######## imem_loader ########
Fig. 1: imem_loader, M1 wires
Supply wires on this layer in grey.
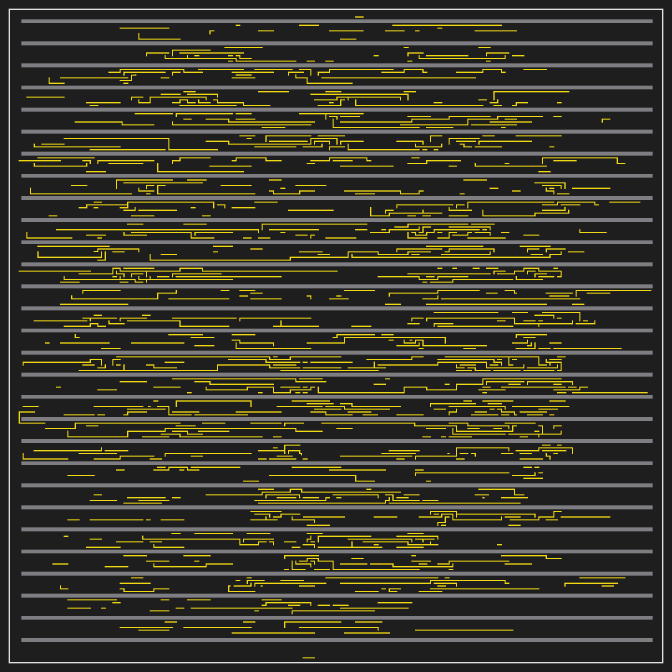

--- src/rtl/imem_loader.sv ---
// imem_loader: boot-time program loader for the 16-bit MIPS core.
// Parses a big-endian byte stream (2-byte word count, then 16-bit words)
// and writes it into instruction memory while holding the core in reset.
module imem_loader #(
  parameter int ADDR_W = 8
) (
  input  logic              clk,
  input  logic              rst_n,
  input  logic              reload,
  input  logic              in_valid,
  input  logic [7:0]        in_data,
  output logic              in_ready,
  output logic              mem_we,
  output logic [ADDR_W-1:0] mem_addr,
  output logic [15:0]       mem_wdata,
  output logic              cpu_hold,
  output logic              done,
  output logic              err
);

  typedef enum logic [2:0] {
    CNT_HI,
    CNT_LO,
    DAT_HI,
    DAT_LO,
    RUN,
    ERR
  } state_t;

  // Largest legal word count: a completely full instruction memory.
  localparam logic [16:0] CAP = 17'(1) << ADDR_W;

  state_t            state;
  logic [7:0]        cnt_hi_q;   // header high byte, waiting for its partner
  logic [15:0]       count_q;    // number of words in the image
  logic [7:0]        hold_q;     // instruction high byte, waiting for its partner
  logic [ADDR_W:0]   idx_q;      // one extra bit so a full image is countable

  logic              accept;
  logic [15:0]       hdr;
  logic              hdr_bad;
  logic              last_word;

  assign accept    = in_valid && in_ready;
  assign hdr       = {cnt_hi_q, in_data};
  assign hdr_bad   = (hdr == 16'd0) || ({1'b0, hdr} > CAP);
  assign last_word = (17'(idx_q) + 17'd1) == {1'b0, count_q};

  // Stream is open in every state except RUN, and RUN is the only state
  // in which the core is allowed to execute.
  assign in_ready = (state != RUN);
  assign cpu_hold = (state != RUN);

  // Header parse, word assembly and the registered memory write port.
  always_ff @(posedge clk or negedge rst_n) begin
    if (!rst_n) begin
      state     <= CNT_HI;
      cnt_hi_q  <= '0;
      count_q   <= '0;
      hold_q    <= '0;
      idx_q     <= '0;
      mem_we    <= 1'b0;
      mem_addr  <= '0;
      mem_wdata <= '0;
      done      <= 1'b0;
      err       <= 1'b0;
    end else begin
      // NOTE: non-blocking assignments everywhere in this block; these
      // defaults make mem_we/done single-cycle pulses unless a case below
      // overrides them later in the same edge.
      mem_we <= 1'b0;
      done   <= 1'b0;
      if (reload) begin
        // A byte accepted in this same cycle is deliberately dropped.
        state <= CNT_HI;
        err   <= 1'b0;
        idx_q <= '0;
      end else begin
        case (state)
          CNT_HI: if (accept) begin
            cnt_hi_q <= in_data;
            state    <= CNT_LO;
          end
          CNT_LO: if (accept) begin
            count_q <= hdr;
            idx_q   <= '0;
            if (hdr_bad) begin
              err   <= 1'b1;
              state <= ERR;
            end else begin
              state <= DAT_HI;
            end
          end
          DAT_HI: if (accept) begin
            hold_q <= in_data;
            state  <= DAT_LO;
          end
          DAT_LO: if (accept) begin
            mem_we    <= 1'b1;
            mem_addr  <= idx_q[ADDR_W-1:0];
            mem_wdata <= {hold_q, in_data};
            idx_q     <= idx_q + (ADDR_W+1)'(1);
            if (last_word) begin
              done  <= 1'b1;
              state <= RUN;
            end else begin
              state <= DAT_HI;
            end
          end
          RUN: ;   // back-pressure until reload
          ERR: ;   // swallow bytes until reload
          default: state <= CNT_HI;
        endcase
      end
    end
  end

endmodule

--- config.mk ---
export PLATFORM = sky130hd
export DESIGN_NAME = imem_loader
export DESIGN_NICKNAME = d
export VERILOG_FILES = /design/src/rtl/imem_loader.sv
export SDC_FILE = /design/constraint.sdc
export NUM_CORES = 1
export LEC_CHECK = 0
export ABC_CLOCK_PERIOD_IN_PS = 3600
export CORE_UTILIZATION = 53
export CTS_CLUSTER_DIAMETER = 40
export DETAILED_ROUTE_END_ITERATION = 16
export HOLD_SLACK_MARGIN = 0.15
export PLACE_DENSITY = 0.74
export SYNTH_ARGS = -nofsm -noshare
export SYNTH_HDL_FRONTEND = slang
export SYNTH_SLANG_ARGS = --single-unit
--- constraint.sdc ---
create_clock -name clk -period 3.6 [get_ports clk]
set_input_delay 0.54 -clock clk [delete_from_list [all_inputs] [get_ports clk]]
set_output_delay 0.54 -clock clk [all_outputs]
set_load 0.02 [all_outputs]
######## stream_packet_arbiter ########
$ cat src/rtl/stream_packet_arbiter.sv
// rtl/stream_packet_arbiter.sv - packet-level round-robin arbiter for serial bit streams
// Optional locked-packet idle timeout enabled by defining STREAM_ARB_TIMEOUT_EN.
module stream_packet_arbiter #(
  parameter int N_SRC       = 4,
  parameter int TIMEOUT_CYC = 16
) (
  input  logic                     clk,
  input  logic                     reset_n,
  input  logic [N_SRC-1:0]         src_valid,
  input  logic [N_SRC-1:0]         src_sop,
  input  logic [N_SRC-1:0]         src_eop,
  input  logic [N_SRC-1:0]         src_data,
  output logic [N_SRC-1:0]         src_ready,
  input  logic                     dst_ready,
  output logic                     dst_valid,
  output logic                     dst_sop,
  output logic                     dst_eop,
  output logic                     dst_data,
  output logic [$clog2(N_SRC)-1:0] gnt_idx,
  output logic                     busy,
  output logic                     orphan_drop,
  output logic                     err_timeout
);

  localparam int IW = $clog2(N_SRC);

  localparam logic [0:0] S_IDLE = 1'b0;
  localparam logic [0:0] S_LOCK = 1'b1;

  logic [0:0]       state;
  logic [IW-1:0]    ptr;
  logic [IW-1:0]    gnt;
  logic [IW-1:0]    gnt_nxt;
  logic [IW-1:0]    winner;
  logic [N_SRC-1:0] req;
  logic             found;
  logic             locked;
  logic             accept;
  logic             to;

  assign req     = src_valid & src_sop;
  assign locked  = reset_n && (state == S_LOCK);
  assign gnt_nxt = (gnt == IW'(N_SRC - 1)) ? '0 : gnt + 1'b1;
  assign accept  = locked && src_valid[gnt] && dst_ready && !to;

  // First requester at or after ptr, wrapping around.
  always_comb begin
    winner = '0;
    found  = 1'b0;
    for (int k = 0; k < N_SRC; k++) begin
      if (!found && req[(int'(ptr) + k) % N_SRC]) begin
        winner = IW'((int'(ptr) + k) % N_SRC);
        found  = 1'b1;
      end
    end
  end

`ifdef STREAM_ARB_TIMEOUT_EN
  localparam int CW = $clog2(TIMEOUT_CYC + 1);
  logic [CW-1:0] cnt;

  assign to = locked && (cnt == CW'(TIMEOUT_CYC));

  // Held at zero in IDLE, so entering LOCK always starts a fresh count.
  always_ff @(posedge clk or negedge reset_n) begin
    if (!reset_n) begin
      cnt <= '0;
    end else if (state == S_IDLE || accept || to) begin
      cnt <= '0;
    end else begin
      cnt <= cnt + 1'b1;
    end
  end
`else
  localparam int unused_timeout_cyc = TIMEOUT_CYC;
  assign to = 1'b0;
`endif

  always_ff @(posedge clk or negedge reset_n) begin
    if (!reset_n) begin
      state <= S_IDLE;
      ptr   <= '0;
      gnt   <= '0;
    end else if (state == S_IDLE) begin
      if (found) begin
        gnt   <= winner;
        state <= S_LOCK;
      end
    end else if (to || (accept && src_eop[gnt])) begin
      state <= S_IDLE;
      ptr   <= gnt_nxt;
    end
  end

  // Outputs are forced low while reset is held, independent of the inputs.
  always_comb begin
    src_ready   = '0;
    dst_valid   = 1'b0;
    dst_sop     = 1'b0;
    dst_eop     = 1'b0;
    dst_data    = 1'b0;
    orphan_drop = 1'b0;
    err_timeout = 1'b0;
    busy        = locked;
    gnt_idx     = locked ? gnt : '0;
    if (reset_n) begin
      if (state == S_IDLE) begin
        src_ready   = src_valid & ~src_sop;
        orphan_drop = |(src_valid & ~src_sop);
      end else begin
        dst_valid      = src_valid[gnt] & ~to;
        dst_sop        = src_sop[gnt];
        dst_eop        = src_eop[gnt];
        dst_data       = src_data[gnt];
        src_ready[gnt] = dst_ready | to;
        err_timeout    = to;
      end
    end
  end

endmodule

$ cat config.mk
export PLATFORM = sky130hd
export DESIGN_NAME = stream_packet_arbiter
export DESIGN_NICKNAME = d
export VERILOG_FILES = /design/src/rtl/stream_packet_arbiter.sv
export SDC_FILE = /design/constraint.sdc
export NUM_CORES = 1
export LEC_CHECK = 0
export CAP_MARGIN = 0
export CORE_MARGIN = 2
export CORE_UTILIZATION = 41
export CTS_BUF_LIST = sky130_fd_sc_hd__clkbuf_4
export CTS_CLUSTER_SIZE = 28
export DETAILED_ROUTE_END_ITERATION = 16
export GPL_TIMING_DRIVEN = 0
export HOLD_SLACK_MARGIN = 0.08
export PLACE_DENSITY = 0.81
export SLEW_MARGIN = 5
export SYNTH_ARGS = -nofsm -noshare
export SYNTH_HDL_FRONTEND = slang
export SYNTH_SLANG_ARGS = --single-unit
$ cat constraint.sdc
create_clock -name clk -period 1.9 [get_ports clk]
set_input_delay 0.57 -clock clk [delete_from_list [all_inputs] [get_ports clk]]
set_output_delay 0.57 -clock clk [all_outputs]
set_load 0.05 [all_outputs]
######## mem_wb_stage ########
File: src/rtl/mem_wb_stage.sv
// Memory-access stage: runs loads/stores on a req/ack data port, resolves redirects and
// registers the writeback bundle, stalling upstream while an access is outstanding.
module mem_wb_stage #(
  parameter int unsigned TIMEOUT = 255
) (
  input  logic        clk,
  input  logic        rst,
  input  logic        MEM_valid,
  input  logic [31:0] MEM_pc,
  input  logic [31:0] MEM_alu_res,
  input  logic [31:0] MEM_br_alu_res,
  input  logic [31:0] MEM_imm,
  input  logic [31:0] MEM_rs2_val,
  input  logic [31:0] MEM_inst,
  input  logic        MEM_cmp_res,
  input  logic        MEM_is_jal,
  input  logic        MEM_is_jalr,
  input  logic        MEM_is_auipc,
  input  logic        MEM_is_lui,
  input  logic        MEM_is_branch,
  input  logic        MEM_mem2reg,
  input  logic        MEM_reg_wen,
  output logic        dmem_req,
  output logic        dmem_we,
  output logic [31:0] dmem_addr,
  output logic [3:0]  dmem_be,
  output logic [31:0] dmem_wdata,
  input  logic [31:0] dmem_rdata,
  input  logic        dmem_ack,
  output logic        stall_o,
  output logic        redirect,
  output logic [31:0] redirect_pc,
  output logic        WB_valid,
  output logic        WB_reg_wen,
  output logic [4:0]  WB_rd,
  output logic [31:0] WB_wdata,
  output logic [31:0] WB_pc,
  output logic        WB_misalign,
  output logic        WB_bus_err
);

  typedef enum logic {StIdle, StWait} state_e;
  localparam logic [7:0] TimeoutCnt = 8'(TIMEOUT);

  state_e      state_q, state_d;
  logic [7:0]  cnt_q, cnt_d;
  logic [6:0]  opcode;
  logic [2:0]  funct3;
  logic [4:0]  rd;
  logic [1:0]  off;
  logic        is_store, mem_op, misalign, aligned_op;
  logic        req, stall, bus_err, retire;
  logic [31:0] shifted, load_val, wb_val;
  logic [3:0]  be;
  logic [31:0] st_data;
  logic        unused_inst;

  logic        wb_valid_q, wb_reg_wen_q, wb_misalign_q, wb_bus_err_q;
  logic [4:0]  wb_rd_q;
  logic [31:0] wb_wdata_q, wb_pc_q;

  assign opcode      = MEM_inst[6:0];
  assign funct3      = MEM_inst[14:12];
  assign rd          = MEM_inst[11:7];
  assign off         = MEM_alu_res[1:0];
  assign unused_inst = ^MEM_inst[31:15];

  assign is_store   = (opcode == 7'b0100011);
  assign mem_op     = MEM_valid & (MEM_mem2reg | is_store);
  assign misalign   = mem_op & (((funct3[1:0] == 2'b01) & off[0]) |
                                ((funct3[1:0] == 2'b10) & (off != 2'b00)));
  assign aligned_op = mem_op & ~misalign;

  always_comb begin
    state_d = state_q;
    cnt_d   = cnt_q;
    req     = 1'b0;
    stall   = 1'b0;
    bus_err = 1'b0;
    unique case (state_q)
      StIdle: begin
        if (aligned_op) begin
          req = 1'b1;
          if (!dmem_ack) begin
            stall   = 1'b1;
            state_d = StWait;
            cnt_d   = 8'd1;
          end
        end
      end
      StWait: begin
        if (cnt_q == TimeoutCnt) begin
          // Give up: request dropped, instruction retires flagged as a bus error.
          bus_err = 1'b1;
          state_d = StIdle;
          cnt_d   = 8'd0;
        end else begin
          req = 1'b1;
          if (dmem_ack) begin
            state_d = StIdle;
            cnt_d   = 8'd0;
          end else begin
            stall = 1'b1;
            cnt_d = cnt_q + 8'd1;
          end
        end
      end
      default: state_d = StIdle;
    endcase
  end

  assign retire = MEM_valid & ~stall;

  always_comb begin
    shifted = dmem_rdata >> {off, 3'b000};
    case (funct3)
      3'b000:  load_val = {{24{shifted[7]}}, shifted[7:0]};
      3'b001:  load_val = {{16{shifted[15]}}, shifted[15:0]};
      3'b100:  load_val = {24'b0, shifted[7:0]};
      3'b101:  load_val = {16'b0, shifted[15:0]};
      default: load_val = shifted;
    endcase
    case (funct3[1:0])
      2'b00: begin
        be      = 4'b0001 << off;
        st_data = {4{MEM_rs2_val[7:0]}};
      end
      2'b01: begin
        be      = off[1] ? 4'b1100 : 4'b0011;
        st_data = {2{MEM_rs2_val[15:0]}};
      end
      default: begin
        be      = 4'hF;
        st_data = MEM_rs2_val;
      end
    endcase
    if (MEM_is_jal || MEM_is_jalr) wb_val = MEM_pc + 32'd4;
    else if (MEM_is_lui)           wb_val = MEM_imm;
    else if (MEM_is_auipc)         wb_val = MEM_br_alu_res;
    else if (MEM_mem2reg)          wb_val = load_val;
    else                           wb_val = MEM_alu_res;
  end

  always_comb begin
    redirect    = 1'b0;
    redirect_pc = 32'b0;
    if (MEM_valid && !stall && !rst) begin
      if (MEM_is_jal) begin
        redirect    = 1'b1;
        redirect_pc = MEM_br_alu_res;
      end else if (MEM_is_jalr) begin
        redirect    = 1'b1;
        redirect_pc = {MEM_alu_res[31:1], 1'b0};
      end else if (MEM_is_branch && MEM_cmp_res) begin
        redirect    = 1'b1;
        redirect_pc = MEM_br_alu_res;
      end
    end
  end

  assign dmem_req   = req & ~rst;
  assign dmem_we    = dmem_req & is_store;
  assign dmem_addr  = rst ? 32'b0 : {MEM_alu_res[31:2], 2'b00};
  assign dmem_be    = rst ? 4'b0 : be;
  assign dmem_wdata = rst ? 32'b0 : st_data;
  assign stall_o    = stall & ~rst;

  always_ff @(posedge clk or posedge rst) begin
    if (rst) begin
      state_q       <= StIdle;
      cnt_q         <= 8'd0;
      wb_valid_q    <= 1'b0;
      wb_reg_wen_q  <= 1'b0;
      wb_rd_q       <= 5'd0;
      wb_wdata_q    <= 32'd0;
      wb_pc_q       <= 32'd0;
      wb_misalign_q <= 1'b0;
      wb_bus_err_q  <= 1'b0;
    end else begin
      state_q <= state_d;
      cnt_q   <= cnt_d;
      if (retire) begin
        wb_valid_q    <= 1'b1;
        wb_reg_wen_q  <= MEM_reg_wen & (rd != 5'd0) & ~misalign & ~bus_err;
        wb_rd_q       <= rd;
        wb_wdata_q    <= wb_val;
        wb_pc_q       <= MEM_pc;
        wb_misalign_q <= misalign;
        wb_bus_err_q  <= bus_err;
      end else begin
        wb_valid_q    <= 1'b0;
        wb_reg_wen_q  <= 1'b0;
        wb_misalign_q <= 1'b0;
        wb_bus_err_q  <= 1'b0;
      end
    end
  end

  assign WB_valid    = wb_valid_q;
  assign WB_reg_wen  = wb_reg_wen_q;
  assign WB_rd       = wb_rd_q;
  assign WB_wdata    = wb_wdata_q;
  assign WB_pc       = wb_pc_q;
  assign WB_misalign = wb_misalign_q;
  assign WB_bus_err  = wb_bus_err_q;

endmodule
File: config.mk
export PLATFORM = sky130hd
export DESIGN_NAME = mem_wb_stage
export DESIGN_NICKNAME = d
export VERILOG_FILES = /design/src/rtl/mem_wb_stage.sv
export SDC_FILE = /design/constraint.sdc
export NUM_CORES = 1
export LEC_CHECK = 0
export CAP_MARGIN = 20
export CELL_PAD_IN_SITES_DETAIL_PLACEMENT = 1
export CELL_PAD_IN_SITES_GLOBAL_PLACEMENT = 2
export CORE_MARGIN = 5
export CORE_UTILIZATION = 21
export DETAILED_ROUTE_END_ITERATION = 6
export HOLD_SLACK_MARGIN = 0.15
export PLACE_DENSITY = 0.95
export SYNTH_ARGS = -nofsm -noshare
export SYNTH_HDL_FRONTEND = slang
export SYNTH_SLANG_ARGS = --single-unit
File: constraint.sdc
create_clock -name clk -period 10.4 [get_ports clk]
set_input_delay 2.08 -clock clk [delete_from_list [all_inputs] [get_ports clk]]
set_output_delay 2.08 -clock clk [all_outputs]
set_load 0.01 [all_outputs]
######## riscv_shift_sequencer ########
--- src/rtl/riscv_shift_sequencer.sv ---
// Two-requester round-robin front end for the 15-bit-per-pass RV32 barrel shifter.
// Full 0-31 shift amounts are produced by iterating passes through an accumulator.

module riscv_pass_shifter (
    input  logic [31:0] i_data,
    input  logic [3:0]  i_amt,
    input  logic [1:0]  i_type,
    output logic [31:0] o_data
);

    logic [31:0] w_val;
    logic        w_fill;

    // Log-shifter stages of 1/2/4/8; SRA replicates the sign of the pass input.
    always_comb begin
        w_fill = (i_type == 2'b10) && i_data[31];
        w_val  = i_data;
        for (int k = 0; k < 4; k++) begin
            if (i_amt[k] && (i_type != 2'b11)) begin
                if (i_type == 2'b00) begin
                    w_val = w_val << (1 << k);
                end else begin
                    w_val = (w_val >> (1 << k)) |
                            (w_fill ? ~(32'hFFFF_FFFF >> (1 << k)) : 32'd0);
                end
            end
        end
        o_data = w_val;
    end

endmodule

module riscv_shift_sequencer (
    input  logic        clk,
    input  logic        rst_n,
    input  logic        req0_valid,
    output logic        req0_ready,
    input  logic [31:0] req0_data,
    input  logic [4:0]  req0_shamt,
    input  logic [1:0]  req0_type,
    input  logic        req1_valid,
    output logic        req1_ready,
    input  logic [31:0] req1_data,
    input  logic [4:0]  req1_shamt,
    input  logic [1:0]  req1_type,
    output logic        resp_valid,
    input  logic        resp_ready,
    output logic [31:0] resp_data,
    output logic        resp_id,
    output logic        busy
);

    typedef enum logic [1:0] {
        ST_IDLE  = 2'd0,
        ST_SHIFT = 2'd1,
        ST_RESP  = 2'd2
    } state_t;

    state_t      r_state;
    state_t      w_next_state;

    logic [31:0] r_acc;
    logic [4:0]  r_rem;
    logic [1:0]  r_type;
    logic        r_id;
    logic        r_last_grant;

    logic        w_grant0;
    logic        w_grant1;
    logic        w_accept;
    logic        w_sel_id;
    logic [31:0] w_sel_data;
    logic [4:0]  w_sel_shamt;
    logic [1:0]  w_sel_type;
    logic [3:0]  w_step;
    logic [4:0]  w_rem_next;
    logic [31:0] w_shift_out;

    // Contention goes to whichever requester did not win last time.
    assign w_grant0 = req0_valid && (!req1_valid || r_last_grant);
    assign w_grant1 = req1_valid && (!req0_valid || !r_last_grant);
    assign w_accept = (r_state == ST_IDLE) && (w_grant0 || w_grant1);
    assign w_sel_id = w_grant1;

    assign w_sel_data  = w_sel_id ? req1_data  : req0_data;
    assign w_sel_shamt = w_sel_id ? req1_shamt : req0_shamt;
    assign w_sel_type  = w_sel_id ? req1_type  : req0_type;

    assign w_step     = (r_rem > 5'd15) ? 4'd15 : r_rem[3:0];
    assign w_rem_next = r_rem - {1'b0, w_step};

    riscv_pass_shifter u_shifter (
        .i_data (r_acc),
        .i_amt  (w_step),
        .i_type (r_type),
        .o_data (w_shift_out)
    );

    always_ff @(posedge clk or negedge rst_n) begin
        if (!rst_n) begin
            r_state <= ST_IDLE;
        end else begin
            r_state <= w_next_state;
        end
    end

    always_comb begin
        w_next_state = r_state;
        case (r_state)
            ST_IDLE: begin
                if (w_accept) begin
                    if ((w_sel_shamt == 5'd0) || (w_sel_type == 2'b11)) begin
                        w_next_state = ST_RESP;
                    end else begin
                        w_next_state = ST_SHIFT;
                    end
                end
            end
            ST_SHIFT: begin
                if (w_rem_next == 5'd0) begin
                    w_next_state = ST_RESP;
                end
            end
            ST_RESP: begin
                if (resp_ready) begin
                    w_next_state = ST_IDLE;
                end
            end
            default: w_next_state = ST_IDLE;
        endcase
    end

    // Readies are masked by rst_n so nothing is accepted while reset is held.
    always_comb begin
        req0_ready = rst_n && (r_state == ST_IDLE) && w_grant0;
        req1_ready = rst_n && (r_state == ST_IDLE) && w_grant1;
        resp_valid = (r_state == ST_RESP);
        busy       = (r_state != ST_IDLE);
        resp_data  = r_acc;
        resp_id    = r_id;
    end

    always_ff @(posedge clk or negedge rst_n) begin
        if (!rst_n) begin
            r_acc        <= 32'd0;
            r_rem        <= 5'd0;
            r_type       <= 2'b00;
            r_id         <= 1'b0;
            r_last_grant <= 1'b1;
        end else begin
            case (r_state)
                ST_IDLE: begin
                    if (w_accept) begin
                        r_acc        <= w_sel_data;
                        r_rem        <= w_sel_shamt;
                        r_type       <= w_sel_type;
                        r_id         <= w_sel_id;
                        r_last_grant <= w_sel_id;
                    end
                end
                ST_SHIFT: begin
                    r_acc <= w_shift_out;
                    r_rem <= w_rem_next;
                end
                default: begin
                end
            endcase
        end
    end

endmodule

--- config.mk ---
export PLATFORM = sky130hd
export DESIGN_NAME = riscv_shift_sequencer
export DESIGN_NICKNAME = d
export VERILOG_FILES = /design/src/rtl/riscv_shift_sequencer.sv
export SDC_FILE = /design/constraint.sdc
export NUM_CORES = 1
export LEC_CHECK = 0
export ABC_AREA = 1
export CAP_MARGIN = 10
export CORE_MARGIN = 4
export CORE_UTILIZATION = 30
export CTS_CLUSTER_SIZE = 12
export DETAILED_ROUTE_END_ITERATION = 10
export PLACE_DENSITY = 0.51
export SYNTH_ARGS = -nofsm -noshare
export SYNTH_HDL_FRONTEND = slang
export SYNTH_SLANG_ARGS = --single-unit
--- constraint.sdc ---
create_clock -name clk -period 4.35 [get_ports clk]
set_input_delay 1.305 -clock clk [delete_from_list [all_inputs] [get_ports clk]]
set_output_delay 1.305 -clock clk [all_outputs]
set_load 0.05 [all_outputs]
Fig. 2: stream_packet_arbiter, cell classes on the final placement
Scale bar: 10 um. Fill, decap, tap and diode cells in grey.
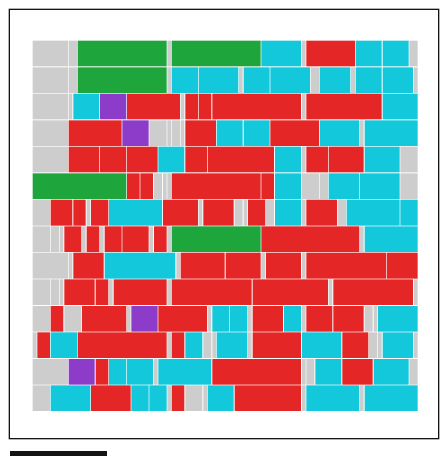
class	colour	cells
flip-flops	green	5
other buffers and delay cells	cyan	48
all other logic	red	62
clock drivers and dummy loads	purple	4

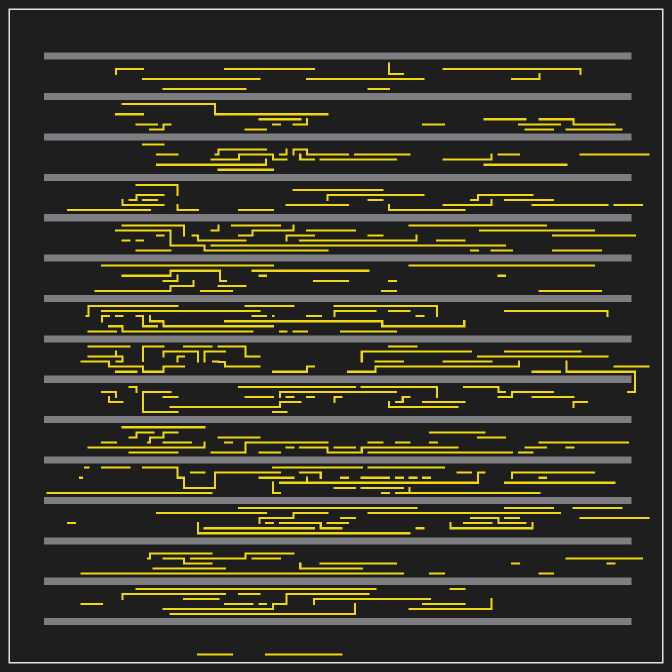
Fig. 3. M1 wires (stream_packet_arbiter).
Supply wires on this layer in grey.
main direction	horizontal
longest straight run	21.6 um
share of all routed wire	38%
nets with wire on the layer	127

==> summary.json, stream_packet_arbiter <==
{
  "synth_cell_types": 37,
  "finalSetupViolations": 9,
  "seq_area_frac_synth": 0.1916,
  "syn_area_per_cell_sq_um": 9.071,
  "worstReg2RegStart": "gnt[0]",
  "critical_path_class": "input pin to primary output",
  "highest_delay_cell_along_the_critical_path": "sky130_fd_sc_hd__mux4_2",
  "antenna_cells_inserted": 0,
  "outcome": "finished with violations",
  "tritoncts_num_sinks": 5,
  "area_leader_share": 0.1916,
  "tally_of_yosys_warning_messages": 0,
  "port_buffers": 30,
  "mostFrequentLayoutCells": "15 x sky130_fd_sc_hd__buf_4, 8 x sky130_fd_sc_hd__buf_2, 7 x sky130_fd_sc_hd__buf_6, 7 x sky130_fd_sc_hd__buf_8",
  "fin_hold_ws_ns": 0.1784,
  "failed_checks": "negative setup slack",
  "postLayoutCoreUtil": 0.8596,
  "topCellsByArea": "sky130_fd_sc_hd__dfrtp_1 19%, sky130_fd_sc_hd__mux4_1 8.0%, sky130_fd_sc_hd__ha_1 7.7%, sky130_fd_sc_hd__inv_1 4.6%, sky130_fd_sc_hd__mux2_4 4.6%",
  "setup_ws_ns": -0.2859,
  "synthesis.nets": 95
}
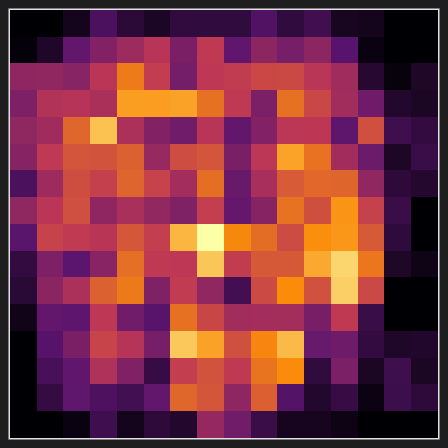
Fig. 4. Signal metal coverage by tile (imem_loader).
16 x 16 tiles, from black (low) to pale yellow (high), scaled to the fullest tile. Values are wire area over tile area, all layers added.
densest ninth of the die	centre
fullest tile	0.43
tiles over half the peak	33%
All-Layer GR Usage: 0.2289
vias after detailed routing: 2299

## Picture notes: Fig. 1
nets with wire on the layer	307
longest straight run	24.8 um
share of all routed wire	48%

==> summary.json, imem_loader <==
{
  "outcome": "completed",
  "post_cts.repair.setup_buffers": 0,
  "tritoncts": "built",
  "numPlacedInstances": 404,
  "synth.cellmix.adderShare": 0.003855,
  "antenna_cells_inserted": 0,
  "stage_log_warnings": 26,
  "timing.critical_path.depth": 6,
  "ys_area_sq_mm": 0.003246,
  "antenna_violating_nets_post_route": 0,
  "rsz0062_at_grt": "false",
  "proportion_of_cell_area_occupied_by_registers": 0.4597,
  "routed.top_layer": "met4",
  "mostFrequentLayoutCells": "81 x sky130_fd_sc_hd__nand2_1, 71 x sky130_fd_sc_hd__dfrtp_1, 39 x sky130_fd_sc_hd__clkdlybuf4s50_1, 23 x sky130_fd_sc_hd__mux2_2, 11 x sky130_fd_sc_hd__clkbuf_8",
  "highest_delay_cell_along_the_critical_path": "sky130_fd_sc_hd__dfrtp_1",
  "cts_inserted_buffers": 9,
  "worst_path_max_stage_delay_ns": 0.55,
  "nNonClkInverters": 5,
  "wl_per_cell_um": 15.77,
  "finalSetupViolations": 0,
  "post_synth_inst_count": 303,
  "clockBufferCount": 11,
  "core_util_floorplan": 0.5482,
  "yosys-stat-cells": 303,
  "max_freq_mhz": 383.9,
  "antenna_found_initial": 0
}
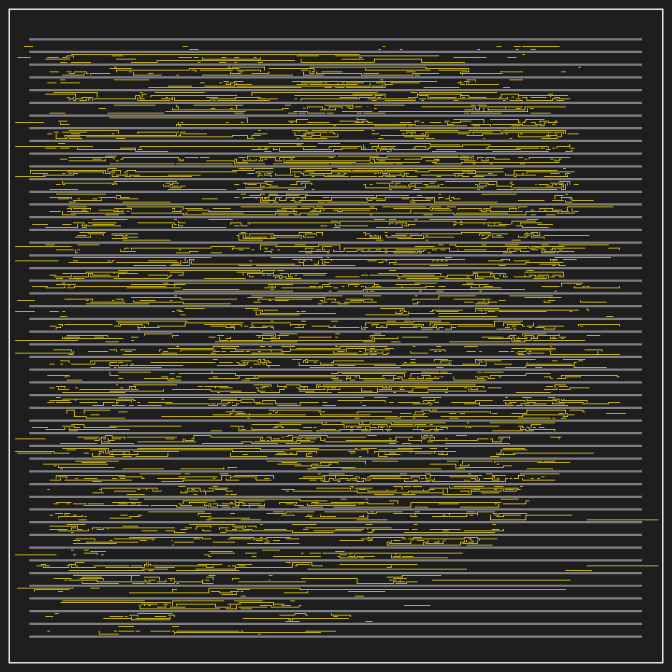
Fig. 5. M1 wires (riscv_shift_sequencer).
Supply wires on this layer in grey.
main direction	horizontal
wire length on this layer	10500 um
Global Route met1 Usage: 0.3270
total length of routed wires: 22.13 mm
vias after detailed routing: 6541

==> summary.json, riscv_shift_sequencer <==
{
  "outcome": "completed",
  "tritoncts": "built",
  "timing.critical_path.depth": 4,
  "dpl_worst_slack_ns": 0.5267,
  "yosysMostFrequentCell": "sky130_fd_sc_hd__nand2_1",
  "grt_pass1_wl_mm": 34.99,
  "mostFrequentLayoutCells": "429 x sky130_fd_sc_hd__nand2_1, 201 x sky130_fd_sc_hd__nand3_1, 116 x sky130_fd_sc_hd__clkdlybuf4s50_1, 52 x sky130_fd_sc_hd__inv_1, 42 x sky130_fd_sc_hd__dfrtp_1",
  "setup_total_negative_slack_ns": 0,
  "insertion_delay_ns": 0.31,
  "dieHeight_um": 139.5,
  "finish.net_count": 1128,
  "final_cells": 1265,
  "max_cap_viol_count": 0,
  "detailed_route_iter0_violations": 483,
  "timing.final.crit_share": 0.8772,
  "taps": 220,
  "postLayoutCoreUtil": 0.3967,
  "groute.layer.met3.usage": 0.05592,
  "series_of_cell_instances_along_the_critical_path": "clkdlybuf4s50_1 -> inv_1 -> a2111oi_2 -> buf_12",
  "comb_area_frac": 0.5412,
  "syn2layout_area_growth_pct": 28.08,
  "synthesis.nets": 1044,
  "multi_input_comb_cells": 801,
  "port_buffers": 119,
  "numPlacedInstances": 1257,
  "setup.worst_path.end": "req0_ready",
  "topCellsByArea": "sky130_fd_sc_hd__nand2_1 31%, sky130_fd_sc_hd__dfrtp_1 20%, sky130_fd_sc_hd__nand3_1 19%, sky130_fd_sc_hd__inv_1 3.8%, sky130_fd_sc_hd__nor2_1 3.0%",
  "io_pins": 120,
  "max_freq_mhz": 262.1,
  "grt.busiest_layer": "met2",
  "layout-drive-gt1-share": 0.04593,
  "top_logic_kind": "simple AND/OR/NAND/NOR gates",
  "post-synth-top-area-cell": "sky130_fd_sc_hd__nand2_1",
  "dp_hpwl_mm": 16.82,
  "worst_path_max_stage_delay_ns": 0.50,
  "cts.root.buffer_cell": "sky130_fd_sc_hd__clkbuf_16",
  "wl_per_cell_um": 17.49
}
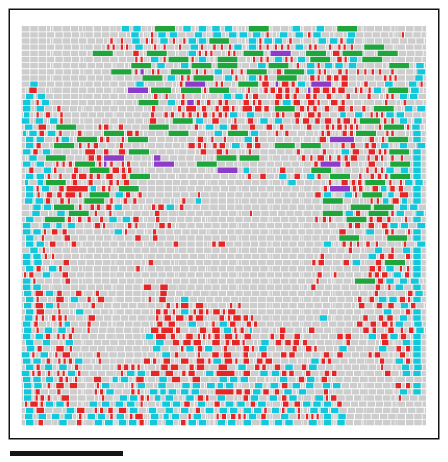
Fig. 6. Cell classes on the final placement (mem_wb_stage).
Scale bar: 50 um. Fill, decap, tap and diode cells in grey.
class	colour	cells
flip-flops	green	82
other buffers and delay cells	cyan	411
all other logic	red	752
clock drivers and dummy loads	purple	16

==> summary.json, mem_wb_stage <==
{
  "highest_delay_cell_along_the_critical_path": "sky130_fd_sc_hd__inv_2",
  "count_of_non_cts_buffers_in_the_layout": 411,
  "min_delay_worst_endpoint": "WB_pc[14]",
  "drc_errors": 0,
  "die_area_sq_mm": 0.03578,
  "common_cells": "182 x sky130_fd_sc_hd__nand2_1, 91 x sky130_fd_sc_hd__nor2_1, 82 x sky130_fd_sc_hd__dfrtp_1",
  "final_common_cell": "sky130_fd_sc_hd__clkdlybuf4s50_1",
  "cts.root.buffer_cell": "sky130_fd_sc_hd__clkbuf_16",
  "detailed_router_iteration_count_before_antenna_repair": 5,
  "timing.hold.worst.class": "flop to flop",
  "grt_util_met2": 0.3626,
  "setup_ws_ns": 2.236,
  "synth.cellmix.adderShare": 0.003713,
  "outcome": "completed",
  "dpl_worst_slack_ns": 2.172,
  "cts_inserted_buffers": 9,
  "nNonClkInverters": 11,
  "cts_hold_buf": 0,
  "post_cts.repair.setup_buffers": 0
}

######## cache_fill_ctrl_flat ########
Fig. 7: cache_fill_ctrl_flat, wiring by layer
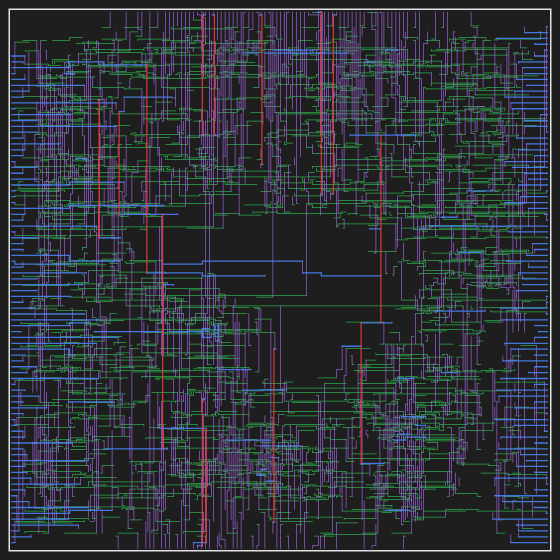

[config.mk]
export PLATFORM = sky130hd
export DESIGN_NAME = cache_fill_ctrl_flat
export DESIGN_NICKNAME = d
export VERILOG_FILES = /design/src/rtl/cache_fill_ctrl_if.sv /design/src/rtl/cache_fill_ctrl.sv /design/src/flat_wrapper.sv
export SDC_FILE = /design/constraint.sdc
export NUM_CORES = 1
export LEC_CHECK = 0
export CORE_MARGIN = 2
export CORE_UTILIZATION = 41
export CTS_CLUSTER_SIZE = 30
export DETAILED_ROUTE_END_ITERATION = 8
export HOLD_SLACK_MARGIN = 0.08
export PLACE_DENSITY = 0.78
export REMOVE_ABC_BUFFERS = 1
export SETUP_SLACK_MARGIN = 0.02
export SYNTH_ARGS = -nofsm -noshare
export SYNTH_HDL_FRONTEND = slang
export SYNTH_SLANG_ARGS = --single-unit
export TNS_END_PERCENT = 10
[constraint.sdc]
create_clock -name clk -period 2.7 [get_ports clk]
set_input_delay 0.54 -clock clk [delete_from_list [all_inputs] [get_ports clk]]
set_output_delay 0.54 -clock clk [all_outputs]
set_load 0.03 [all_outputs]
[src/rtl/cache_fill_ctrl_if.sv]
// Bus bundle between the miss/fill controller and its three neighbours:
// the CPU memory-stage port, the fully associative CACHE and line-wide memory.
//
//   master : controller view (drives CPU response, CACHE controls, memory request)
//   slave  : environment view (CPU request, CACHE lookup result, memory response)
//
// CPU    : cpu_req_valid/cpu_req_write/cpu_addr/cpu_wdata in, cpu_rdata/cpu_stall out
// CACHE  : cache_addr/cache_line/cache_readC/cache_writeC/cache_writeCword out,
//          cache_rdata/cache_hit in (cache_hit is combinational on cache_addr)
// Memory : mem_req/mem_write/mem_addr/mem_wdata out, mem_rdata/mem_ready in
interface cache_fill_ctrl_if #(
  parameter int unsigned WORD_SIZE = 16,
  parameter int unsigned LINE_SIZE = 64
);
  logic                 cpu_req_valid;
  logic                 cpu_req_write;
  logic [WORD_SIZE-1:0] cpu_addr;
  logic [WORD_SIZE-1:0] cpu_wdata;
  logic [WORD_SIZE-1:0] cpu_rdata;
  logic                 cpu_stall;

  logic [WORD_SIZE-1:0] cache_addr;
  logic [LINE_SIZE-1:0] cache_line;
  logic                 cache_readC;
  logic                 cache_writeC;
  logic                 cache_writeCword;
  logic [WORD_SIZE-1:0] cache_rdata;
  logic                 cache_hit;

  logic                 mem_req;
  logic                 mem_write;
  logic [WORD_SIZE-1:0] mem_addr;
  logic [WORD_SIZE-1:0] mem_wdata;
  logic [LINE_SIZE-1:0] mem_rdata;
  logic                 mem_ready;

  modport master (
    input  cpu_req_valid, cpu_req_write, cpu_addr, cpu_wdata,
    output cpu_rdata, cpu_stall,
    output cache_addr, cache_line, cache_readC, cache_writeC, cache_writeCword,
    input  cache_rdata, cache_hit,
    output mem_req, mem_write, mem_addr, mem_wdata,
    input  mem_rdata, mem_ready
  );

  modport slave (
    output cpu_req_valid, cpu_req_write, cpu_addr, cpu_wdata,
    input  cpu_rdata, cpu_stall,
    input  cache_addr, cache_line, cache_readC, cache_writeC, cache_writeCword,
    output cache_rdata, cache_hit,
    input  mem_req, mem_write, mem_addr, mem_wdata,
    output mem_rdata, mem_ready
  );
endinterface

[src/rtl/cache_fill_ctrl.sv]
// Miss/fill controller for a fully associative cache in front of line-wide memory.
// Read misses fetch the 4-word line, install it in one cycle and replay the lookup.
// Stores are write-through / no-write-allocate: memory is always written, the cache
// word only when the store hit. The CPU is stalled for every miss and every store.
//
// Ports:
//   clk, reset_n  : clock, synchronous active-low reset
//   bus           : cache_fill_ctrl_if.master (CPU, CACHE and memory signals)
//   hit_count     : saturating count of completed accesses that hit
//   access_count  : saturating count of completed accesses
module cache_fill_ctrl #(
  parameter int unsigned WORD_SIZE = 16,
  parameter int unsigned LINE_SIZE = 64,
  parameter int unsigned CNT_WIDTH = 16
) (
  input  logic                 clk,
  input  logic                 reset_n,
  cache_fill_ctrl_if.master    bus,
  output logic [CNT_WIDTH-1:0] hit_count,
  output logic [CNT_WIDTH-1:0] access_count
);

  typedef enum logic [1:0] {StIdle, StFillWait, StFillWrite, StWbWait} state_e;

  state_e               state_q, state_d;
  logic                 mem_req_q, mem_req_d;
  logic                 mem_write_q, mem_write_d;
  logic [WORD_SIZE-1:0] mem_addr_q, mem_addr_d;
  logic [WORD_SIZE-1:0] mem_wdata_q, mem_wdata_d;
  logic [LINE_SIZE-1:0] line_q, line_d;
  logic                 filled_q, filled_d;
  logic                 wr_hit_q, wr_hit_d;
  logic [CNT_WIDTH-1:0] hit_cnt_q, hit_cnt_d;
  logic [CNT_WIDTH-1:0] acc_cnt_q, acc_cnt_d;

  logic [WORD_SIZE-1:0] line_base;
  logic                 stall_c;
  logic                 complete;
  logic                 count_hit;

  logic                 readc_c, writec_c, writecword_c;
  logic [WORD_SIZE-1:0] cache_addr_c;
  logic [LINE_SIZE-1:0] cache_line_c;

  assign line_base = {bus.cpu_addr[WORD_SIZE-1:2], 2'b00};

  // CACHE controls. Kept apart from the next-state logic because cache_hit is a
  // combinational function of cache_addr; nothing here may depend on cache_hit.
  always_comb begin
    readc_c      = 1'b0;
    writec_c     = 1'b0;
    writecword_c = 1'b0;
    cache_addr_c = '0;
    cache_line_c = '0;
    if (reset_n) begin
      case (state_q)
        StIdle: begin
          if (bus.cpu_req_valid) begin
            readc_c      = 1'b1;
            cache_addr_c = bus.cpu_addr;
          end
        end
        StFillWrite: begin
          writec_c     = 1'b1;
          cache_addr_c = line_base;
          cache_line_c = line_q;
        end
        StWbWait: begin
          // Store hit: update the resident word in the same cycle memory acknowledges.
          if (bus.mem_ready && wr_hit_q) begin
            writec_c     = 1'b1;
            writecword_c = 1'b1;
            cache_addr_c = bus.cpu_addr;
            cache_line_c = {mem_wdata_q, {(LINE_SIZE-WORD_SIZE){1'b0}}};
          end
        end
        default: ;
      endcase
    end
  end

  // Next state, stall and statistics.
  always_comb begin
    state_d     = state_q;
    mem_req_d   = mem_req_q;
    mem_write_d = mem_write_q;
    mem_addr_d  = mem_addr_q;
    mem_wdata_d = mem_wdata_q;
    line_d      = line_q;
    filled_d    = filled_q;
    wr_hit_d    = wr_hit_q;
    hit_cnt_d   = hit_cnt_q;
    acc_cnt_d   = acc_cnt_q;
    stall_c     = 1'b0;

    case (state_q)
      StIdle: begin
        if (bus.cpu_req_valid) begin
          if (!bus.cpu_req_write) begin
            if (!bus.cache_hit) begin
              stall_c     = 1'b1;
              state_d     = StFillWait;
              mem_req_d   = 1'b1;
              mem_write_d = 1'b0;
              mem_addr_d  = line_base;
            end
          end else begin
            stall_c     = 1'b1;
            wr_hit_d    = bus.cache_hit;
            state_d     = StWbWait;
            mem_req_d   = 1'b1;
            mem_write_d = 1'b1;
            mem_addr_d  = bus.cpu_addr;
            mem_wdata_d = bus.cpu_wdata;
          end
        end
      end
      StFillWait: begin
        stall_c = 1'b1;
        if (bus.mem_ready) begin
          line_d    = bus.mem_rdata;
          mem_req_d = 1'b0;
          state_d   = StFillWrite;
        end
      end
      StFillWrite: begin
        stall_c  = 1'b1;
        filled_d = 1'b1; // the replayed lookup hits but is not counted as a hit
        state_d  = StIdle;
      end
      StWbWait: begin
        if (bus.mem_ready) begin
          mem_req_d = 1'b0;
          state_d   = StIdle;
        end else begin
          stall_c = 1'b1;
        end
      end
      default: state_d = StIdle;
    endcase

    complete  = bus.cpu_req_valid && !stall_c;
    count_hit = bus.cpu_req_write ? wr_hit_q : !filled_q;
    if (complete) begin
      filled_d = 1'b0;
      if (acc_cnt_q != '1) acc_cnt_d = acc_cnt_q + 1'b1;
      if (count_hit && (hit_cnt_q != '1)) hit_cnt_d = hit_cnt_q + 1'b1;
    end
  end

  always_ff @(posedge clk) begin
    if (!reset_n) begin
      state_q     <= StIdle;
      mem_req_q   <= 1'b0;
      mem_write_q <= 1'b0;
      mem_addr_q  <= '0;
      mem_wdata_q <= '0;
      line_q      <= '0;
      filled_q    <= 1'b0;
      wr_hit_q    <= 1'b0;
      hit_cnt_q   <= '0;
      acc_cnt_q   <= '0;
    end else begin
      state_q     <= state_d;
      mem_req_q   <= mem_req_d;
      mem_write_q <= mem_write_d;
      mem_addr_q  <= mem_addr_d;
      mem_wdata_q <= mem_wdata_d;
      line_q      <= line_d;
      filled_q    <= filled_d;
      wr_hit_q    <= wr_hit_d;
      hit_cnt_q   <= hit_cnt_d;
      acc_cnt_q   <= acc_cnt_d;
    end
  end

  assign bus.cache_readC      = readc_c;
  assign bus.cache_writeC     = writec_c;
  assign bus.cache_writeCword = writecword_c;
  assign bus.cache_addr       = cache_addr_c;
  assign bus.cache_line       = cache_line_c;
  assign bus.cpu_stall        = reset_n && stall_c;
  assign bus.cpu_rdata        = reset_n ? bus.cache_rdata : '0;
  assign bus.mem_req          = mem_req_q;
  assign bus.mem_write        = mem_write_q;
  assign bus.mem_addr         = mem_addr_q;
  assign bus.mem_wdata        = mem_wdata_q;
  assign hit_count            = hit_cnt_q;
  assign access_count         = acc_cnt_q;

endmodule
[src/flat_wrapper.sv]
// flat-port wrapper written by rule: the top's interface ports become plain ports
module cache_fill_ctrl_flat 
#(
  parameter int unsigned WORD_SIZE = 16,
  parameter int unsigned LINE_SIZE = 64,
  parameter int unsigned CNT_WIDTH = 16
)
  (clk, reset_n, hit_count, access_count, bus_cpu_req_valid, bus_cpu_req_write, bus_cpu_addr, bus_cpu_wdata, bus_cpu_rdata, bus_cpu_stall, bus_cache_addr, bus_cache_line, bus_cache_readC, bus_cache_writeC, bus_cache_writeCword, bus_cache_rdata, bus_cache_hit, bus_mem_req, bus_mem_write, bus_mem_addr, bus_mem_wdata, bus_mem_rdata, bus_mem_ready);
  cache_fill_ctrl_if #(.WORD_SIZE(WORD_SIZE), .LINE_SIZE(LINE_SIZE)) bus_i ();
  input  logic clk;
  input  logic reset_n;
  output logic [CNT_WIDTH-1:0] hit_count;
  output logic [CNT_WIDTH-1:0] access_count;
  input wire logic [$bits(bus_i.cpu_req_valid)-1:0] bus_cpu_req_valid;
  input wire logic [$bits(bus_i.cpu_req_write)-1:0] bus_cpu_req_write;
  input wire logic [$bits(bus_i.cpu_addr)-1:0] bus_cpu_addr;
  input wire logic [$bits(bus_i.cpu_wdata)-1:0] bus_cpu_wdata;
  output wire logic [$bits(bus_i.cpu_rdata)-1:0] bus_cpu_rdata;
  output wire logic [$bits(bus_i.cpu_stall)-1:0] bus_cpu_stall;
  output wire logic [$bits(bus_i.cache_addr)-1:0] bus_cache_addr;
  output wire logic [$bits(bus_i.cache_line)-1:0] bus_cache_line;
  output wire logic [$bits(bus_i.cache_readC)-1:0] bus_cache_readC;
  output wire logic [$bits(bus_i.cache_writeC)-1:0] bus_cache_writeC;
  output wire logic [$bits(bus_i.cache_writeCword)-1:0] bus_cache_writeCword;
  input wire logic [$bits(bus_i.cache_rdata)-1:0] bus_cache_rdata;
  input wire logic [$bits(bus_i.cache_hit)-1:0] bus_cache_hit;
  output wire logic [$bits(bus_i.mem_req)-1:0] bus_mem_req;
  output wire logic [$bits(bus_i.mem_write)-1:0] bus_mem_write;
  output wire logic [$bits(bus_i.mem_addr)-1:0] bus_mem_addr;
  output wire logic [$bits(bus_i.mem_wdata)-1:0] bus_mem_wdata;
  input wire logic [$bits(bus_i.mem_rdata)-1:0] bus_mem_rdata;
  input wire logic [$bits(bus_i.mem_ready)-1:0] bus_mem_ready;
  assign bus_i.cpu_req_valid = bus_cpu_req_valid;
  assign bus_i.cpu_req_write = bus_cpu_req_write;
  assign bus_i.cpu_addr = bus_cpu_addr;
  assign bus_i.cpu_wdata = bus_cpu_wdata;
  assign bus_cpu_rdata = bus_i.cpu_rdata;
  assign bus_cpu_stall = bus_i.cpu_stall;
  assign bus_cache_addr = bus_i.cache_addr;
  assign bus_cache_line = bus_i.cache_line;
  assign bus_cache_readC = bus_i.cache_readC;
  assign bus_cache_writeC = bus_i.cache_writeC;
  assign bus_cache_writeCword = bus_i.cache_writeCword;
  assign bus_i.cache_rdata = bus_cache_rdata;
  assign bus_i.cache_hit = bus_cache_hit;
  assign bus_mem_req = bus_i.mem_req;
  assign bus_mem_write = bus_i.mem_write;
  assign bus_mem_addr = bus_i.mem_addr;
  assign bus_mem_wdata = bus_i.mem_wdata;
  assign bus_i.mem_rdata = bus_mem_rdata;
  assign bus_i.mem_ready = bus_mem_ready;
  cache_fill_ctrl #(.WORD_SIZE(WORD_SIZE), .LINE_SIZE(LINE_SIZE), .CNT_WIDTH(CNT_WIDTH)) u_core (.clk(clk), .reset_n(reset_n), .bus(bus_i), .hit_count(hit_count), .access_count(access_count));
endmodule
######## cnn_out_collector ########
`config.mk`:
```
export PLATFORM = sky130hd
export DESIGN_NAME = cnn_out_collector
export DESIGN_NICKNAME = d
export VERILOG_FILES = /design/src/rtl/cnn_out_collector.sv
export SDC_FILE = /design/constraint.sdc
export NUM_CORES = 1
export LEC_CHECK = 0
export ABC_AREA = 1
export CAP_MARGIN = 20
export CORE_MARGIN = 3
export CORE_UTILIZATION = 35
export DETAILED_ROUTE_END_ITERATION = 8
export PLACE_DENSITY_LB_ADDON = 0.08
export SYNTH_ARGS = -nofsm -noshare
export SYNTH_HDL_FRONTEND = slang
export SYNTH_SLANG_ARGS = --single-unit
```
`constraint.sdc`:
```
create_clock -name clk -period 8.15 [get_ports clk]
set_input_delay 0.815 -clock clk [delete_from_list [all_inputs] [get_ports clk]]
set_output_delay 0.815 -clock clk [all_outputs]
set_load 0.02 [all_outputs]
```
`src/rtl/cnn_out_collector.sv`:
```
// ---------------------------------------------------------------------------
// cnn_out_collector
//   Receive side of the accelerator timing generator. Follows the
//   vsync/hsync/data-valid stream and takes one 8-bit result per accepted
//   pixel. It tracks the row, column and pixel count, packs four pixels per
//   32-bit little-endian word and writes each word to the output SRAM. It
//   flags short lines and truncated frames, and pulses frame completion.
//
// Ports
//   clk, rstn              clock, asynchronous active-low reset
//   q_start                arm request (only honoured in IDLE)
//   q_width, q_frame_size  line length and frame length in pixels
//   q_base_addr            first SRAM word address of the frame
//   i_vsync_run            frame-start blanking (rising edge starts/aborts)
//   i_hsync_run            line-start blanking (realigns a short line)
//   i_data_valid, i_data   one result pixel per cycle
//   o_wr_en/addr/data/be   SRAM write port; data/be valid only with o_wr_en
//   o_row, o_col           position of the next expected pixel
//   o_pix_count            pixels accepted in the current frame
//   o_busy, o_frame_done   activity flag, 1-cycle end-of-frame pulse
//   o_line_err, o_frame_err  sticky error flags, cleared by q_start
// ---------------------------------------------------------------------------
module cnn_out_collector #(
  parameter int W_SIZE       = 12,
  parameter int W_FRAME_SIZE = 25,
  parameter int W_ADDR       = 16
) (
  input  logic                    clk,
  input  logic                    rstn,
  input  logic                    q_start,
  input  logic [W_SIZE-1:0]       q_width,
  input  logic [W_FRAME_SIZE-1:0] q_frame_size,
  input  logic [W_ADDR-1:0]       q_base_addr,
  input  logic                    i_vsync_run,
  input  logic                    i_hsync_run,
  input  logic                    i_data_valid,
  input  logic [7:0]              i_data,
  output logic                    o_wr_en,
  output logic [W_ADDR-1:0]       o_wr_addr,
  output logic [31:0]             o_wr_data,
  output logic [3:0]              o_wr_be,
  output logic [W_SIZE-1:0]       o_row,
  output logic [W_SIZE-1:0]       o_col,
  output logic [W_FRAME_SIZE-1:0] o_pix_count,
  output logic                    o_busy,
  output logic                    o_frame_done,
  output logic                    o_line_err,
  output logic                    o_frame_err
);

  typedef enum logic [2:0] {S_IDLE, S_ARM, S_RECV, S_FLUSH, S_DONE} state_t;

  state_t                  state_reg, state_next;
  logic                    vsync_d_reg;
  logic [W_ADDR-1:0]       wr_addr_reg, wr_addr_next;
  logic [31:0]             pack_reg, pack_next;
  logic [W_SIZE-1:0]       row_reg, row_next, col_reg, col_next;
  logic [W_FRAME_SIZE-1:0] pix_reg, pix_next;
  logic                    line_err_reg, line_err_next;
  logic                    frame_err_reg, frame_err_next;
  logic                    wr_en_reg, wr_en_next;
  logic [W_ADDR-1:0]       wr_addr_o_reg, wr_addr_o_next;
  logic [31:0]             wr_data_reg, wr_data_next;
  logic [3:0]              wr_be_reg, wr_be_next;

  logic       vs_rise, accept, last_pix, vs_err;
  logic [1:0] lane;
  logic [2:0] fill;      // bytes held in the packer after this cycle's pixel
  logic [31:0] word;     // packer contents including this cycle's pixel

  assign vs_rise  = i_vsync_run & ~vsync_d_reg;
  assign lane     = pix_reg[1:0];
  assign accept   = (state_reg == S_RECV) & i_data_valid;
  assign last_pix = (pix_reg == q_frame_size - 1'b1);
  assign vs_err   = (state_reg == S_RECV) & vs_rise & (pix_reg != '0);

  always_comb begin
    state_next     = state_reg;
    wr_addr_next   = wr_addr_reg;
    pack_next      = pack_reg;
    row_next       = row_reg;
    col_next       = col_reg;
    pix_next       = pix_reg;
    line_err_next  = line_err_reg;
    frame_err_next = frame_err_reg;
    wr_en_next     = 1'b0;
    wr_addr_o_next = wr_addr_o_reg;
    wr_data_next   = wr_data_reg;
    wr_be_next     = wr_be_reg;
    word           = pack_reg;
    fill           = {1'b0, lane};

    case (state_reg)
      S_IDLE: begin
        if (q_start) begin
          state_next     = S_ARM;
          wr_addr_next   = q_base_addr;
          pack_next      = '0;
          row_next       = '0;
          col_next       = '0;
          pix_next       = '0;
          line_err_next  = 1'b0;
          frame_err_next = 1'b0;
        end
      end
      S_ARM: begin
        if (vs_rise) state_next = S_RECV;
      end
      S_RECV: begin
        if (accept) begin
          word     = pack_reg | ({24'd0, i_data} << {lane, 3'b000});
          fill     = {1'b0, lane} + 3'd1;
          pix_next = pix_reg + 1'b1;
          if (col_reg == q_width - 1'b1) begin
            col_next = '0;
            row_next = row_reg + 1'b1;
          end else begin
            col_next = col_reg + 1'b1;
          end
        end
        // Realignment is judged on the column after this cycle's pixel.
        if (i_hsync_run && (col_next != '0)) begin
          line_err_next = 1'b1;
          col_next      = '0;
          row_next      = row_next + 1'b1;
        end
        // A truncating vsync schedules the partial-word write here so that
        // it is presented on the port during the FLUSH cycle.
        if ((accept && ((lane == 2'd3) || last_pix)) || (vs_err && (fill != 3'd0))) begin
          wr_en_next     = 1'b1;
          wr_addr_o_next = wr_addr_reg;
          wr_data_next   = word;
          wr_be_next     = (fill == 3'd4) ? 4'b1111 : 4'((5'd1 << fill) - 5'd1);
          wr_addr_next   = wr_addr_reg + 1'b1;
          pack_next      = '0;
        end else begin
          pack_next = word;
        end
        if (vs_err) begin
          frame_err_next = 1'b1;
          state_next     = S_FLUSH;
        end else if (accept && last_pix) begin
          state_next = S_DONE;
        end
      end
      S_FLUSH: state_next = S_DONE;
      S_DONE:  state_next = S_IDLE;
      default: state_next = S_IDLE;
    endcase
  end

  always_ff @(posedge clk or negedge rstn) begin
    if (!rstn) begin
      state_reg     <= S_IDLE;
      vsync_d_reg   <= 1'b0;
      wr_addr_reg   <= '0;
      pack_reg      <= '0;
      row_reg       <= '0;
      col_reg       <= '0;
      pix_reg       <= '0;
      line_err_reg  <= 1'b0;
      frame_err_reg <= 1'b0;
      wr_en_reg     <= 1'b0;
      wr_addr_o_reg <= '0;
      wr_data_reg   <= '0;
      wr_be_reg     <= '0;
    end else begin
      state_reg     <= state_next;
      vsync_d_reg   <= i_vsync_run;
      wr_addr_reg   <= wr_addr_next;
      pack_reg      <= pack_next;
      row_reg       <= row_next;
      col_reg       <= col_next;
      pix_reg       <= pix_next;
      line_err_reg  <= line_err_next;
      frame_err_reg <= frame_err_next;
      wr_en_reg     <= wr_en_next;
      wr_addr_o_reg <= wr_addr_o_next;
      wr_data_reg   <= wr_data_next;
      wr_be_reg     <= wr_be_next;
    end
  end

  assign o_wr_en      = wr_en_reg;
  assign o_wr_addr    = wr_addr_o_reg;
  assign o_wr_data    = wr_data_reg;
  assign o_wr_be      = wr_be_reg;
  assign o_row        = row_reg;
  assign o_col        = col_reg;
  assign o_pix_count  = pix_reg;
  assign o_busy       = (state_reg != S_IDLE);
  assign o_frame_done = (state_reg == S_DONE);
  assign o_line_err   = line_err_reg;
  assign o_frame_err  = frame_err_reg;

endmodule

```
######## cs_lbp_histogram ########
`src/rtl/cs_lbp_pkg.sv`:
```
`default_nettype none
// ============================================================================
// Module   : cs_lbp_pkg
// Brief    : Shared constants and FSM state encoding for the CS-LBP histogram.
// Revision : 1.0 - initial release
// ============================================================================
package cs_lbp_pkg;

    localparam int NUM_BINS      = 16;
    localparam int PATTERN_WIDTH = 4;

    typedef enum logic [0:0] {
        ACCUM = 1'b0,
        DRAIN = 1'b1
    } lbpState_t;

endpackage : cs_lbp_pkg
`default_nettype wire

```
`src/rtl/cs_lbp_histogram.sv`:
```
`default_nettype none
// ============================================================================
// Module   : cs_lbp_histogram
// Brief    : Accumulates CS-LBP codes into a 16-bin cell histogram, then
//            streams every bin out over a valid/ready handshake.
// Revision : 1.0 - initial release
// ============================================================================
module cs_lbp_histogram
    import cs_lbp_pkg::*;
#(
    parameter  int CELL_SIZE = 64,
    localparam int BIN_WIDTH = $clog2(CELL_SIZE + 1)
) (
    input  logic                     clk,
    input  logic                     rst_n,
    input  logic [PATTERN_WIDTH-1:0] pattern_in,
    input  logic                     pattern_valid,
    output logic                     pattern_ready,
    input  logic                     flush,
    output logic [BIN_WIDTH-1:0]     bin_data,
    output logic [PATTERN_WIDTH-1:0] bin_index,
    output logic                     bin_valid,
    input  logic                     bin_ready,
    output logic                     bin_last
);

    localparam logic [BIN_WIDTH-1:0]     c_cellLast = BIN_WIDTH'(CELL_SIZE - 1);
    localparam logic [PATTERN_WIDTH-1:0] c_lastIdx  = PATTERN_WIDTH'(NUM_BINS - 1);
    localparam logic [BIN_WIDTH-1:0]     c_one      = BIN_WIDTH'(1);

    lbpState_t                r_state;
    lbpState_t                w_stateNext;
    logic [BIN_WIDTH-1:0]     r_hist [NUM_BINS];
    logic [BIN_WIDTH-1:0]     r_cellCnt;
    logic [PATTERN_WIDTH-1:0] r_drainIdx;
    logic                     w_accept;
    logic                     w_xfer;
    logic                     w_lastXfer;

    // All outputs derive from registered state only, so they hold during stalls.
    assign pattern_ready = (r_state == ACCUM);
    assign bin_valid     = (r_state == DRAIN);
    assign bin_index     = r_drainIdx;
    assign bin_data      = bin_valid ? r_hist[r_drainIdx] : '0;
    assign bin_last      = bin_valid && (r_drainIdx == c_lastIdx);

    assign w_accept   = pattern_valid && pattern_ready;
    assign w_xfer     = bin_valid && bin_ready;
    assign w_lastXfer = w_xfer && bin_last;

    always_ff @(posedge clk or negedge rst_n) begin
        if (!rst_n) begin
            r_state <= ACCUM;
        end else begin
            r_state <= w_stateNext;
        end
    end

    always_comb begin
        w_stateNext = r_state;
        case (r_state)
            ACCUM: begin
                // A flush on an empty cell with no accept is a no-op.
                if ((w_accept && (r_cellCnt == c_cellLast)) ||
                    (flush && ((r_cellCnt != '0) || w_accept))) begin
                    w_stateNext = DRAIN;
                end
            end
            DRAIN: begin
                if (w_lastXfer) begin
                    w_stateNext = ACCUM;
                end
            end
            default: w_stateNext = ACCUM;
        endcase
    end

    always_ff @(posedge clk or negedge rst_n) begin
        if (!rst_n) begin
            r_cellCnt  <= '0;
            r_drainIdx <= '0;
        end else begin
            if (w_accept) begin
                r_cellCnt <= r_cellCnt + c_one;
            end else if (w_lastXfer) begin
                r_cellCnt <= '0;
            end
            // Wraps 15 -> 0 on the final transfer, ready for the next cell.
            if (w_xfer) begin
                r_drainIdx <= r_drainIdx + PATTERN_WIDTH'(1);
            end
        end
    end

    // Accepts only occur in ACCUM and transfers only in DRAIN, so the two
    // updates never target the bin file in the same cycle.
    always_ff @(posedge clk or negedge rst_n) begin
        if (!rst_n) begin
            for (int b = 0; b < NUM_BINS; b++) begin
                r_hist[b] <= '0;
            end
        end else if (w_accept) begin
            r_hist[pattern_in] <= r_hist[pattern_in] + c_one;
        end else if (w_xfer) begin
            r_hist[r_drainIdx] <= '0;
        end
    end

endmodule : cs_lbp_histogram
`default_nettype wire

```
`config.mk`:
```
export PLATFORM = sky130hd
export DESIGN_NAME = cs_lbp_histogram
export DESIGN_NICKNAME = d
export VERILOG_FILES = /design/src/rtl/cs_lbp_pkg.sv /design/src/rtl/cs_lbp_histogram.sv
export SDC_FILE = /design/constraint.sdc
export NUM_CORES = 1
export LEC_CHECK = 0
export CAP_MARGIN = 10
export CORE_MARGIN = 2
export CORE_UTILIZATION = 60
export CTS_BUF_LIST = sky130_fd_sc_hd__clkbuf_4 sky130_fd_sc_hd__clkbuf_8 sky130_fd_sc_hd__clkbuf_16
export DETAILED_ROUTE_END_ITERATION = 7
export DONT_BUFFER_PORTS = 1
export GPL_ROUTABILITY_DRIVEN = 0
export PLACE_DENSITY = 0.76
export SYNTH_ARGS = -nofsm -noshare
export SYNTH_HDL_FRONTEND = slang
export SYNTH_SLANG_ARGS = --single-unit
```
`constraint.sdc`:
```
create_clock -name clk -period 5.2 [get_ports clk]
set_clock_uncertainty 0.05 [all_clocks]
set_input_delay 1.04 -clock clk [delete_from_list [all_inputs] [get_ports clk]]
set_output_delay 1.04 -clock clk [all_outputs]
set_load 0.05 [all_outputs]
```
Fig. 8: cache_fill_ctrl_flat, cell classes on the final placement
Scale bar: 50 um. Fill, decap, tap and diode cells in grey.
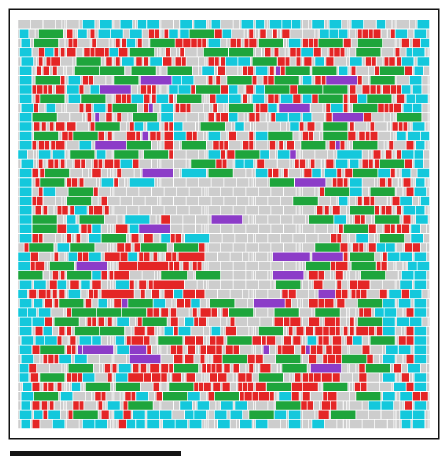
class	colour	cells
clock drivers and dummy loads	purple	30
other buffers and delay cells	cyan	307
all other logic	red	608
flip-flops	green	134

Notes on Fig. 7 above:
layer	colour	wire length
met1	green	7910 um
met3	blue	1620 um
met4	red	509 um
met2	purple	9140 um

==> summary.json, cache_fill_ctrl_flat <==
{
  "clock_group_power_mw": 2.10,
  "synth-edff-count": 0,
  "final_hold_viol_count": 0,
  "dieHeight_um": 125.2,
  "series_of_cell_instances_along_the_critical_path": "clkdlybuf4s50_1 -> nand3_2 -> a311oi_4 -> buf_4 -> and2_1 -> buf_4",
  "chipWidth_um": 125.2,
  "routed.top_layer": "met4",
  "top_logic_kind": "simple AND/OR/NAND/NOR gates",
  "wl_met1_mm": 7.911,
  "comb_area_frac": 0.3314,
  "ys_area_sq_mm": 0.006027,
  "timing.critical_path.required_ns": 2.16,
  "layout_min_cycle_time_ns": 2.648,
  "cts_repair_resize_count": 2,
  "outcome": "completed",
  "common_cells": "219 x sky130_fd_sc_hd__nand2_1, 134 x sky130_fd_sc_hd__dfxtp_1, 118 x sky130_fd_sc_hd__a21oi_1",
  "detailed_route_iter0_violations": 428
}
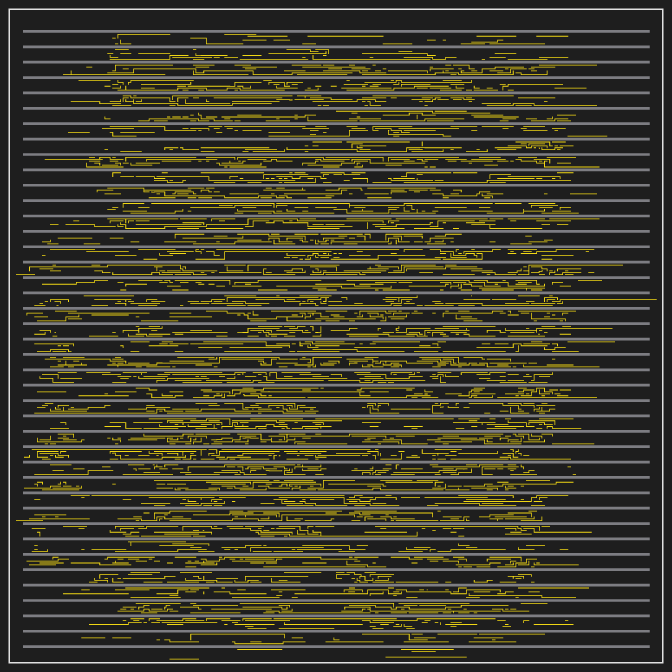
Fig. 9. M1 wires (cs_lbp_histogram).
Supply wires on this layer in grey.
wire length on this layer	8410 um
main direction	horizontal
share of all routed wire	35%
nets with wire on the layer	663
longest straight run	44.6 um

==> summary.json, cs_lbp_histogram <==
{
  "mux_share": 0.2030,
  "clock_group_power_mw": 1.20,
  "grt_util_met2": 0.5489,
  "worst_path_max_stage_delay_ns": 1.07,
  "drc_errors": 4,
  "failed_checks": "design-rule violations",
  "report.power.total_mw": 3.111,
  "pwr.group.sequential_mw": 1.28,
  "rsz0062_at_grt": "false",
  "dp_hpwl_mm": 14.53,
  "outcome": "finished with violations",
  "core_sq_mm": 0.01206,
  "cts-htree-levels": 4,
  "detailed_route_iter0_violations": 1042,
  "cts_repair_resize_count": 0
}
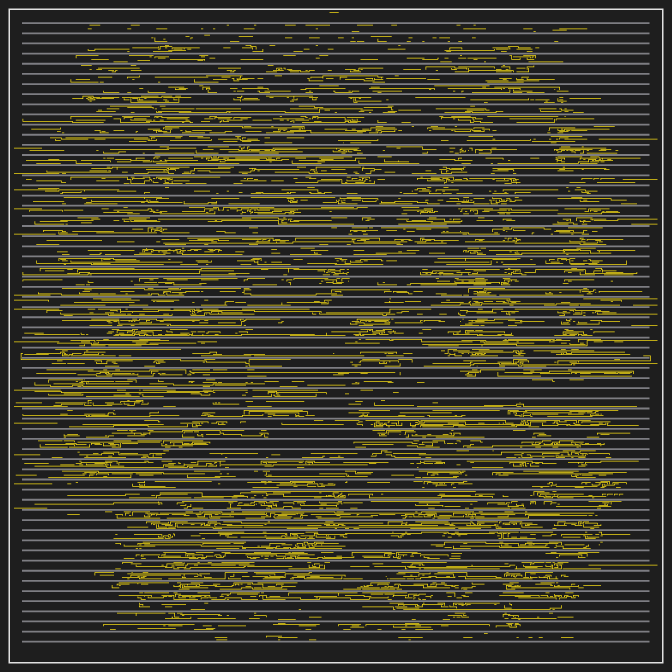
Fig. 10. M1 wires (cnn_out_collector).
Supply wires on this layer in grey.
share of all routed wire	50%
wire length on this layer	14800 um

==> summary.json, cnn_out_collector <==
{
  "grt_max_degree": 91,
  "detailed_router_iteration_count_before_antenna_repair": 5,
  "synth.cellmix.adderShare": 0.01128,
  "post_synth_inst_count": 1347,
  "cell_internal_pwr_mw": 1.827,
  "topCellsByArea": "sky130_fd_sc_hd__dfrtp_1 39%, sky130_fd_sc_hd__nand2_1 13%, sky130_fd_sc_hd__nor2_1 5.6%, sky130_fd_sc_hd__inv_1 5.0%, sky130_fd_sc_hd__a21oi_1 4.6%",
  "nNonClkInverters": 148,
  "synth_xor_xnor_area_share": 0.05439,
  "cellPowerDensity_mw_per_mm2": 253.1,
  "grt_pass1_wl_mm": 48.95,
  "met2_wl_post_dr_mm": 13.42,
  "p_leak_nw": 5.604,
  "flop_cell": "sky130_fd_sc_hd__dfrtp_1",
  "vdd_ir_drop_max_uv": 145.8,
  "tritoncts": "built",
  "synth_compound_gate_area_share": 0.1363,
  "critical_path_class": "flop to flop",
  "power.switching_mw": 1.367,
  "final_common_cell": "sky130_fd_sc_hd__nand2_1",
  "grt.overflow.total": 0,
  "layout.cell_area.non_filler_sq_mm": 0.01262,
  "outcome": "completed",
  "rsz0062_at_grt": "false",
  "routed.top_layer": "met4",
  "tritoncts_num_sinks": 156,
  "clockBufferCount": 17,
  "layout-drive-gt1-share": 0.08814,
  "crit_arrival_ns": 4.99,
  "met3WireLength_mm": 1.376,
  "numPlacedInstances": 1854,
  "n_fill_cell": 2896,
  "dieHeight_um": 174.9,
  "rr_endpoint": "wr_addr_reg[14]",
  "top_power_group": "combinational logic",
  "series_of_cell_instances_along_the_critical_path": "clkinv_1 -> ha_1 -> inv_1 -> nor2_1 -> a21oi_1 -> inv_1 -> nor2_1 -> nand2_1 -> o21ai_2 -> nand3_4 -> nand2_2 -> nand2_1 -> o21ai_2",
  "critical_path_origin": "o_pix_count[1]",
  "comb_power_share": 0.394
}

######## elastic_pipe_reg ########
Fig. 11: elastic_pipe_reg, M1 wires
Supply wires on this layer in grey.
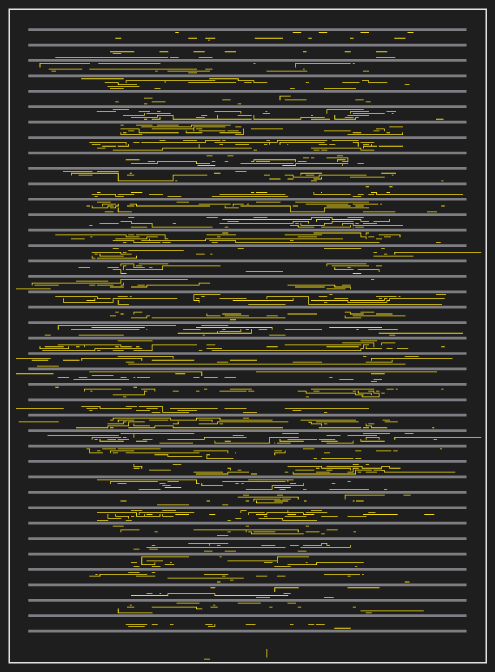

[config.mk]
export PLATFORM = sky130hd
export DESIGN_NAME = elastic_pipe_reg
export DESIGN_NICKNAME = d
export VERILOG_FILES = /design/src/rtl/elastic_pipe_reg.sv
export SDC_FILE = /design/constraint.sdc
export NUM_CORES = 1
export LEC_CHECK = 0
export CAP_MARGIN = 20
export CELL_PAD_IN_SITES_DETAIL_PLACEMENT = 1
export CELL_PAD_IN_SITES_GLOBAL_PLACEMENT = 1
export CORE_ASPECT_RATIO = 1.4
export CORE_MARGIN = 3
export CORE_UTILIZATION = 34
export DETAILED_ROUTE_END_ITERATION = 8
export HOLD_SLACK_MARGIN = 0.03
export PLACE_DENSITY = 0.76
export SKIP_LAST_GASP = 1
export SLEW_MARGIN = 20
export SYNTH_ARGS = -nofsm -noshare
export SYNTH_HDL_FRONTEND = slang
export SYNTH_SLANG_ARGS = --single-unit
[constraint.sdc]
create_clock -name clk -period 2 [get_ports clk]
set_input_delay 0.4 -clock clk [delete_from_list [all_inputs] [get_ports clk]]
set_output_delay 0.4 -clock clk [all_outputs]
set_load 0.02 [all_outputs]
[src/rtl/elastic_pipe_reg.sv]
// elastic_pipe_reg: DEPTH-stage valid/ready pipeline register with one skid entry and synchronous flush
module elastic_pipe_reg #(
  parameter int WDATA = 32,
  parameter int DEPTH = 1
) (
  input  logic                          clk,
  input  logic                          rst,
  input  logic                          clr,
  input  logic                          in_valid,
  output logic                          in_ready,
  input  logic [WDATA-1:0]              din,
  output logic                          out_valid,
  input  logic                          out_ready,
  output logic [WDATA-1:0]              dout,
  output logic [$clog2(DEPTH+2)-1:0]    occupancy
);
  localparam int OW = $clog2(DEPTH+2);
  logic [DEPTH-1:0] v, adv;
  logic [WDATA-1:0] d [DEPTH];
  logic             sv;
  logic [WDATA-1:0] sd;
  logic             acc, load0, in_fire, out_fire;
  assign in_ready  = !sv && !clr;
  assign in_fire   = in_valid && in_ready;
  assign out_valid = v[DEPTH-1];
  assign out_fire  = out_valid && out_ready;
  assign dout      = d[DEPTH-1];
  // adv[k]: the entry in stage k moves forward this cycle (a hole or a departure exists downstream)
  always_comb begin
    acc = out_ready || !v[DEPTH-1];
    adv = '0;
    adv[DEPTH-1] = acc;
    for (int k = DEPTH-2; k >= 0; k--) begin
      acc = acc || !v[k+1];
      adv[k] = acc;
    end
  end
  // an empty S0 can always take new data, even when everything behind it is stalled
  assign load0 = adv[0] || !v[0];
  always_ff @(posedge clk) begin
    if (rst || clr) begin
      v         <= '0;
      sv        <= 1'b0;
      sd        <= '0;
      occupancy <= '0;
      for (int k = 0; k < DEPTH; k++) d[k] <= '0;
    end else begin
      if (load0) begin
        v[0] <= sv || in_fire;
        d[0] <= sv ? sd : din;
      end
      for (int k = 1; k < DEPTH; k++)
        if (adv[k-1]) begin
          v[k] <= v[k-1];
          d[k] <= d[k-1];
        end
      sv <= (sv || in_fire) && !load0;
      if (in_fire && !load0) sd <= din;
      occupancy <= occupancy + OW'(in_fire) - OW'(out_fire);
    end
  end
endmodule
######## fetch_predict_unit ########
<file path="src/rtl/fetch_predict_unit.sv">
`default_nettype none
// ============================================================================
// Module   : fetch_predict_unit
// Brief    : Fetch next-PC generator with 2-bit counters, BTB lookup/update and
//            in-order in-flight prediction FIFO. PREDICT_STATS_EN adds stats.
// Revision : 1.0
// ============================================================================
module fetch_predict_unit #(
    parameter logic [31:0] RESET_PC = 32'h0000_0000,
    parameter int          IDX_BITS = 4,
    parameter int          DEPTH    = 4
) (
    input  logic        CLK,
    input  logic        nRST,
    input  logic        ihit,
    input  logic        stall,
    input  logic        btb_hit,
    input  logic [31:0] btb_target,
    output logic [31:0] imemaddr,
    output logic        pred_taken,
    output logic        fetch_stall,
    input  logic        retire_valid,
    input  logic        retire_branch,
    input  logic        retire_taken,
    input  logic [31:0] retire_target,
    output logic        flush,
    output logic        btb_wen,
    output logic [31:0] btb_wpc,
    output logic [31:0] btb_wtarget
`ifdef PREDICT_STATS_EN
    ,
    output logic [31:0] stat_branches,
    output logic [31:0] stat_mispredicts
`endif
);

    localparam int                 c_PTR_W   = $clog2(DEPTH);
    localparam int                 c_ENTRIES = 1 << IDX_BITS;
    localparam logic [c_PTR_W:0]   c_FULL    = (c_PTR_W + 1)'(DEPTH);
    localparam logic [c_PTR_W:0]   c_CNT_ONE = (c_PTR_W + 1)'(1);
    localparam logic [c_PTR_W-1:0] c_PTR_ONE = c_PTR_W'(1);

    logic [31:0]         r_pc;
    logic [1:0]          r_cnt [c_ENTRIES];
    logic [31:0]         r_q_pc  [DEPTH];
    logic [31:0]         r_q_tgt [DEPTH];
    logic [DEPTH-1:0]    r_q_pt;
    logic [c_PTR_W-1:0]  r_rd_ptr;
    logic [c_PTR_W-1:0]  r_wr_ptr;
    logic [c_PTR_W:0]    r_count;
    logic                r_flush;
    logic                r_btb_wen;
    logic [31:0]         r_btb_wpc;
    logic [31:0]         r_btb_wtarget;

    logic [IDX_BITS-1:0] w_fetch_idx;
    logic [IDX_BITS-1:0] w_h_idx;
    logic                w_pred_taken;
    logic [31:0]         w_pred_tgt;
    logic                w_full;
    logic                w_retire;
    logic [31:0]         w_h_pc;
    logic [31:0]         w_h_tgt;
    logic                w_h_pt;
    logic                w_mispredict;
    logic                w_adv;
    logic                w_btb_upd;
    logic [31:0]         w_redirect;

    assign w_fetch_idx  = r_pc[IDX_BITS+1:2];
    assign w_pred_taken = btb_hit && r_cnt[w_fetch_idx][1];
    assign w_pred_tgt   = w_pred_taken ? btb_target : r_pc + 32'd4;
    assign w_full       = (r_count == c_FULL);

    assign w_retire = retire_valid && (r_count != '0);
    assign w_h_pc   = r_q_pc[r_rd_ptr];
    assign w_h_tgt  = r_q_tgt[r_rd_ptr];
    assign w_h_pt   = r_q_pt[r_rd_ptr];
    assign w_h_idx  = w_h_pc[IDX_BITS+1:2];

    // A non-branch that was predicted taken (index/BTB aliasing) must also redirect.
    assign w_mispredict = w_retire &&
        (retire_branch ? ((retire_taken != w_h_pt) || (retire_taken && (retire_target != w_h_tgt)))
                       : w_h_pt);
    assign w_adv      = ihit && !stall && !w_full && !w_mispredict;
    assign w_btb_upd  = w_retire && retire_branch && retire_taken;
    assign w_redirect = (retire_branch && retire_taken) ? retire_target : w_h_pc + 32'd4;

    always_ff @(posedge CLK) begin
        if (!nRST) begin
            r_pc          <= RESET_PC;
            r_rd_ptr      <= '0;
            r_wr_ptr      <= '0;
            r_count       <= '0;
            r_flush       <= 1'b0;
            r_btb_wen     <= 1'b0;
            r_btb_wpc     <= '0;
            r_btb_wtarget <= '0;
        end else begin
            r_flush   <= w_mispredict;
            r_btb_wen <= w_btb_upd;
            if (w_btb_upd) begin
                r_btb_wpc     <= w_h_pc;
                r_btb_wtarget <= retire_target;
            end
            if (w_mispredict) begin
                r_pc     <= w_redirect;
                r_rd_ptr <= '0;
                r_wr_ptr <= '0;
                r_count  <= '0;
            end else begin
                if (w_adv) begin
                    r_pc     <= w_pred_tgt;
                    r_wr_ptr <= r_wr_ptr + c_PTR_ONE;
                end
                if (w_retire) begin
                    r_rd_ptr <= r_rd_ptr + c_PTR_ONE;
                end
                case ({w_adv, w_retire})
                    2'b10:   r_count <= r_count + c_CNT_ONE;
                    2'b01:   r_count <= r_count - c_CNT_ONE;
                    default: r_count <= r_count;
                endcase
            end
        end
    end

    // Payload needs no reset: occupancy is tracked solely by the pointers/count.
    always_ff @(posedge CLK) begin
        if (w_adv) begin
            r_q_pc[r_wr_ptr]  <= r_pc;
            r_q_tgt[r_wr_ptr] <= btb_target;
            r_q_pt[r_wr_ptr]  <= w_pred_taken;
        end
    end

    always_ff @(posedge CLK) begin
        if (!nRST) begin
            for (int i = 0; i < c_ENTRIES; i++) begin
                r_cnt[i] <= 2'b01;
            end
        end else if (w_retire && retire_branch) begin
            if (retire_taken) begin
                if (r_cnt[w_h_idx] != 2'b11) begin
                    r_cnt[w_h_idx] <= r_cnt[w_h_idx] + 2'd1;
                end
            end else if (r_cnt[w_h_idx] != 2'b00) begin
                r_cnt[w_h_idx] <= r_cnt[w_h_idx] - 2'd1;
            end
        end
    end

`ifdef PREDICT_STATS_EN
    logic [31:0] r_stat_branches;
    logic [31:0] r_stat_mispredicts;

    always_ff @(posedge CLK) begin
        if (!nRST) begin
            r_stat_branches    <= '0;
            r_stat_mispredicts <= '0;
        end else begin
            if (w_retire && retire_branch) begin
                r_stat_branches <= r_stat_branches + 32'd1;
            end
            if (w_mispredict) begin
                r_stat_mispredicts <= r_stat_mispredicts + 32'd1;
            end
        end
    end

    assign stat_branches    = r_stat_branches;
    assign stat_mispredicts = r_stat_mispredicts;
`endif

    assign imemaddr    = r_pc;
    assign pred_taken  = w_pred_taken;
    assign fetch_stall = w_full;
    assign flush       = r_flush;
    assign btb_wen     = r_btb_wen;
    assign btb_wpc     = r_btb_wpc;
    assign btb_wtarget = r_btb_wtarget;

endmodule
`default_nettype wire
</file>
<file path="config.mk">
export PLATFORM = sky130hd
export DESIGN_NAME = fetch_predict_unit
export DESIGN_NICKNAME = d
export VERILOG_FILES = /design/src/rtl/fetch_predict_unit.sv
export SDC_FILE = /design/constraint.sdc
export NUM_CORES = 1
export LEC_CHECK = 0
export CAP_MARGIN = 20
export CORE_UTILIZATION = 60
export DETAILED_ROUTE_END_ITERATION = 12
export MAX_ROUTING_LAYER = met4
export PLACE_DENSITY_LB_ADDON = 0.15
export SYNTH_ARGS = -nofsm -noshare
export SYNTH_HDL_FRONTEND = slang
export SYNTH_SLANG_ARGS = --single-unit
</file>
<file path="constraint.sdc">
create_clock -name CLK -period 13.3 [get_ports CLK]
set_input_delay 2.66 -clock CLK [delete_from_list [all_inputs] [get_ports CLK]]
set_output_delay 2.66 -clock CLK [all_outputs]
set_load 0.02 [all_outputs]
</file>
######## instr_mem_fetch ########
--- src/rtl/instr_mem_pkg.sv ---
// Shared definitions for the IF-stage instruction memory: FSM state encoding
// and the default word returned on faulting fetches.
package instr_mem_pkg;

    typedef enum logic {
        S_LOAD = 1'b0,
        S_RUN  = 1'b1
    } state_t;

    localparam logic [31:0] NOP_DEFAULT = 32'h0000_0000;

endpackage

--- src/rtl/instr_mem_array.sv ---
// Single-port-write, synchronous-read instruction storage, filled with a fixed
// word at time zero. Kept separate so a vendor RAM macro can replace it.
module instr_mem_array #(
    parameter int              DATA_W = 32,
    parameter int              DEPTH  = 64,
    parameter int              IDX_W  = $clog2(DEPTH),
    parameter logic [DATA_W-1:0] FILL = '0
) (
    input  logic              clk,
    input  logic              i_we,
    input  logic [IDX_W-1:0]  i_waddr,
    input  logic [DATA_W-1:0] i_wdata,
    input  logic              i_re,
    input  logic [IDX_W-1:0]  i_raddr,
    output logic [DATA_W-1:0] o_rdata
);

    // Contents survive reset; only the power-up image is defined.
    logic [DATA_W-1:0] r_mem [DEPTH] = '{default: FILL};
    logic [DATA_W-1:0] r_rdata = FILL;

    always_ff @(posedge clk) begin
        if (i_we) begin
            r_mem[i_waddr] <= i_wdata;
        end
        if (i_re) begin
            r_rdata <= r_mem[i_raddr];
        end
    end

    assign o_rdata = r_rdata;

endmodule

--- src/rtl/instr_mem_fetch.sv ---
// IF-stage instruction memory: serial program load after reset, then registered
// fetches behind a valid/ready handshake with misaligned/out-of-range detection.
module instr_mem_fetch
    import instr_mem_pkg::*;
#(
    parameter int                DATA_W    = 32,
    parameter int                DEPTH     = 64,
    parameter int                ADDR_W    = 32,
    parameter int                SKIP_LOAD = 0,
    parameter logic [DATA_W-1:0] NOP_WORD  = DATA_W'(NOP_DEFAULT)
) (
    input  logic              clk,
    input  logic              rst_n,
    input  logic              prog_valid,
    input  logic [DATA_W-1:0] prog_data,
    input  logic              prog_last,
    output logic              loading,
    input  logic              req_valid,
    input  logic [ADDR_W-1:0] req_addr,
    output logic              req_ready,
    output logic              resp_valid,
    output logic [DATA_W-1:0] resp_inst,
    output logic              resp_fault,
    input  logic              resp_ready,
    output logic              fault_sticky
);

    localparam int OFF_W = $clog2(DATA_W / 8);
    localparam int IDX_W = $clog2(DEPTH);
    localparam logic [ADDR_W-1:0] OFF_MASK = ADDR_W'((1 << OFF_W) - 1);

    state_t              r_state;
    logic [IDX_W-1:0]    r_wptr;
    logic                r_respValid;
    logic                r_respFault;
    logic                r_faultSticky;

    logic [ADDR_W-1:0]   w_idx;
    logic                w_misaligned;
    logic                w_outOfRange;
    logic                w_fault;
    logic                w_accept;
    logic                w_progWrite;
    logic                w_lastSlot;
    logic [DATA_W-1:0]   w_rdata;

    // The full shifted address is compared so any set upper bit faults.
    assign w_idx        = req_addr >> OFF_W;
    assign w_misaligned = |(req_addr & OFF_MASK);
    assign w_outOfRange = w_idx >= ADDR_W'(DEPTH);
    assign w_fault      = w_misaligned || w_outOfRange;

    assign req_ready   = (r_state == S_RUN) && (!r_respValid || resp_ready);
    assign w_accept    = req_valid && req_ready;
    assign w_progWrite = (r_state == S_LOAD) && prog_valid;
    assign w_lastSlot  = (r_wptr == IDX_W'(DEPTH - 1));

    instr_mem_array #(
        .DATA_W (DATA_W),
        .DEPTH  (DEPTH),
        .IDX_W  (IDX_W),
        .FILL   (NOP_WORD)
    ) u_array (
        .clk     (clk),
        .i_we    (w_progWrite),
        .i_waddr (r_wptr),
        .i_wdata (prog_data),
        .i_re    (w_accept && !w_fault),
        .i_raddr (w_idx[IDX_W-1:0]),
        .o_rdata (w_rdata)
    );

    always_ff @(posedge clk) begin
        if (!rst_n) begin
            r_state       <= (SKIP_LOAD != 0) ? S_RUN : S_LOAD;
            r_wptr        <= '0;
            r_respValid   <= 1'b0;
            r_respFault   <= 1'b0;
            r_faultSticky <= 1'b0;
        end else begin
            case (r_state)
                S_LOAD: begin
                    if (prog_valid) begin
                        if (!w_lastSlot) begin
                            r_wptr <= r_wptr + IDX_W'(1);
                        end
                        if (prog_last || w_lastSlot) begin
                            r_state <= S_RUN;
                        end
                    end
                end
                default: ;
            endcase

            // A consumed response is replaced in the same cycle by a new accept.
            if (w_accept) begin
                r_respValid <= 1'b1;
                r_respFault <= w_fault;
                if (w_fault) begin
                    r_faultSticky <= 1'b1;
                end
            end else if (resp_ready) begin
                r_respValid <= 1'b0;
            end
        end
    end

    assign loading      = (r_state == S_LOAD);
    assign resp_valid   = r_respValid;
    assign resp_fault   = r_respFault;
    assign resp_inst    = (r_respValid && !r_respFault) ? w_rdata : NOP_WORD;
    assign fault_sticky = r_faultSticky;

endmodule

--- config.mk ---
export PLATFORM = sky130hd
export DESIGN_NAME = instr_mem_fetch
export DESIGN_NICKNAME = d
export VERILOG_FILES = /design/src/rtl/instr_mem_pkg.sv /design/src/rtl/instr_mem_array.sv /design/src/rtl/instr_mem_fetch.sv
export SDC_FILE = /design/constraint.sdc
export NUM_CORES = 2
export LEC_CHECK = 0
export CAP_MARGIN = 20
export CORE_MARGIN = 1
export CORE_UTILIZATION = 40
export CTS_BUF_LIST = sky130_fd_sc_hd__clkbuf_16
export DETAILED_ROUTE_END_ITERATION = 16
export GPL_TIMING_DRIVEN = 0
export HOLD_SLACK_MARGIN = 0.03
export SYNTH_ARGS = -nofsm -noshare
export SYNTH_HDL_FRONTEND = slang
export SYNTH_SLANG_ARGS = --single-unit
--- constraint.sdc ---
create_clock -name clk -period 8.1 [get_ports clk]
set_input_delay 0.81 -clock clk [delete_from_list [all_inputs] [get_ports clk]]
set_output_delay 0.81 -clock clk [all_outputs]
set_load 0.05 [all_outputs]
######## control_fsm_flat ########
--- src/rtl/control_fsm_pkg.sv ---
// Shared types and constants for the instruction-sequencing controller:
// state encoding, ALU operation codes, data-processing opcodes and condition codes.
package cpu_pkg;

    typedef enum logic [3:0] {
        S_IDLE   = 4'd0,
        S_FETCH  = 4'd1,
        S_DECODE = 4'd2,
        S_EXEC   = 4'd3,
        S_ALUWB  = 4'd4,
        S_MEMADR = 4'd5,
        S_MEMRD  = 4'd6,
        S_MEMWB  = 4'd7,
        S_MEMWR  = 4'd8,
        S_BRANCH = 4'd9
    } state_e;

    localparam logic [1:0] ALU_ADD = 2'b00;
    localparam logic [1:0] ALU_SUB = 2'b01;
    localparam logic [1:0] ALU_AND = 2'b10;
    localparam logic [1:0] ALU_ORR = 2'b11;

    localparam logic [1:0] OP_DP  = 2'b00;
    localparam logic [1:0] OP_MEM = 2'b01;
    localparam logic [1:0] OP_BR  = 2'b10;
    localparam logic [1:0] OP_ILL = 2'b11;

    localparam logic [3:0] OPC_ADD = 4'b0100;
    localparam logic [3:0] OPC_SUB = 4'b0010;
    localparam logic [3:0] OPC_AND = 4'b0000;
    localparam logic [3:0] OPC_ORR = 4'b1100;
    localparam logic [3:0] OPC_CMP = 4'b1010;

    localparam logic [3:0] COND_EQ = 4'b0000;
    localparam logic [3:0] COND_NE = 4'b0001;
    localparam logic [3:0] COND_CS = 4'b0010;
    localparam logic [3:0] COND_CC = 4'b0011;
    localparam logic [3:0] COND_MI = 4'b0100;
    localparam logic [3:0] COND_PL = 4'b0101;
    localparam logic [3:0] COND_VS = 4'b0110;
    localparam logic [3:0] COND_VC = 4'b0111;
    localparam logic [3:0] COND_HI = 4'b1000;
    localparam logic [3:0] COND_LS = 4'b1001;
    localparam logic [3:0] COND_GE = 4'b1010;
    localparam logic [3:0] COND_LT = 4'b1011;
    localparam logic [3:0] COND_GT = 4'b1100;
    localparam logic [3:0] COND_LE = 4'b1101;
    localparam logic [3:0] COND_AL = 4'b1110;
    localparam logic [3:0] COND_NV = 4'b1111;

    typedef struct packed {
        logic [1:0] alu_op;
        logic       wb;
        logic       is_cmp;
    } dp_dec_t;

    // Unknown opcodes run as ADD but never write back.
    function automatic dp_dec_t dp_decode(input logic [3:0] opcode);
        dp_dec_t d;
        d = '{alu_op: ALU_ADD, wb: 1'b0, is_cmp: 1'b0};
        case (opcode)
            OPC_ADD: d.wb = 1'b1;
            OPC_SUB: begin d.alu_op = ALU_SUB; d.wb = 1'b1; end
            OPC_AND: begin d.alu_op = ALU_AND; d.wb = 1'b1; end
            OPC_ORR: begin d.alu_op = ALU_ORR; d.wb = 1'b1; end
            OPC_CMP: begin d.alu_op = ALU_SUB; d.is_cmp = 1'b1; end
            default: ;
        endcase
        return d;
    endfunction

endpackage

--- src/rtl/control_fsm_if.sv ---
// Instruction-field inputs and datapath-control outputs of the controller,
// bundled so the decoder side (master) and controller side (slave) share one port.
interface control_fsm_if;
    logic       start;
    logic [3:0] cond;
    logic [1:0] op;
    logic       funct_i;
    logic [3:0] opcode;
    logic       s_bit;
    logic       l_bit;
    logic [3:0] alu_flags;
    logic       pc_we;
    logic       ir_we;
    logic       branch;
    logic       we_RF;
    logic       we_RAM;
    logic       ena_mux1;
    logic       ena_mux2;
    logic [1:0] alu_opCode;
    logic       busy;

    modport master (
        output start, cond, op, funct_i, opcode, s_bit, l_bit, alu_flags,
        input  pc_we, ir_we, branch, we_RF, we_RAM, ena_mux1, ena_mux2, alu_opCode, busy
    );

    modport slave (
        input  start, cond, op, funct_i, opcode, s_bit, l_bit, alu_flags,
        output pc_we, ir_we, branch, we_RF, we_RAM, ena_mux1, ena_mux2, alu_opCode, busy
    );
endinterface

--- src/rtl/control_fsm_cond_check.sv ---
// Combinational condition-code evaluator: maps a 4-bit cond field and NZCV to pass/fail.
module cond_check
    import cpu_pkg::*;
(
    input  logic [3:0] cond_i,
    input  logic [3:0] nzcv_i,
    output logic       pass_o
);
    logic n, z, c, v;
    assign {n, z, c, v} = nzcv_i;

    always_comb begin
        pass_o = 1'b0;
        case (cond_i)
            COND_EQ: pass_o = z;
            COND_NE: pass_o = ~z;
            COND_CS: pass_o = c;
            COND_CC: pass_o = ~c;
            COND_MI: pass_o = n;
            COND_PL: pass_o = ~n;
            COND_VS: pass_o = v;
            COND_VC: pass_o = ~v;
            COND_HI: pass_o = c & ~z;
            COND_LS: pass_o = ~c | z;
            COND_GE: pass_o = (n == v);
            COND_LT: pass_o = (n != v);
            COND_GT: pass_o = ~z & (n == v);
            COND_LE: pass_o = z | (n != v);
            COND_AL: pass_o = 1'b1;
            default: pass_o = 1'b0;
        endcase
    end
endmodule

--- src/rtl/control_fsm.sv ---
// Multi-cycle instruction sequencer with Moore-decoded datapath strobes.
// Define COND_EXEC_EN to enable conditional execution via an internal NZCV register.
//
// state   | meaning
// IDLE    | waiting for start
// FETCH   | instruction fetch, 1+FETCH_WAIT cycles, strobes on last cycle
// DECODE  | condition check and instruction-class dispatch
// EXEC    | data-processing ALU operation
// ALUWB   | ALU result written to register file
// MEMADR  | address computation (base + immediate)
// MEMRD   | data-memory read
// MEMWB   | loaded data written to register file
// MEMWR   | data-memory write
// BRANCH  | PC loaded from branch target
module control_fsm
    import cpu_pkg::*;
#(
    parameter int FETCH_WAIT = 1
) (
    input logic          clk,
    input logic          rst,
    control_fsm_if.slave bus
);
    localparam logic [1:0] WAIT_LOAD = 2'(FETCH_WAIT);

    state_e     state_q, state_d;
    logic [1:0] wait_q, wait_d;
    logic [1:0] alu_op_q, alu_op_d;
    logic       wb_q, wb_d;
    logic       funct_q, funct_d;
    logic       setf_q, setf_d;
    logic       lbit_q, lbit_d;
    logic       cond_pass;
    dp_dec_t    dp_dec;

    assign dp_dec = dp_decode(bus.opcode);

`ifdef COND_EXEC_EN
    logic [3:0] nzcv_q, nzcv_d;

    cond_check u_cond_check (
        .cond_i (bus.cond),
        .nzcv_i (nzcv_q),
        .pass_o (cond_pass)
    );

    always_ff @(posedge clk) begin
        if (!rst) nzcv_q <= '0;
        else      nzcv_q <= nzcv_d;
    end

    always_comb begin
        nzcv_d = nzcv_q;
        if (state_q == S_EXEC && setf_q) nzcv_d = bus.alu_flags;
    end
`else
    logic unused_cond;
    assign cond_pass   = 1'b1;
    assign unused_cond = ^{bus.cond, bus.alu_flags, setf_q};
`endif

    always_ff @(posedge clk) begin
        if (!rst) begin
            state_q  <= S_IDLE;
            wait_q   <= '0;
            alu_op_q <= ALU_ADD;
            wb_q     <= 1'b0;
            funct_q  <= 1'b0;
            setf_q   <= 1'b0;
            lbit_q   <= 1'b0;
        end else begin
            state_q  <= state_d;
            wait_q   <= wait_d;
            alu_op_q <= alu_op_d;
            wb_q     <= wb_d;
            funct_q  <= funct_d;
            setf_q   <= setf_d;
            lbit_q   <= lbit_d;
        end
    end

    // Instruction fields are captured in DECODE so later states decode only registers.
    always_comb begin
        state_d  = state_q;
        wait_d   = WAIT_LOAD;
        alu_op_d = alu_op_q;
        wb_d     = wb_q;
        funct_d  = funct_q;
        setf_d   = setf_q;
        lbit_d   = lbit_q;
        case (state_q)
            S_IDLE:   if (bus.start) state_d = S_FETCH;
            S_FETCH: begin
                if (wait_q == WAIT_LOAD && !bus.start) state_d = S_IDLE;
                else if (wait_q == 2'd0)               state_d = S_DECODE;
                else                                   wait_d  = wait_q - 2'd1;
            end
            S_DECODE: begin
                alu_op_d = dp_dec.alu_op;
                wb_d     = dp_dec.wb;
                funct_d  = bus.funct_i;
                setf_d   = bus.s_bit | dp_dec.is_cmp;
                lbit_d   = bus.l_bit;
                if (!cond_pass || bus.op == OP_ILL) state_d = S_FETCH;
                else if (bus.op == OP_DP)           state_d = S_EXEC;
                else if (bus.op == OP_MEM)          state_d = S_MEMADR;
                else                                state_d = S_BRANCH;
            end
            S_EXEC:   state_d = wb_q ? S_ALUWB : S_FETCH;
            S_MEMADR: state_d = lbit_q ? S_MEMRD : S_MEMWR;
            S_MEMRD:  state_d = S_MEMWB;
            S_ALUWB, S_MEMWB, S_MEMWR, S_BRANCH: state_d = S_FETCH;
            default:  state_d = S_IDLE;
        endcase
    end

    logic fetch_last;
    assign fetch_last = (state_q == S_FETCH) && (wait_q == 2'd0);

    assign bus.pc_we      = fetch_last || (state_q == S_BRANCH);
    assign bus.ir_we      = fetch_last;
    assign bus.branch     = (state_q == S_BRANCH);
    assign bus.we_RF      = (state_q == S_ALUWB) || (state_q == S_MEMWB);
    assign bus.we_RAM     = (state_q == S_MEMWR);
    assign bus.ena_mux1   = (state_q == S_EXEC) ? funct_q : (state_q == S_MEMADR);
    assign bus.ena_mux2   = (state_q == S_MEMWB);
    assign bus.alu_opCode = (state_q == S_EXEC) ? alu_op_q : ALU_ADD;
    assign bus.busy       = (state_q != S_IDLE);
endmodule
--- src/flat_wrapper.sv ---
// flat-port wrapper written by rule: the top's interface ports become plain ports
module control_fsm_flat import cpu_pkg::*;
#(
    parameter int FETCH_WAIT = 1
)
  (clk, rst, bus_start, bus_cond, bus_op, bus_funct_i, bus_opcode, bus_s_bit, bus_l_bit, bus_alu_flags, bus_pc_we, bus_ir_we, bus_branch, bus_we_RF, bus_we_RAM, bus_ena_mux1, bus_ena_mux2, bus_alu_opCode, bus_busy);
  control_fsm_if bus_i ();
  input logic clk;
  input logic rst;
  input wire logic [$bits(bus_i.start)-1:0] bus_start;
  input wire logic [$bits(bus_i.cond)-1:0] bus_cond;
  input wire logic [$bits(bus_i.op)-1:0] bus_op;
  input wire logic [$bits(bus_i.funct_i)-1:0] bus_funct_i;
  input wire logic [$bits(bus_i.opcode)-1:0] bus_opcode;
  input wire logic [$bits(bus_i.s_bit)-1:0] bus_s_bit;
  input wire logic [$bits(bus_i.l_bit)-1:0] bus_l_bit;
  input wire logic [$bits(bus_i.alu_flags)-1:0] bus_alu_flags;
  output wire logic [$bits(bus_i.pc_we)-1:0] bus_pc_we;
  output wire logic [$bits(bus_i.ir_we)-1:0] bus_ir_we;
  output wire logic [$bits(bus_i.branch)-1:0] bus_branch;
  output wire logic [$bits(bus_i.we_RF)-1:0] bus_we_RF;
  output wire logic [$bits(bus_i.we_RAM)-1:0] bus_we_RAM;
  output wire logic [$bits(bus_i.ena_mux1)-1:0] bus_ena_mux1;
  output wire logic [$bits(bus_i.ena_mux2)-1:0] bus_ena_mux2;
  output wire logic [$bits(bus_i.alu_opCode)-1:0] bus_alu_opCode;
  output wire logic [$bits(bus_i.busy)-1:0] bus_busy;
  assign bus_i.start = bus_start;
  assign bus_i.cond = bus_cond;
  assign bus_i.op = bus_op;
  assign bus_i.funct_i = bus_funct_i;
  assign bus_i.opcode = bus_opcode;
  assign bus_i.s_bit = bus_s_bit;
  assign bus_i.l_bit = bus_l_bit;
  assign bus_i.alu_flags = bus_alu_flags;
  assign bus_pc_we = bus_i.pc_we;
  assign bus_ir_we = bus_i.ir_we;
  assign bus_branch = bus_i.branch;
  assign bus_we_RF = bus_i.we_RF;
  assign bus_we_RAM = bus_i.we_RAM;
  assign bus_ena_mux1 = bus_i.ena_mux1;
  assign bus_ena_mux2 = bus_i.ena_mux2;
  assign bus_alu_opCode = bus_i.alu_opCode;
  assign bus_busy = bus_i.busy;
  control_fsm #(.FETCH_WAIT(FETCH_WAIT)) u_core (.clk(clk), .rst(rst), .bus(bus_i));
endmodule
--- config.mk ---
export PLATFORM = sky130hd
export DESIGN_NAME = control_fsm_flat
export DESIGN_NICKNAME = d
export VERILOG_FILES = /design/src/rtl/control_fsm_pkg.sv /design/src/rtl/control_fsm_if.sv /design/src/rtl/control_fsm_cond_check.sv /design/src/rtl/control_fsm.sv /design/src/flat_wrapper.sv
export SDC_FILE = /design/constraint.sdc
export NUM_CORES = 1
export LEC_CHECK = 0
export ABC_CLOCK_PERIOD_IN_PS = 3300
export CAP_MARGIN = 10
export CORE_UTILIZATION = 33
export CTS_BUF_LIST = sky130_fd_sc_hd__clkbuf_8 sky130_fd_sc_hd__clkbuf_16
export DETAILED_ROUTE_END_ITERATION = 12
export HOLD_SLACK_MARGIN = 0.12
export PLACE_DENSITY = 0.6
export SYNTH_ARGS = -nofsm -noshare
export SYNTH_HDL_FRONTEND = slang
export SYNTH_HIERARCHICAL = 1
export SYNTH_SLANG_ARGS = --single-unit
--- constraint.sdc ---
create_clock -name clk -period 3.3 [get_ports clk]
set_clock_uncertainty 0.15 [all_clocks]
set_input_delay 0.495 -clock clk [delete_from_list [all_inputs] [get_ports clk]]
set_output_delay 0.495 -clock clk [all_outputs]
set_load 0.005 [all_outputs]
Fig. 12: fetch_predict_unit, wiring by layer
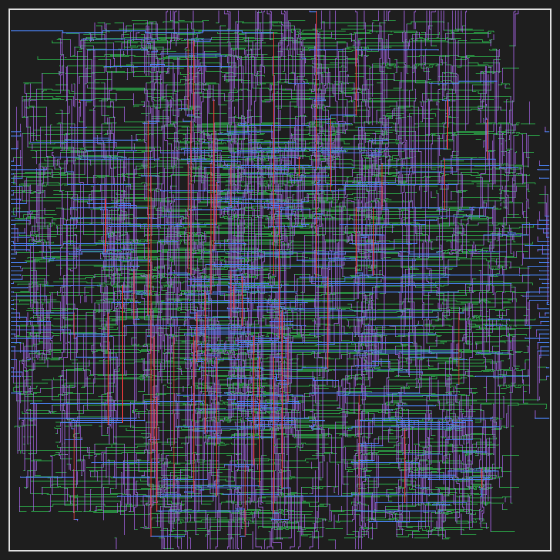
layer	colour	wire length
met3	blue	4910 um
met4	red	1600 um
met1	green	19300 um
met2	purple	21.9 mm
total length of routed wires: 47.70 mm
Routed WL per cell: 24.25 um

==> summary.json, fetch_predict_unit <==
{
  "setup_total_negative_slack_ns": 0,
  "worst_hold_path.num_cells": 2,
  "port_buffers": 171,
  "timing.final.crit_share": 0.5990,
  "antenna_found_initial": 0,
  "series_of_cell_instances_along_the_critical_path": "clkdlybuf4s50_1 -> nor2b_1 -> a22oi_2 -> buf_4 -> inv_1 -> clkdlybuf4s50_1",
  "finalSetupViolations": 0,
  "grt_max_degree": 71,
  "synth_compound_gate_area_share": 0.08745,
  "grt_util_met2": 0.4804,
  "clkPwrFrac": 0.314,
  "die_area_sq_mm": 0.03038,
  "setup.worst_path.end": "pred_taken",
  "cp-start-kind": "input pin",
  "cts.root.buffer_cell": "sky130_fd_sc_hd__clkbuf_16",
  "final_count_of_pins_violating_max_slew": 0,
  "wl_met1_mm": 19.25,
  "cellPowerDensity_mw_per_mm2": 172.1,
  "rsz0062_at_grt": "false",
  "critical_path_origin": "btb_hit",
  "drt-vias-per-instance": 6.396,
  "post_synth_inst_count": 1407,
  "non_clock_buffer_area_fraction": 0.08713,
  "final_cells": 1967,
  "stage_log_warnings": 32,
  "clock_group_power_mw": 1.14,
  "gpl_wtd_cong": 0.9170,
  "outcome": "completed",
  "vdd_ir_drop_max_uv": 125.8,
  "rr_endpoint": "r_q_tgt[1][12]",
  "timing.critical_path.depth": 6,
  "timing.critical_path.required_ns": 10.64,
  "worst_path_clk_slew_ns": 0.06
}
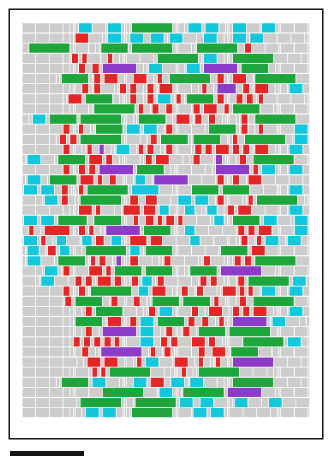
Fig. 13. Cell classes on the final placement (elastic_pipe_reg).
Scale bar: 20 um. Fill, decap, tap and diode cells in grey.
class	colour	cells
all other logic	red	180
flip-flops	green	68
clock drivers and dummy loads	purple	16
other buffers and delay cells	cyan	87

About Fig. 11:
nets with wire on the layer	343
main direction	horizontal
longest straight run	48.8 um
Global Route met1 Usage: 0.1935
vias after detailed routing: 2324
total length of routed wires: 7.706 mm

==> summary.json, elastic_pipe_reg <==
{
  "layout.area.seq_sq_mm": 0.001683,
  "drc_errors": 0,
  "timing.hold.worst.class": "flop to flop",
  "clkPwrFrac": 0.496,
  "cp_common_cell": "sky130_fd_sc_hd__ha_1",
  "post_placement_cell_area_sq_mm": 0.003716,
  "insertion_delay_ns": 0.33,
  "cell_internal_pwr_mw": 2.898,
  "cts.root.buffer_cell": "sky130_fd_sc_hd__clkbuf_16",
  "drt-vias-per-instance": 5.130,
  "hold_start": "sd[12]",
  "area_leader_share": 0.3332,
  "timing.critical_path.depth": 9,
  "postLayoutCoreUtil": 0.4948,
  "post_synth_inst_count": 272,
  "mostFrequentLayoutCells": "71 x sky130_fd_sc_hd__clkdlybuf4s50_1, 37 x sky130_fd_sc_hd__nor2_1, 35 x sky130_fd_sc_hd__dfxtp_1, 33 x sky130_fd_sc_hd__a21oi_1",
  "numPlacedInstances": 437,
  "taps": 102,
  "ys_area_sq_mm": 0.002884,
  "synth-seq-cells": 68,
  "comb_area_frac": 0.2588,
  "multi_input_comb_cells": 178,
  "timing.critical_path.required_ns": 2.21,
  "wl_per_cell_um": 17.01,
  "core_sq_mm": 0.008198,
  "dominant-cell-class": "sequential cells",
  "worst_hold_path.num_cells": 2,
  "layout-drive-gt1-share": 0.09687,
  "stage_log_warnings": 26,
  "report.power.total_mw": 3.649,
  "outcome": "completed",
  "die_area_sq_mm": 0.009640,
  "critical_path_class": "input pin to flop",
  "crit_arrival_ns": 2.05,
  "grt_usage": 0.1691,
  "power.switching_uw": 751.5,
  "synth_xor_xnor_area_share": 0.006074,
  "simple_gate_area_frac": 0.1236,
  "final_cells": 453,
  "vdd_ir_drop_max_uv": 465.5,
  "area_share_clock_buf_inv": 0.08421,
  "comb_power_share": 0.092
}
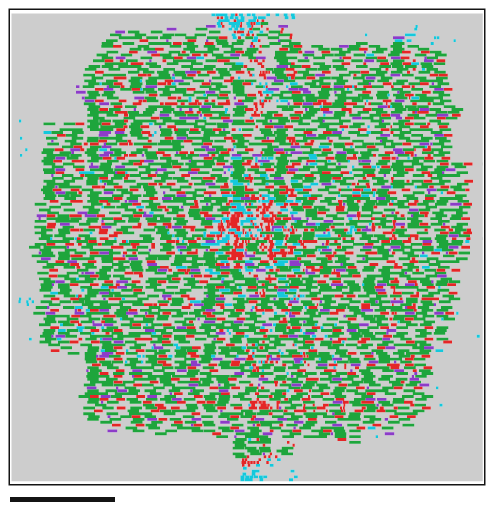
Fig. 14. Cell classes on the final placement (instr_mem_fetch).
Scale bar: 100 um. Fill, decap, tap and diode cells in grey.
class	colour	cells
flip-flops	green	2090
other buffers and delay cells	cyan	399
all other logic	red	1178
clock drivers and dummy loads	purple	385
Final Util: 0.4712
core region area: 0.1980 sq mm

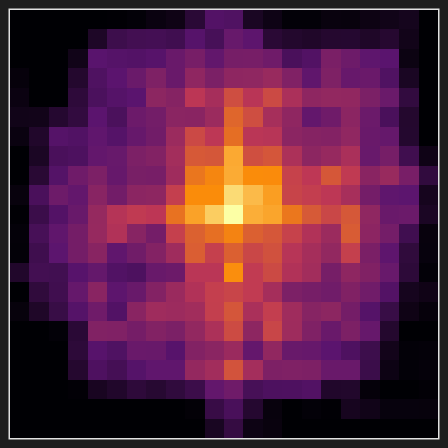
Fig. 15. Signal metal coverage by tile (instr_mem_fetch).
22 x 22 tiles, from black (low) to pale yellow (high), scaled to the fullest tile. Values are wire area over tile area, all layers added.
fullest tile	0.72
mean over tiles	0.19
emptiest ninth of the die	south-west
All-Layer GR Usage: 0.2247
total length of routed wires: 228.4 mm
Routed WL per cell: 34.09 um
vias after detailed routing: 39114

==> summary.json, instr_mem_fetch <==
{
  "outcome": "completed",
  "largest_register_ffs": 2048,
  "tightest_slew_ns": 1.340,
  "top_power_group": "registers",
  "topCellsByArea": "sky130_fd_sc_hd__edfxtp_1 78%, sky130_fd_sc_hd__mux4_2 14%, sky130_fd_sc_hd__mux2i_1 2.4%, sky130_fd_sc_hd__nor2_1 0.48%, sky130_fd_sc_hd__a22oi_1 0.39%",
  "syn2layout_area_growth_pct": 16.61,
  "grtUsageMet1": 0.3098,
  "common_cells": "2080 x sky130_fd_sc_hd__edfxtp_1, 512 x sky130_fd_sc_hd__mux4_2, 195 x sky130_fd_sc_hd__mux2i_1",
  "tally_of_yosys_warning_messages": 0,
  "critical_path_buf_inv_count": 5,
  "critical_path_origin": "req_addr[5]",
  "port_buffers": 102,
  "p_leak_nw": 29.39,
  "proportion_of_cell_area_occupied_by_registers": 0.6714,
  "setup.worst_path.end": "u_array.o_rdata[22]",
  "met3WireLength_mm": 21.39,
  "area_leader_share": 0.7805,
  "cts_hold_buf": 0,
  "grt.busiest_layer": "met2",
  "report.power.total_mw": 22.34
}
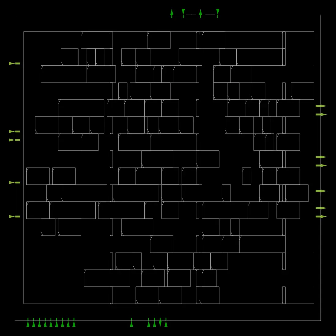
Fig. 16. Cell outlines without signal wires (control_fsm_flat).
Final Util: 0.4821
Row Count: 16
non-filler instance count after layout: 130
number of sequential storage elements: 11

==> summary.json, control_fsm_flat <==
{
  "outcome": "completed",
  "cts.root.buffer_cell": "sky130_fd_sc_hd__clkbuf_8",
  "synth_xor_xnor_area_share": 0.01207,
  "worstPathMaxFanout": 13,
  "insertion_delay_ns": 0.24,
  "chipWidth_um": 48.90,
  "grt_usage": 0.1427,
  "critical_path_buf_inv_count": 1,
  "numPlacedInstances": 126,
  "worst_path_clk_slew_ns": 0.06,
  "routed.top_layer": "met4",
  "io_pins": 30,
  "worst_path_max_stage_delay_ns": 0.53,
  "comb_area_frac": 0.4801,
  "drc_errors": 0,
  "max_cap_viol_count": 0,
  "report.power.total_uw": 332.6,
  "final_count_of_pins_violating_max_slew": 0,
  "area_leader_share": 0.3034,
  "final_hold_viol_count": 0,
  "met2_wl_post_dr_um": 646,
  "setup.worst_path.end": "bus_ir_we",
  "synthesis.nets": 107,
  "grt.busiest_layer": "met2",
  "timing.hold.worst.class": "flop to flop",
  "largest-register": "u_core/state_q",
  "die_area_sq_mm": 0.002391,
  "post_synth_inst_count": 85,
  "final-comb-area_sq_um": 467.9,
  "pwr-share-seq": 0.433
}

==> layout pictures side by side <==
M1 wires.
Supply wires on this layer in grey.
picture 1
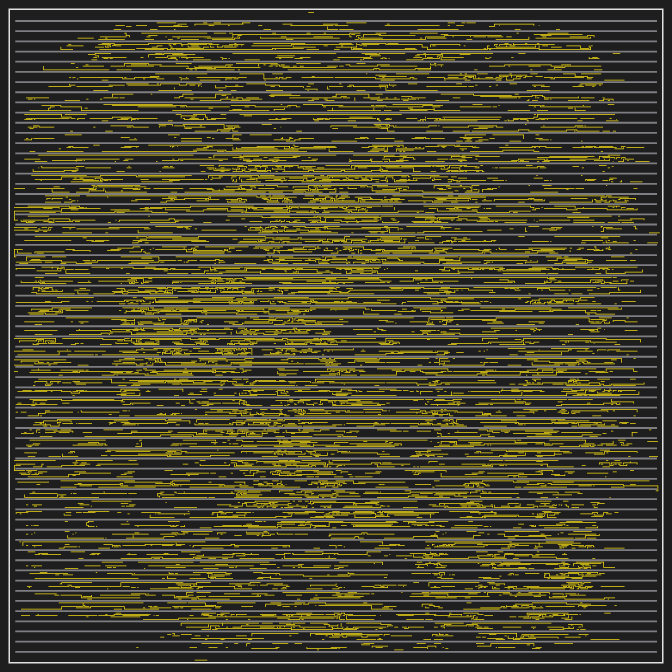
picture 2
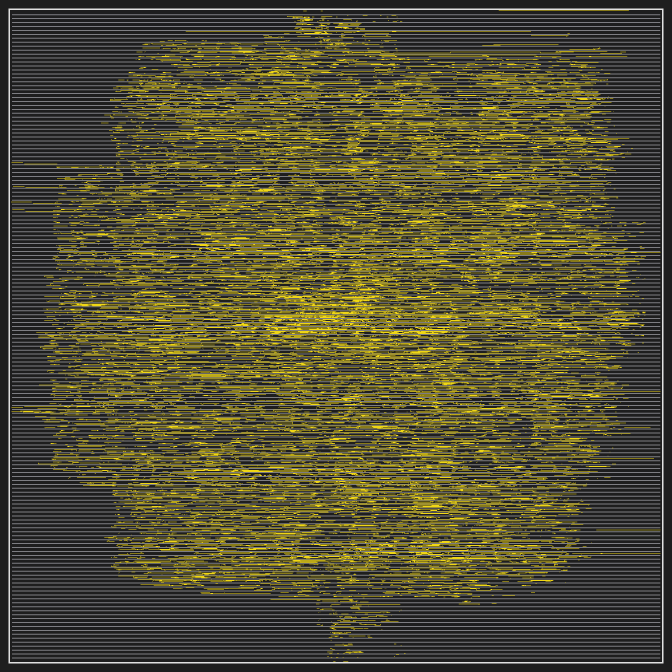
picture 3
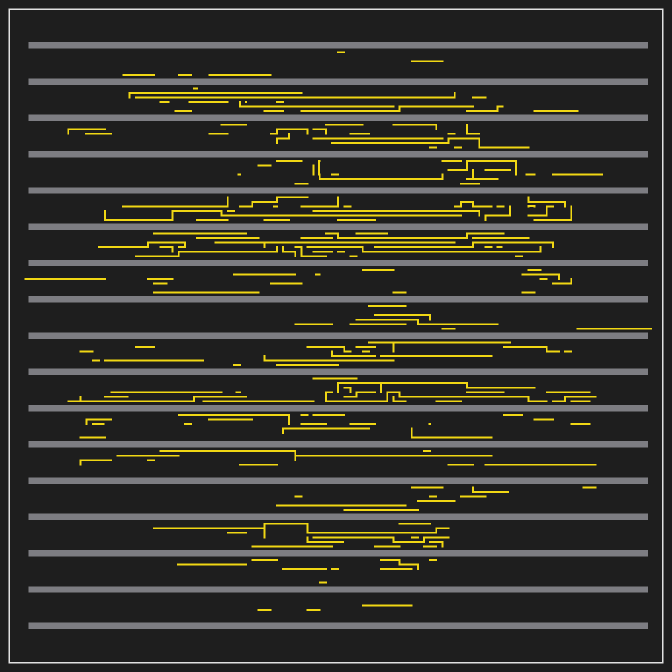
Picture 3 comes from control_fsm_flat.
Picture 1 comes from fetch_predict_unit.
Picture 2 comes from instr_mem_fetch.

Key to picture 2:
longest straight run	238 um
main direction	horizontal
nets with wire on the layer	3872
wire length on this layer	91.6 mm
share of all routed wire	40%


######## key_onehot_capture8 ########
### src/rtl/key_onehot_capture8.sv
// key_onehot_capture8
//
// Input stage ahead of the 8-to-3 binary encoder. Eight raw key lines are
// synchronised, debounced per bit, and each new press event is turned into
// a registered, strictly one-hot code with a single-cycle valid strobe.
// A press event that starts with more than one key is reported on multi_err
// and is never forwarded, so the encoder only ever sees 8'h00 or one bit set.
//
// Ports:
//   clk          system clock, rising edge
//   rst_n        asynchronous active-low reset
//   keys_raw     raw asynchronous key lines, 1 = pressed
//   onehot       one-hot code of the last accepted press (held after release)
//   valid        1-cycle pulse when onehot is loaded with a new press
//   multi_err    high while the current press event began with several keys
//   keys_stable  debounced key vector (status/debug)
module key_onehot_capture8 #(
    parameter int DEBOUNCE_CYCLES = 4
) (
    input  logic       clk,
    input  logic       rst_n,
    input  logic [7:0] keys_raw,
    output logic [7:0] onehot,
    output logic       valid,
    output logic       multi_err,
    output logic [7:0] keys_stable
);

    localparam int CNT_W = $clog2(DEBOUNCE_CYCLES + 1);
    localparam logic [CNT_W-1:0] CNT_LAST = CNT_W'(DEBOUNCE_CYCLES - 1);

    typedef enum logic {
        IDLE = 1'b0,
        HELD = 1'b1
    } state_t;

    // ------------------------------------------------------------------
    // Two-flop synchroniser
    // ------------------------------------------------------------------
    logic [7:0] s1_q;
    logic [7:0] s2_q;

    always_ff @(posedge clk or negedge rst_n) begin
        if (!rst_n) begin
            s1_q <= '0;
            s2_q <= '0;
        end else begin
            s1_q <= keys_raw;
            s2_q <= s1_q;
        end
    end

    // ------------------------------------------------------------------
    // Per-bit debounce: the stable value only flips after the synchronised
    // bit has disagreed with it for DEBOUNCE_CYCLES consecutive cycles.
    // Any agreeing cycle restarts the count, so press and release are
    // filtered identically.
    // ------------------------------------------------------------------
    logic [7:0] keys_stable_q;
    logic [7:0] keys_stable_d;

    generate
        for (genvar gi = 0; gi < 8; gi++) begin : g_debounce
            logic [CNT_W-1:0] cnt_q;
            logic [CNT_W-1:0] cnt_d;
            logic             stable_d;

            always_comb begin
                cnt_d    = cnt_q;
                stable_d = keys_stable_q[gi];
                if (s2_q[gi] == keys_stable_q[gi]) begin
                    cnt_d = '0;
                end else if (cnt_q == CNT_LAST) begin
                    stable_d = s2_q[gi];
                    cnt_d    = '0;
                end else begin
                    cnt_d = cnt_q + 1'b1;
                end
            end

            always_ff @(posedge clk or negedge rst_n) begin
                if (!rst_n) begin
                    cnt_q <= '0;
                end else begin
                    cnt_q <= cnt_d;
                end
            end

            assign keys_stable_d[gi] = stable_d;
        end
    endgenerate

    always_ff @(posedge clk or negedge rst_n) begin
        if (!rst_n) begin
            keys_stable_q <= '0;
        end else begin
            keys_stable_q <= keys_stable_d;
        end
    end

    // ------------------------------------------------------------------
    // Press-event FSM. It looks at the registered stable vector, so the
    // decision about a press is made one edge after the debounce flip.
    // ------------------------------------------------------------------
    state_t     state_q;
    state_t     state_d;
    logic [7:0] onehot_q;
    logic [7:0] onehot_d;
    logic       valid_q;
    logic       valid_d;
    logic       multi_err_q;
    logic       multi_err_d;
    logic       any_key;
    logic       single_key;

    assign any_key    = (keys_stable_q != 8'h00);
    // x & (x-1) clears the lowest set bit; zero afterwards means at most one bit.
    assign single_key = any_key && ((keys_stable_q & (keys_stable_q - 8'd1)) == 8'h00);

    always_comb begin
        state_d     = state_q;
        onehot_d    = onehot_q;
        valid_d     = 1'b0;
        multi_err_d = multi_err_q;
        case (state_q)
            IDLE: begin
                if (single_key) begin
                    onehot_d    = keys_stable_q;
                    valid_d     = 1'b1;
                    multi_err_d = 1'b0;
                    state_d     = HELD;
                end else if (any_key) begin
                    // Several keys debounced on the same edge: flag, do not forward.
                    multi_err_d = 1'b1;
                    state_d     = HELD;
                end
            end
            HELD: begin
                // Later keys in the same event are ignored until full release.
                if (!any_key) begin
                    multi_err_d = 1'b0;
                    state_d     = IDLE;
                end
            end
            default: begin
                state_d = IDLE;
            end
        endcase
    end

    always_ff @(posedge clk or negedge rst_n) begin
        if (!rst_n) begin
            state_q     <= IDLE;
            onehot_q    <= '0;
            valid_q     <= 1'b0;
            multi_err_q <= 1'b0;
        end else begin
            state_q     <= state_d;
            onehot_q    <= onehot_d;
            valid_q     <= valid_d;
            multi_err_q <= multi_err_d;
        end
    end

    assign onehot      = onehot_q;
    assign valid       = valid_q;
    assign multi_err   = multi_err_q;
    assign keys_stable = keys_stable_q;

endmodule

### config.mk
export PLATFORM = sky130hd
export DESIGN_NAME = key_onehot_capture8
export DESIGN_NICKNAME = d
export VERILOG_FILES = /design/src/rtl/key_onehot_capture8.sv
export SDC_FILE = /design/constraint.sdc
export NUM_CORES = 1
export LEC_CHECK = 0
export ABC_AREA = 1
export CAP_MARGIN = 40
export CORE_MARGIN = 4
export CORE_UTILIZATION = 58
export CTS_CLUSTER_SIZE = 20
export DETAILED_ROUTE_END_ITERATION = 12
export GPL_TIMING_DRIVEN = 0
export HOLD_SLACK_MARGIN = 0.1
export PLACE_DENSITY = 0.83
export SLEW_MARGIN = 20
export SYNTH_ARGS = -nofsm -noshare
export SYNTH_HDL_FRONTEND = slang
export SYNTH_SLANG_ARGS = --single-unit
### constraint.sdc
create_clock -name clk -period 3 [get_ports clk]
set_clock_uncertainty 0.1 [all_clocks]
set_input_delay 0.6 -clock clk [delete_from_list [all_inputs] [get_ports clk]]
set_output_delay 0.6 -clock clk [all_outputs]
set_load 0.005 [all_outputs]
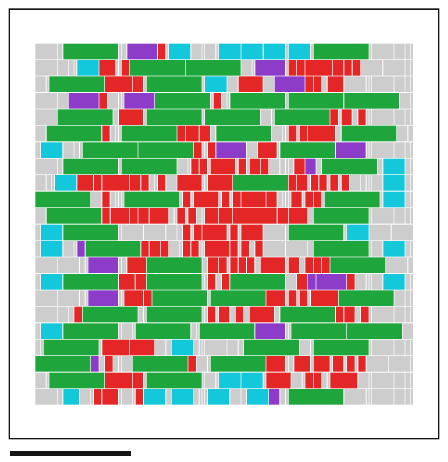
Fig. 17. Cell classes on the final placement (key_onehot_capture8).
Scale bar: 20 um. Fill, decap, tap and diode cells in grey.
class	colour	cells
other buffers and delay cells	cyan	27
flip-flops	green	59
all other logic	red	138
clock drivers and dummy loads	purple	16
Row Count: 22
core region area: 0.003744 sq mm
Final Util: 0.7440

==> summary.json <==
{
  "outcome": "completed",
  "dominant-cell-class": "sequential cells",
  "numPlacedInstances": 272,
  "synth-seq-cells": 59,
  "worst_path_max_stage_delay_ns": 0.56,
  "synth_cell_types": 19,
  "detailed_route_iter0_violations": 72,
  "stage_log_warnings": 26,
  "endpoint_kind": "primary output",
  "drt-vias-per-instance": 4.941,
  "worstRegToRegCells": 8,
  "syn_area_per_cell_sq_um": 11.60,
  "cts-htree-levels": 3,
  "nNonClkInverters": 19,
  "largest-register": "g_debounce.cnt_q",
  "yosysMostFrequentCell": "sky130_fd_sc_hd__dfrtp_1",
  "met2_wl_post_dr_mm": 1.672,
  "post-synth-top-area-cell": "sky130_fd_sc_hd__dfrtp_1",
  "cts_hold_buf": 0,
  "max_cap_viol_count": 0,
  "worst_path_clk_slew_ns": 0.06,
  "groute.layer.met3.usage": 0.07386,
  "cts_buffer_depth": 2,
  "multi_input_comb_cells": 119,
  "dieHeight_um": 70.76,
  "cp_top_family": "buffers and inverters",
  "antenna_found_initial": 0,
  "core_util_floorplan": 0.6103,
  "dpl_worst_slack_ns": 1.240,
  "cts.root.buffer_cell": "sky130_fd_sc_hd__clkbuf_8",
  "area_leader_share": 0.6462,
  "top_power_group": "registers",
  "detailed_router_iteration_count_before_antenna_repair": 5,
  "layout-drive-gt1-share": 0.1375,
  "comb_area_frac": 0.2646,
  "io_pins": 28,
  "non_clock_buffer_area_fraction": 0.09614,
  "tightest_slew_ns": 0.6863,
  "antenna_cells_inserted": 0,
  "clkPwrFrac": 0.237
}
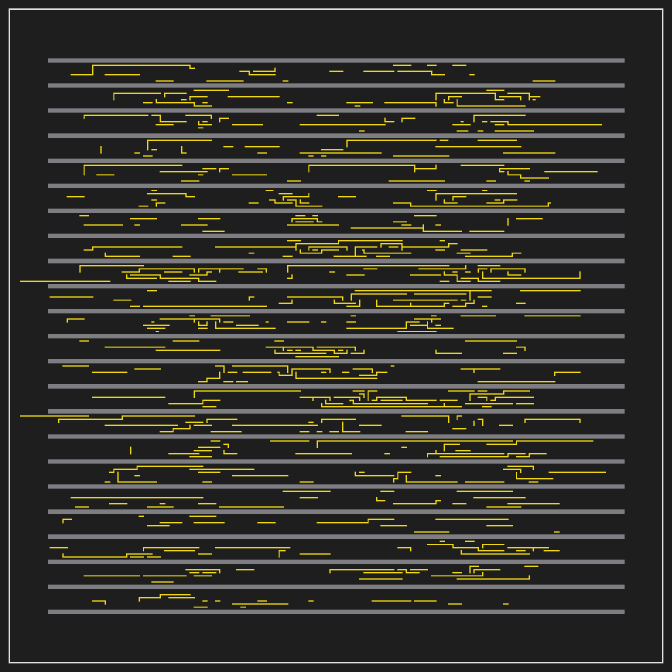
Fig. 18. M1 wires (key_onehot_capture8).
Supply wires on this layer in grey.
main direction	horizontal
share of all routed wire	44%
longest straight run	21.2 um
vias after detailed routing: 1423
Global Route met1 Usage: 0.2229
total length of routed wires: 3.473 mm



## Gallery

Signal metal coverage by tile.
(a)
14 x 14 tiles, from black (low) to pale yellow (high), scaled to the fullest tile. Values are wire area over tile area, all layers added.
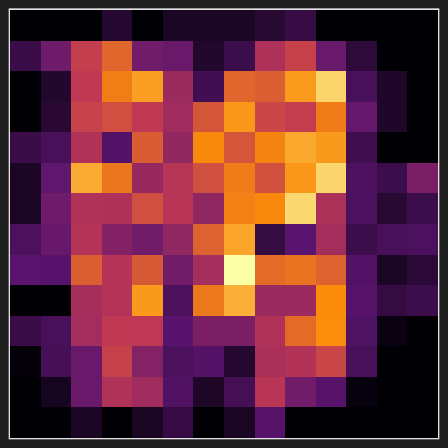
(b)
23 x 23 tiles, from black (low) to pale yellow (high), scaled to the fullest tile. Values are wire area over tile area, all layers added.
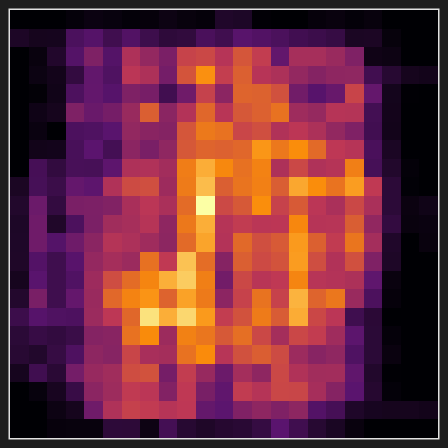
(c)
25 x 25 tiles, from black (low) to pale yellow (high), scaled to the fullest tile. Values are wire area over tile area, all layers added.
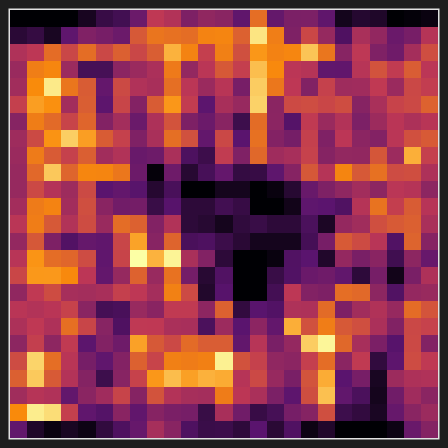
(d)
38 x 38 tiles, from black (low) to pale yellow (high), scaled to the fullest tile. Values are wire area over tile area, all layers added.
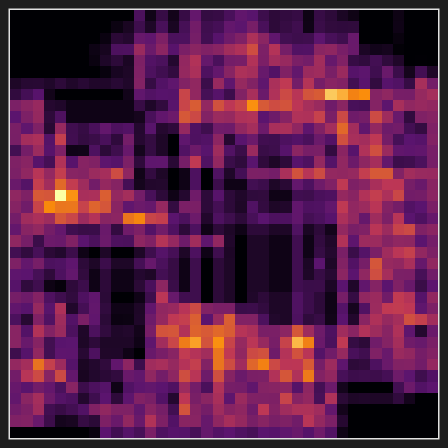
(e)
35 x 35 tiles, from black (low) to pale yellow (high), scaled to the fullest tile. Values are wire area over tile area, all layers added.
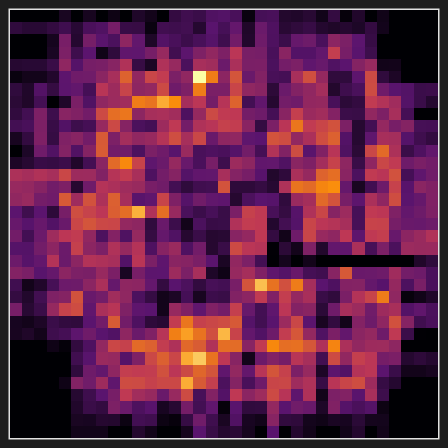
(f)
35 x 35 tiles, from black (low) to pale yellow (high), scaled to the fullest tile. Values are wire area over tile area, all layers added.
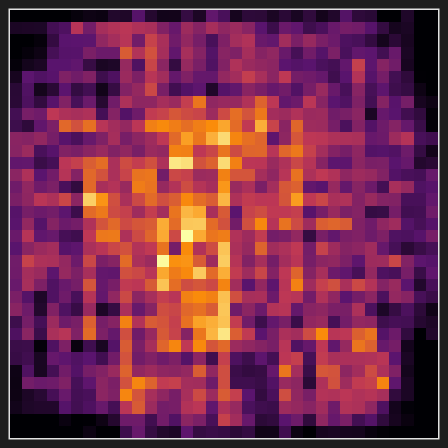
(e): cnn_out_collector
(f): fetch_predict_unit
(b): cs_lbp_histogram
(a): key_onehot_capture8
(d): mem_wb_stage
(c): cache_fill_ctrl_flat

Key to (c):
tiles over half the peak	36%
emptiest ninth of the die	centre
fullest tile	0.48
mean over tiles	0.20
nearly empty tiles	3.4%


==> notes/layouts.md <==
Pictures saved along the way, in no particular order.

Cell classes on the final placement.
image #1
Scale bar: 20 um. Fill, decap, tap and diode cells in grey.
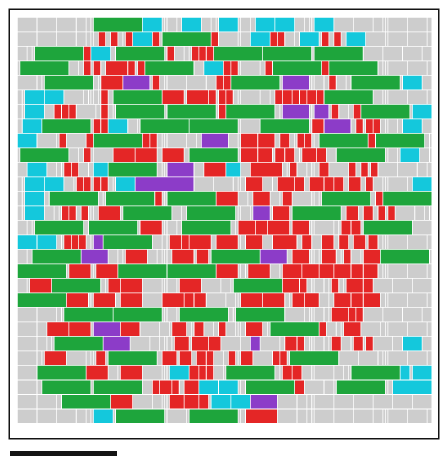
image #2
Scale bar: 20 um. Fill, decap, tap and diode cells in grey.
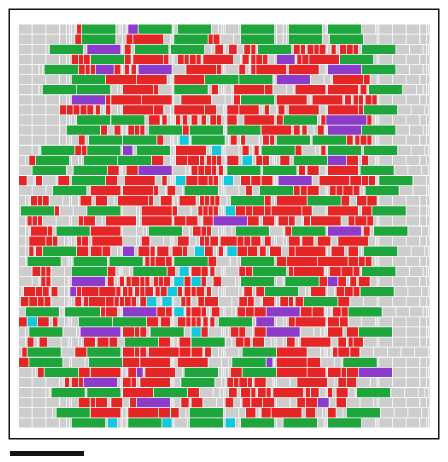
image #3
Scale bar: 50 um. Fill, decap, tap and diode cells in grey.
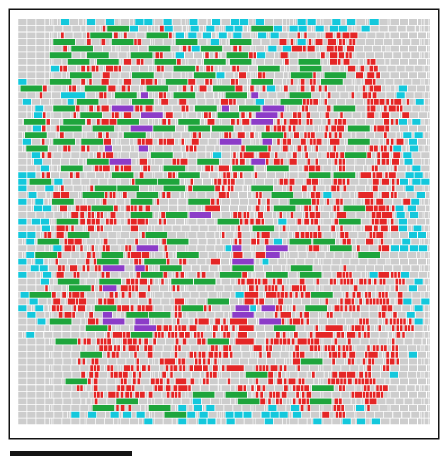
image #4
Scale bar: 50 um. Fill, decap, tap and diode cells in grey.
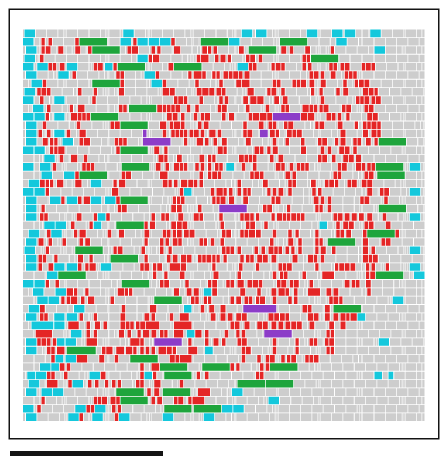
image #5
Scale bar: 50 um. Fill, decap, tap and diode cells in grey.
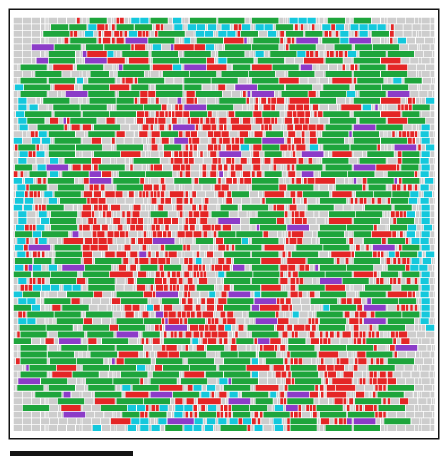
image #6
Scale bar: 10 um. Fill, decap, tap and diode cells in grey.
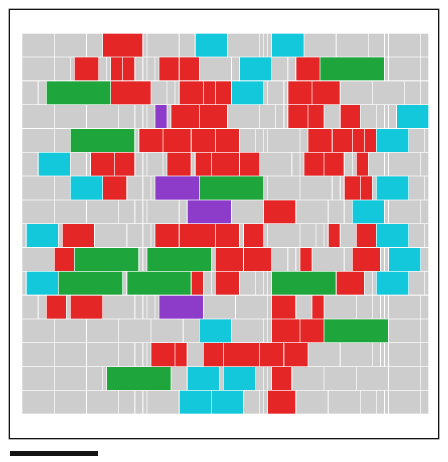
For cs_lbp_histogram, see image #2.
For riscv_shift_sequencer, see image #4.
For cnn_out_collector, see image #3.
For imem_loader, see image #1.
For fetch_predict_unit, see image #5.
For control_fsm_flat, see image #6.

Power and IR drop assume default switching activity.
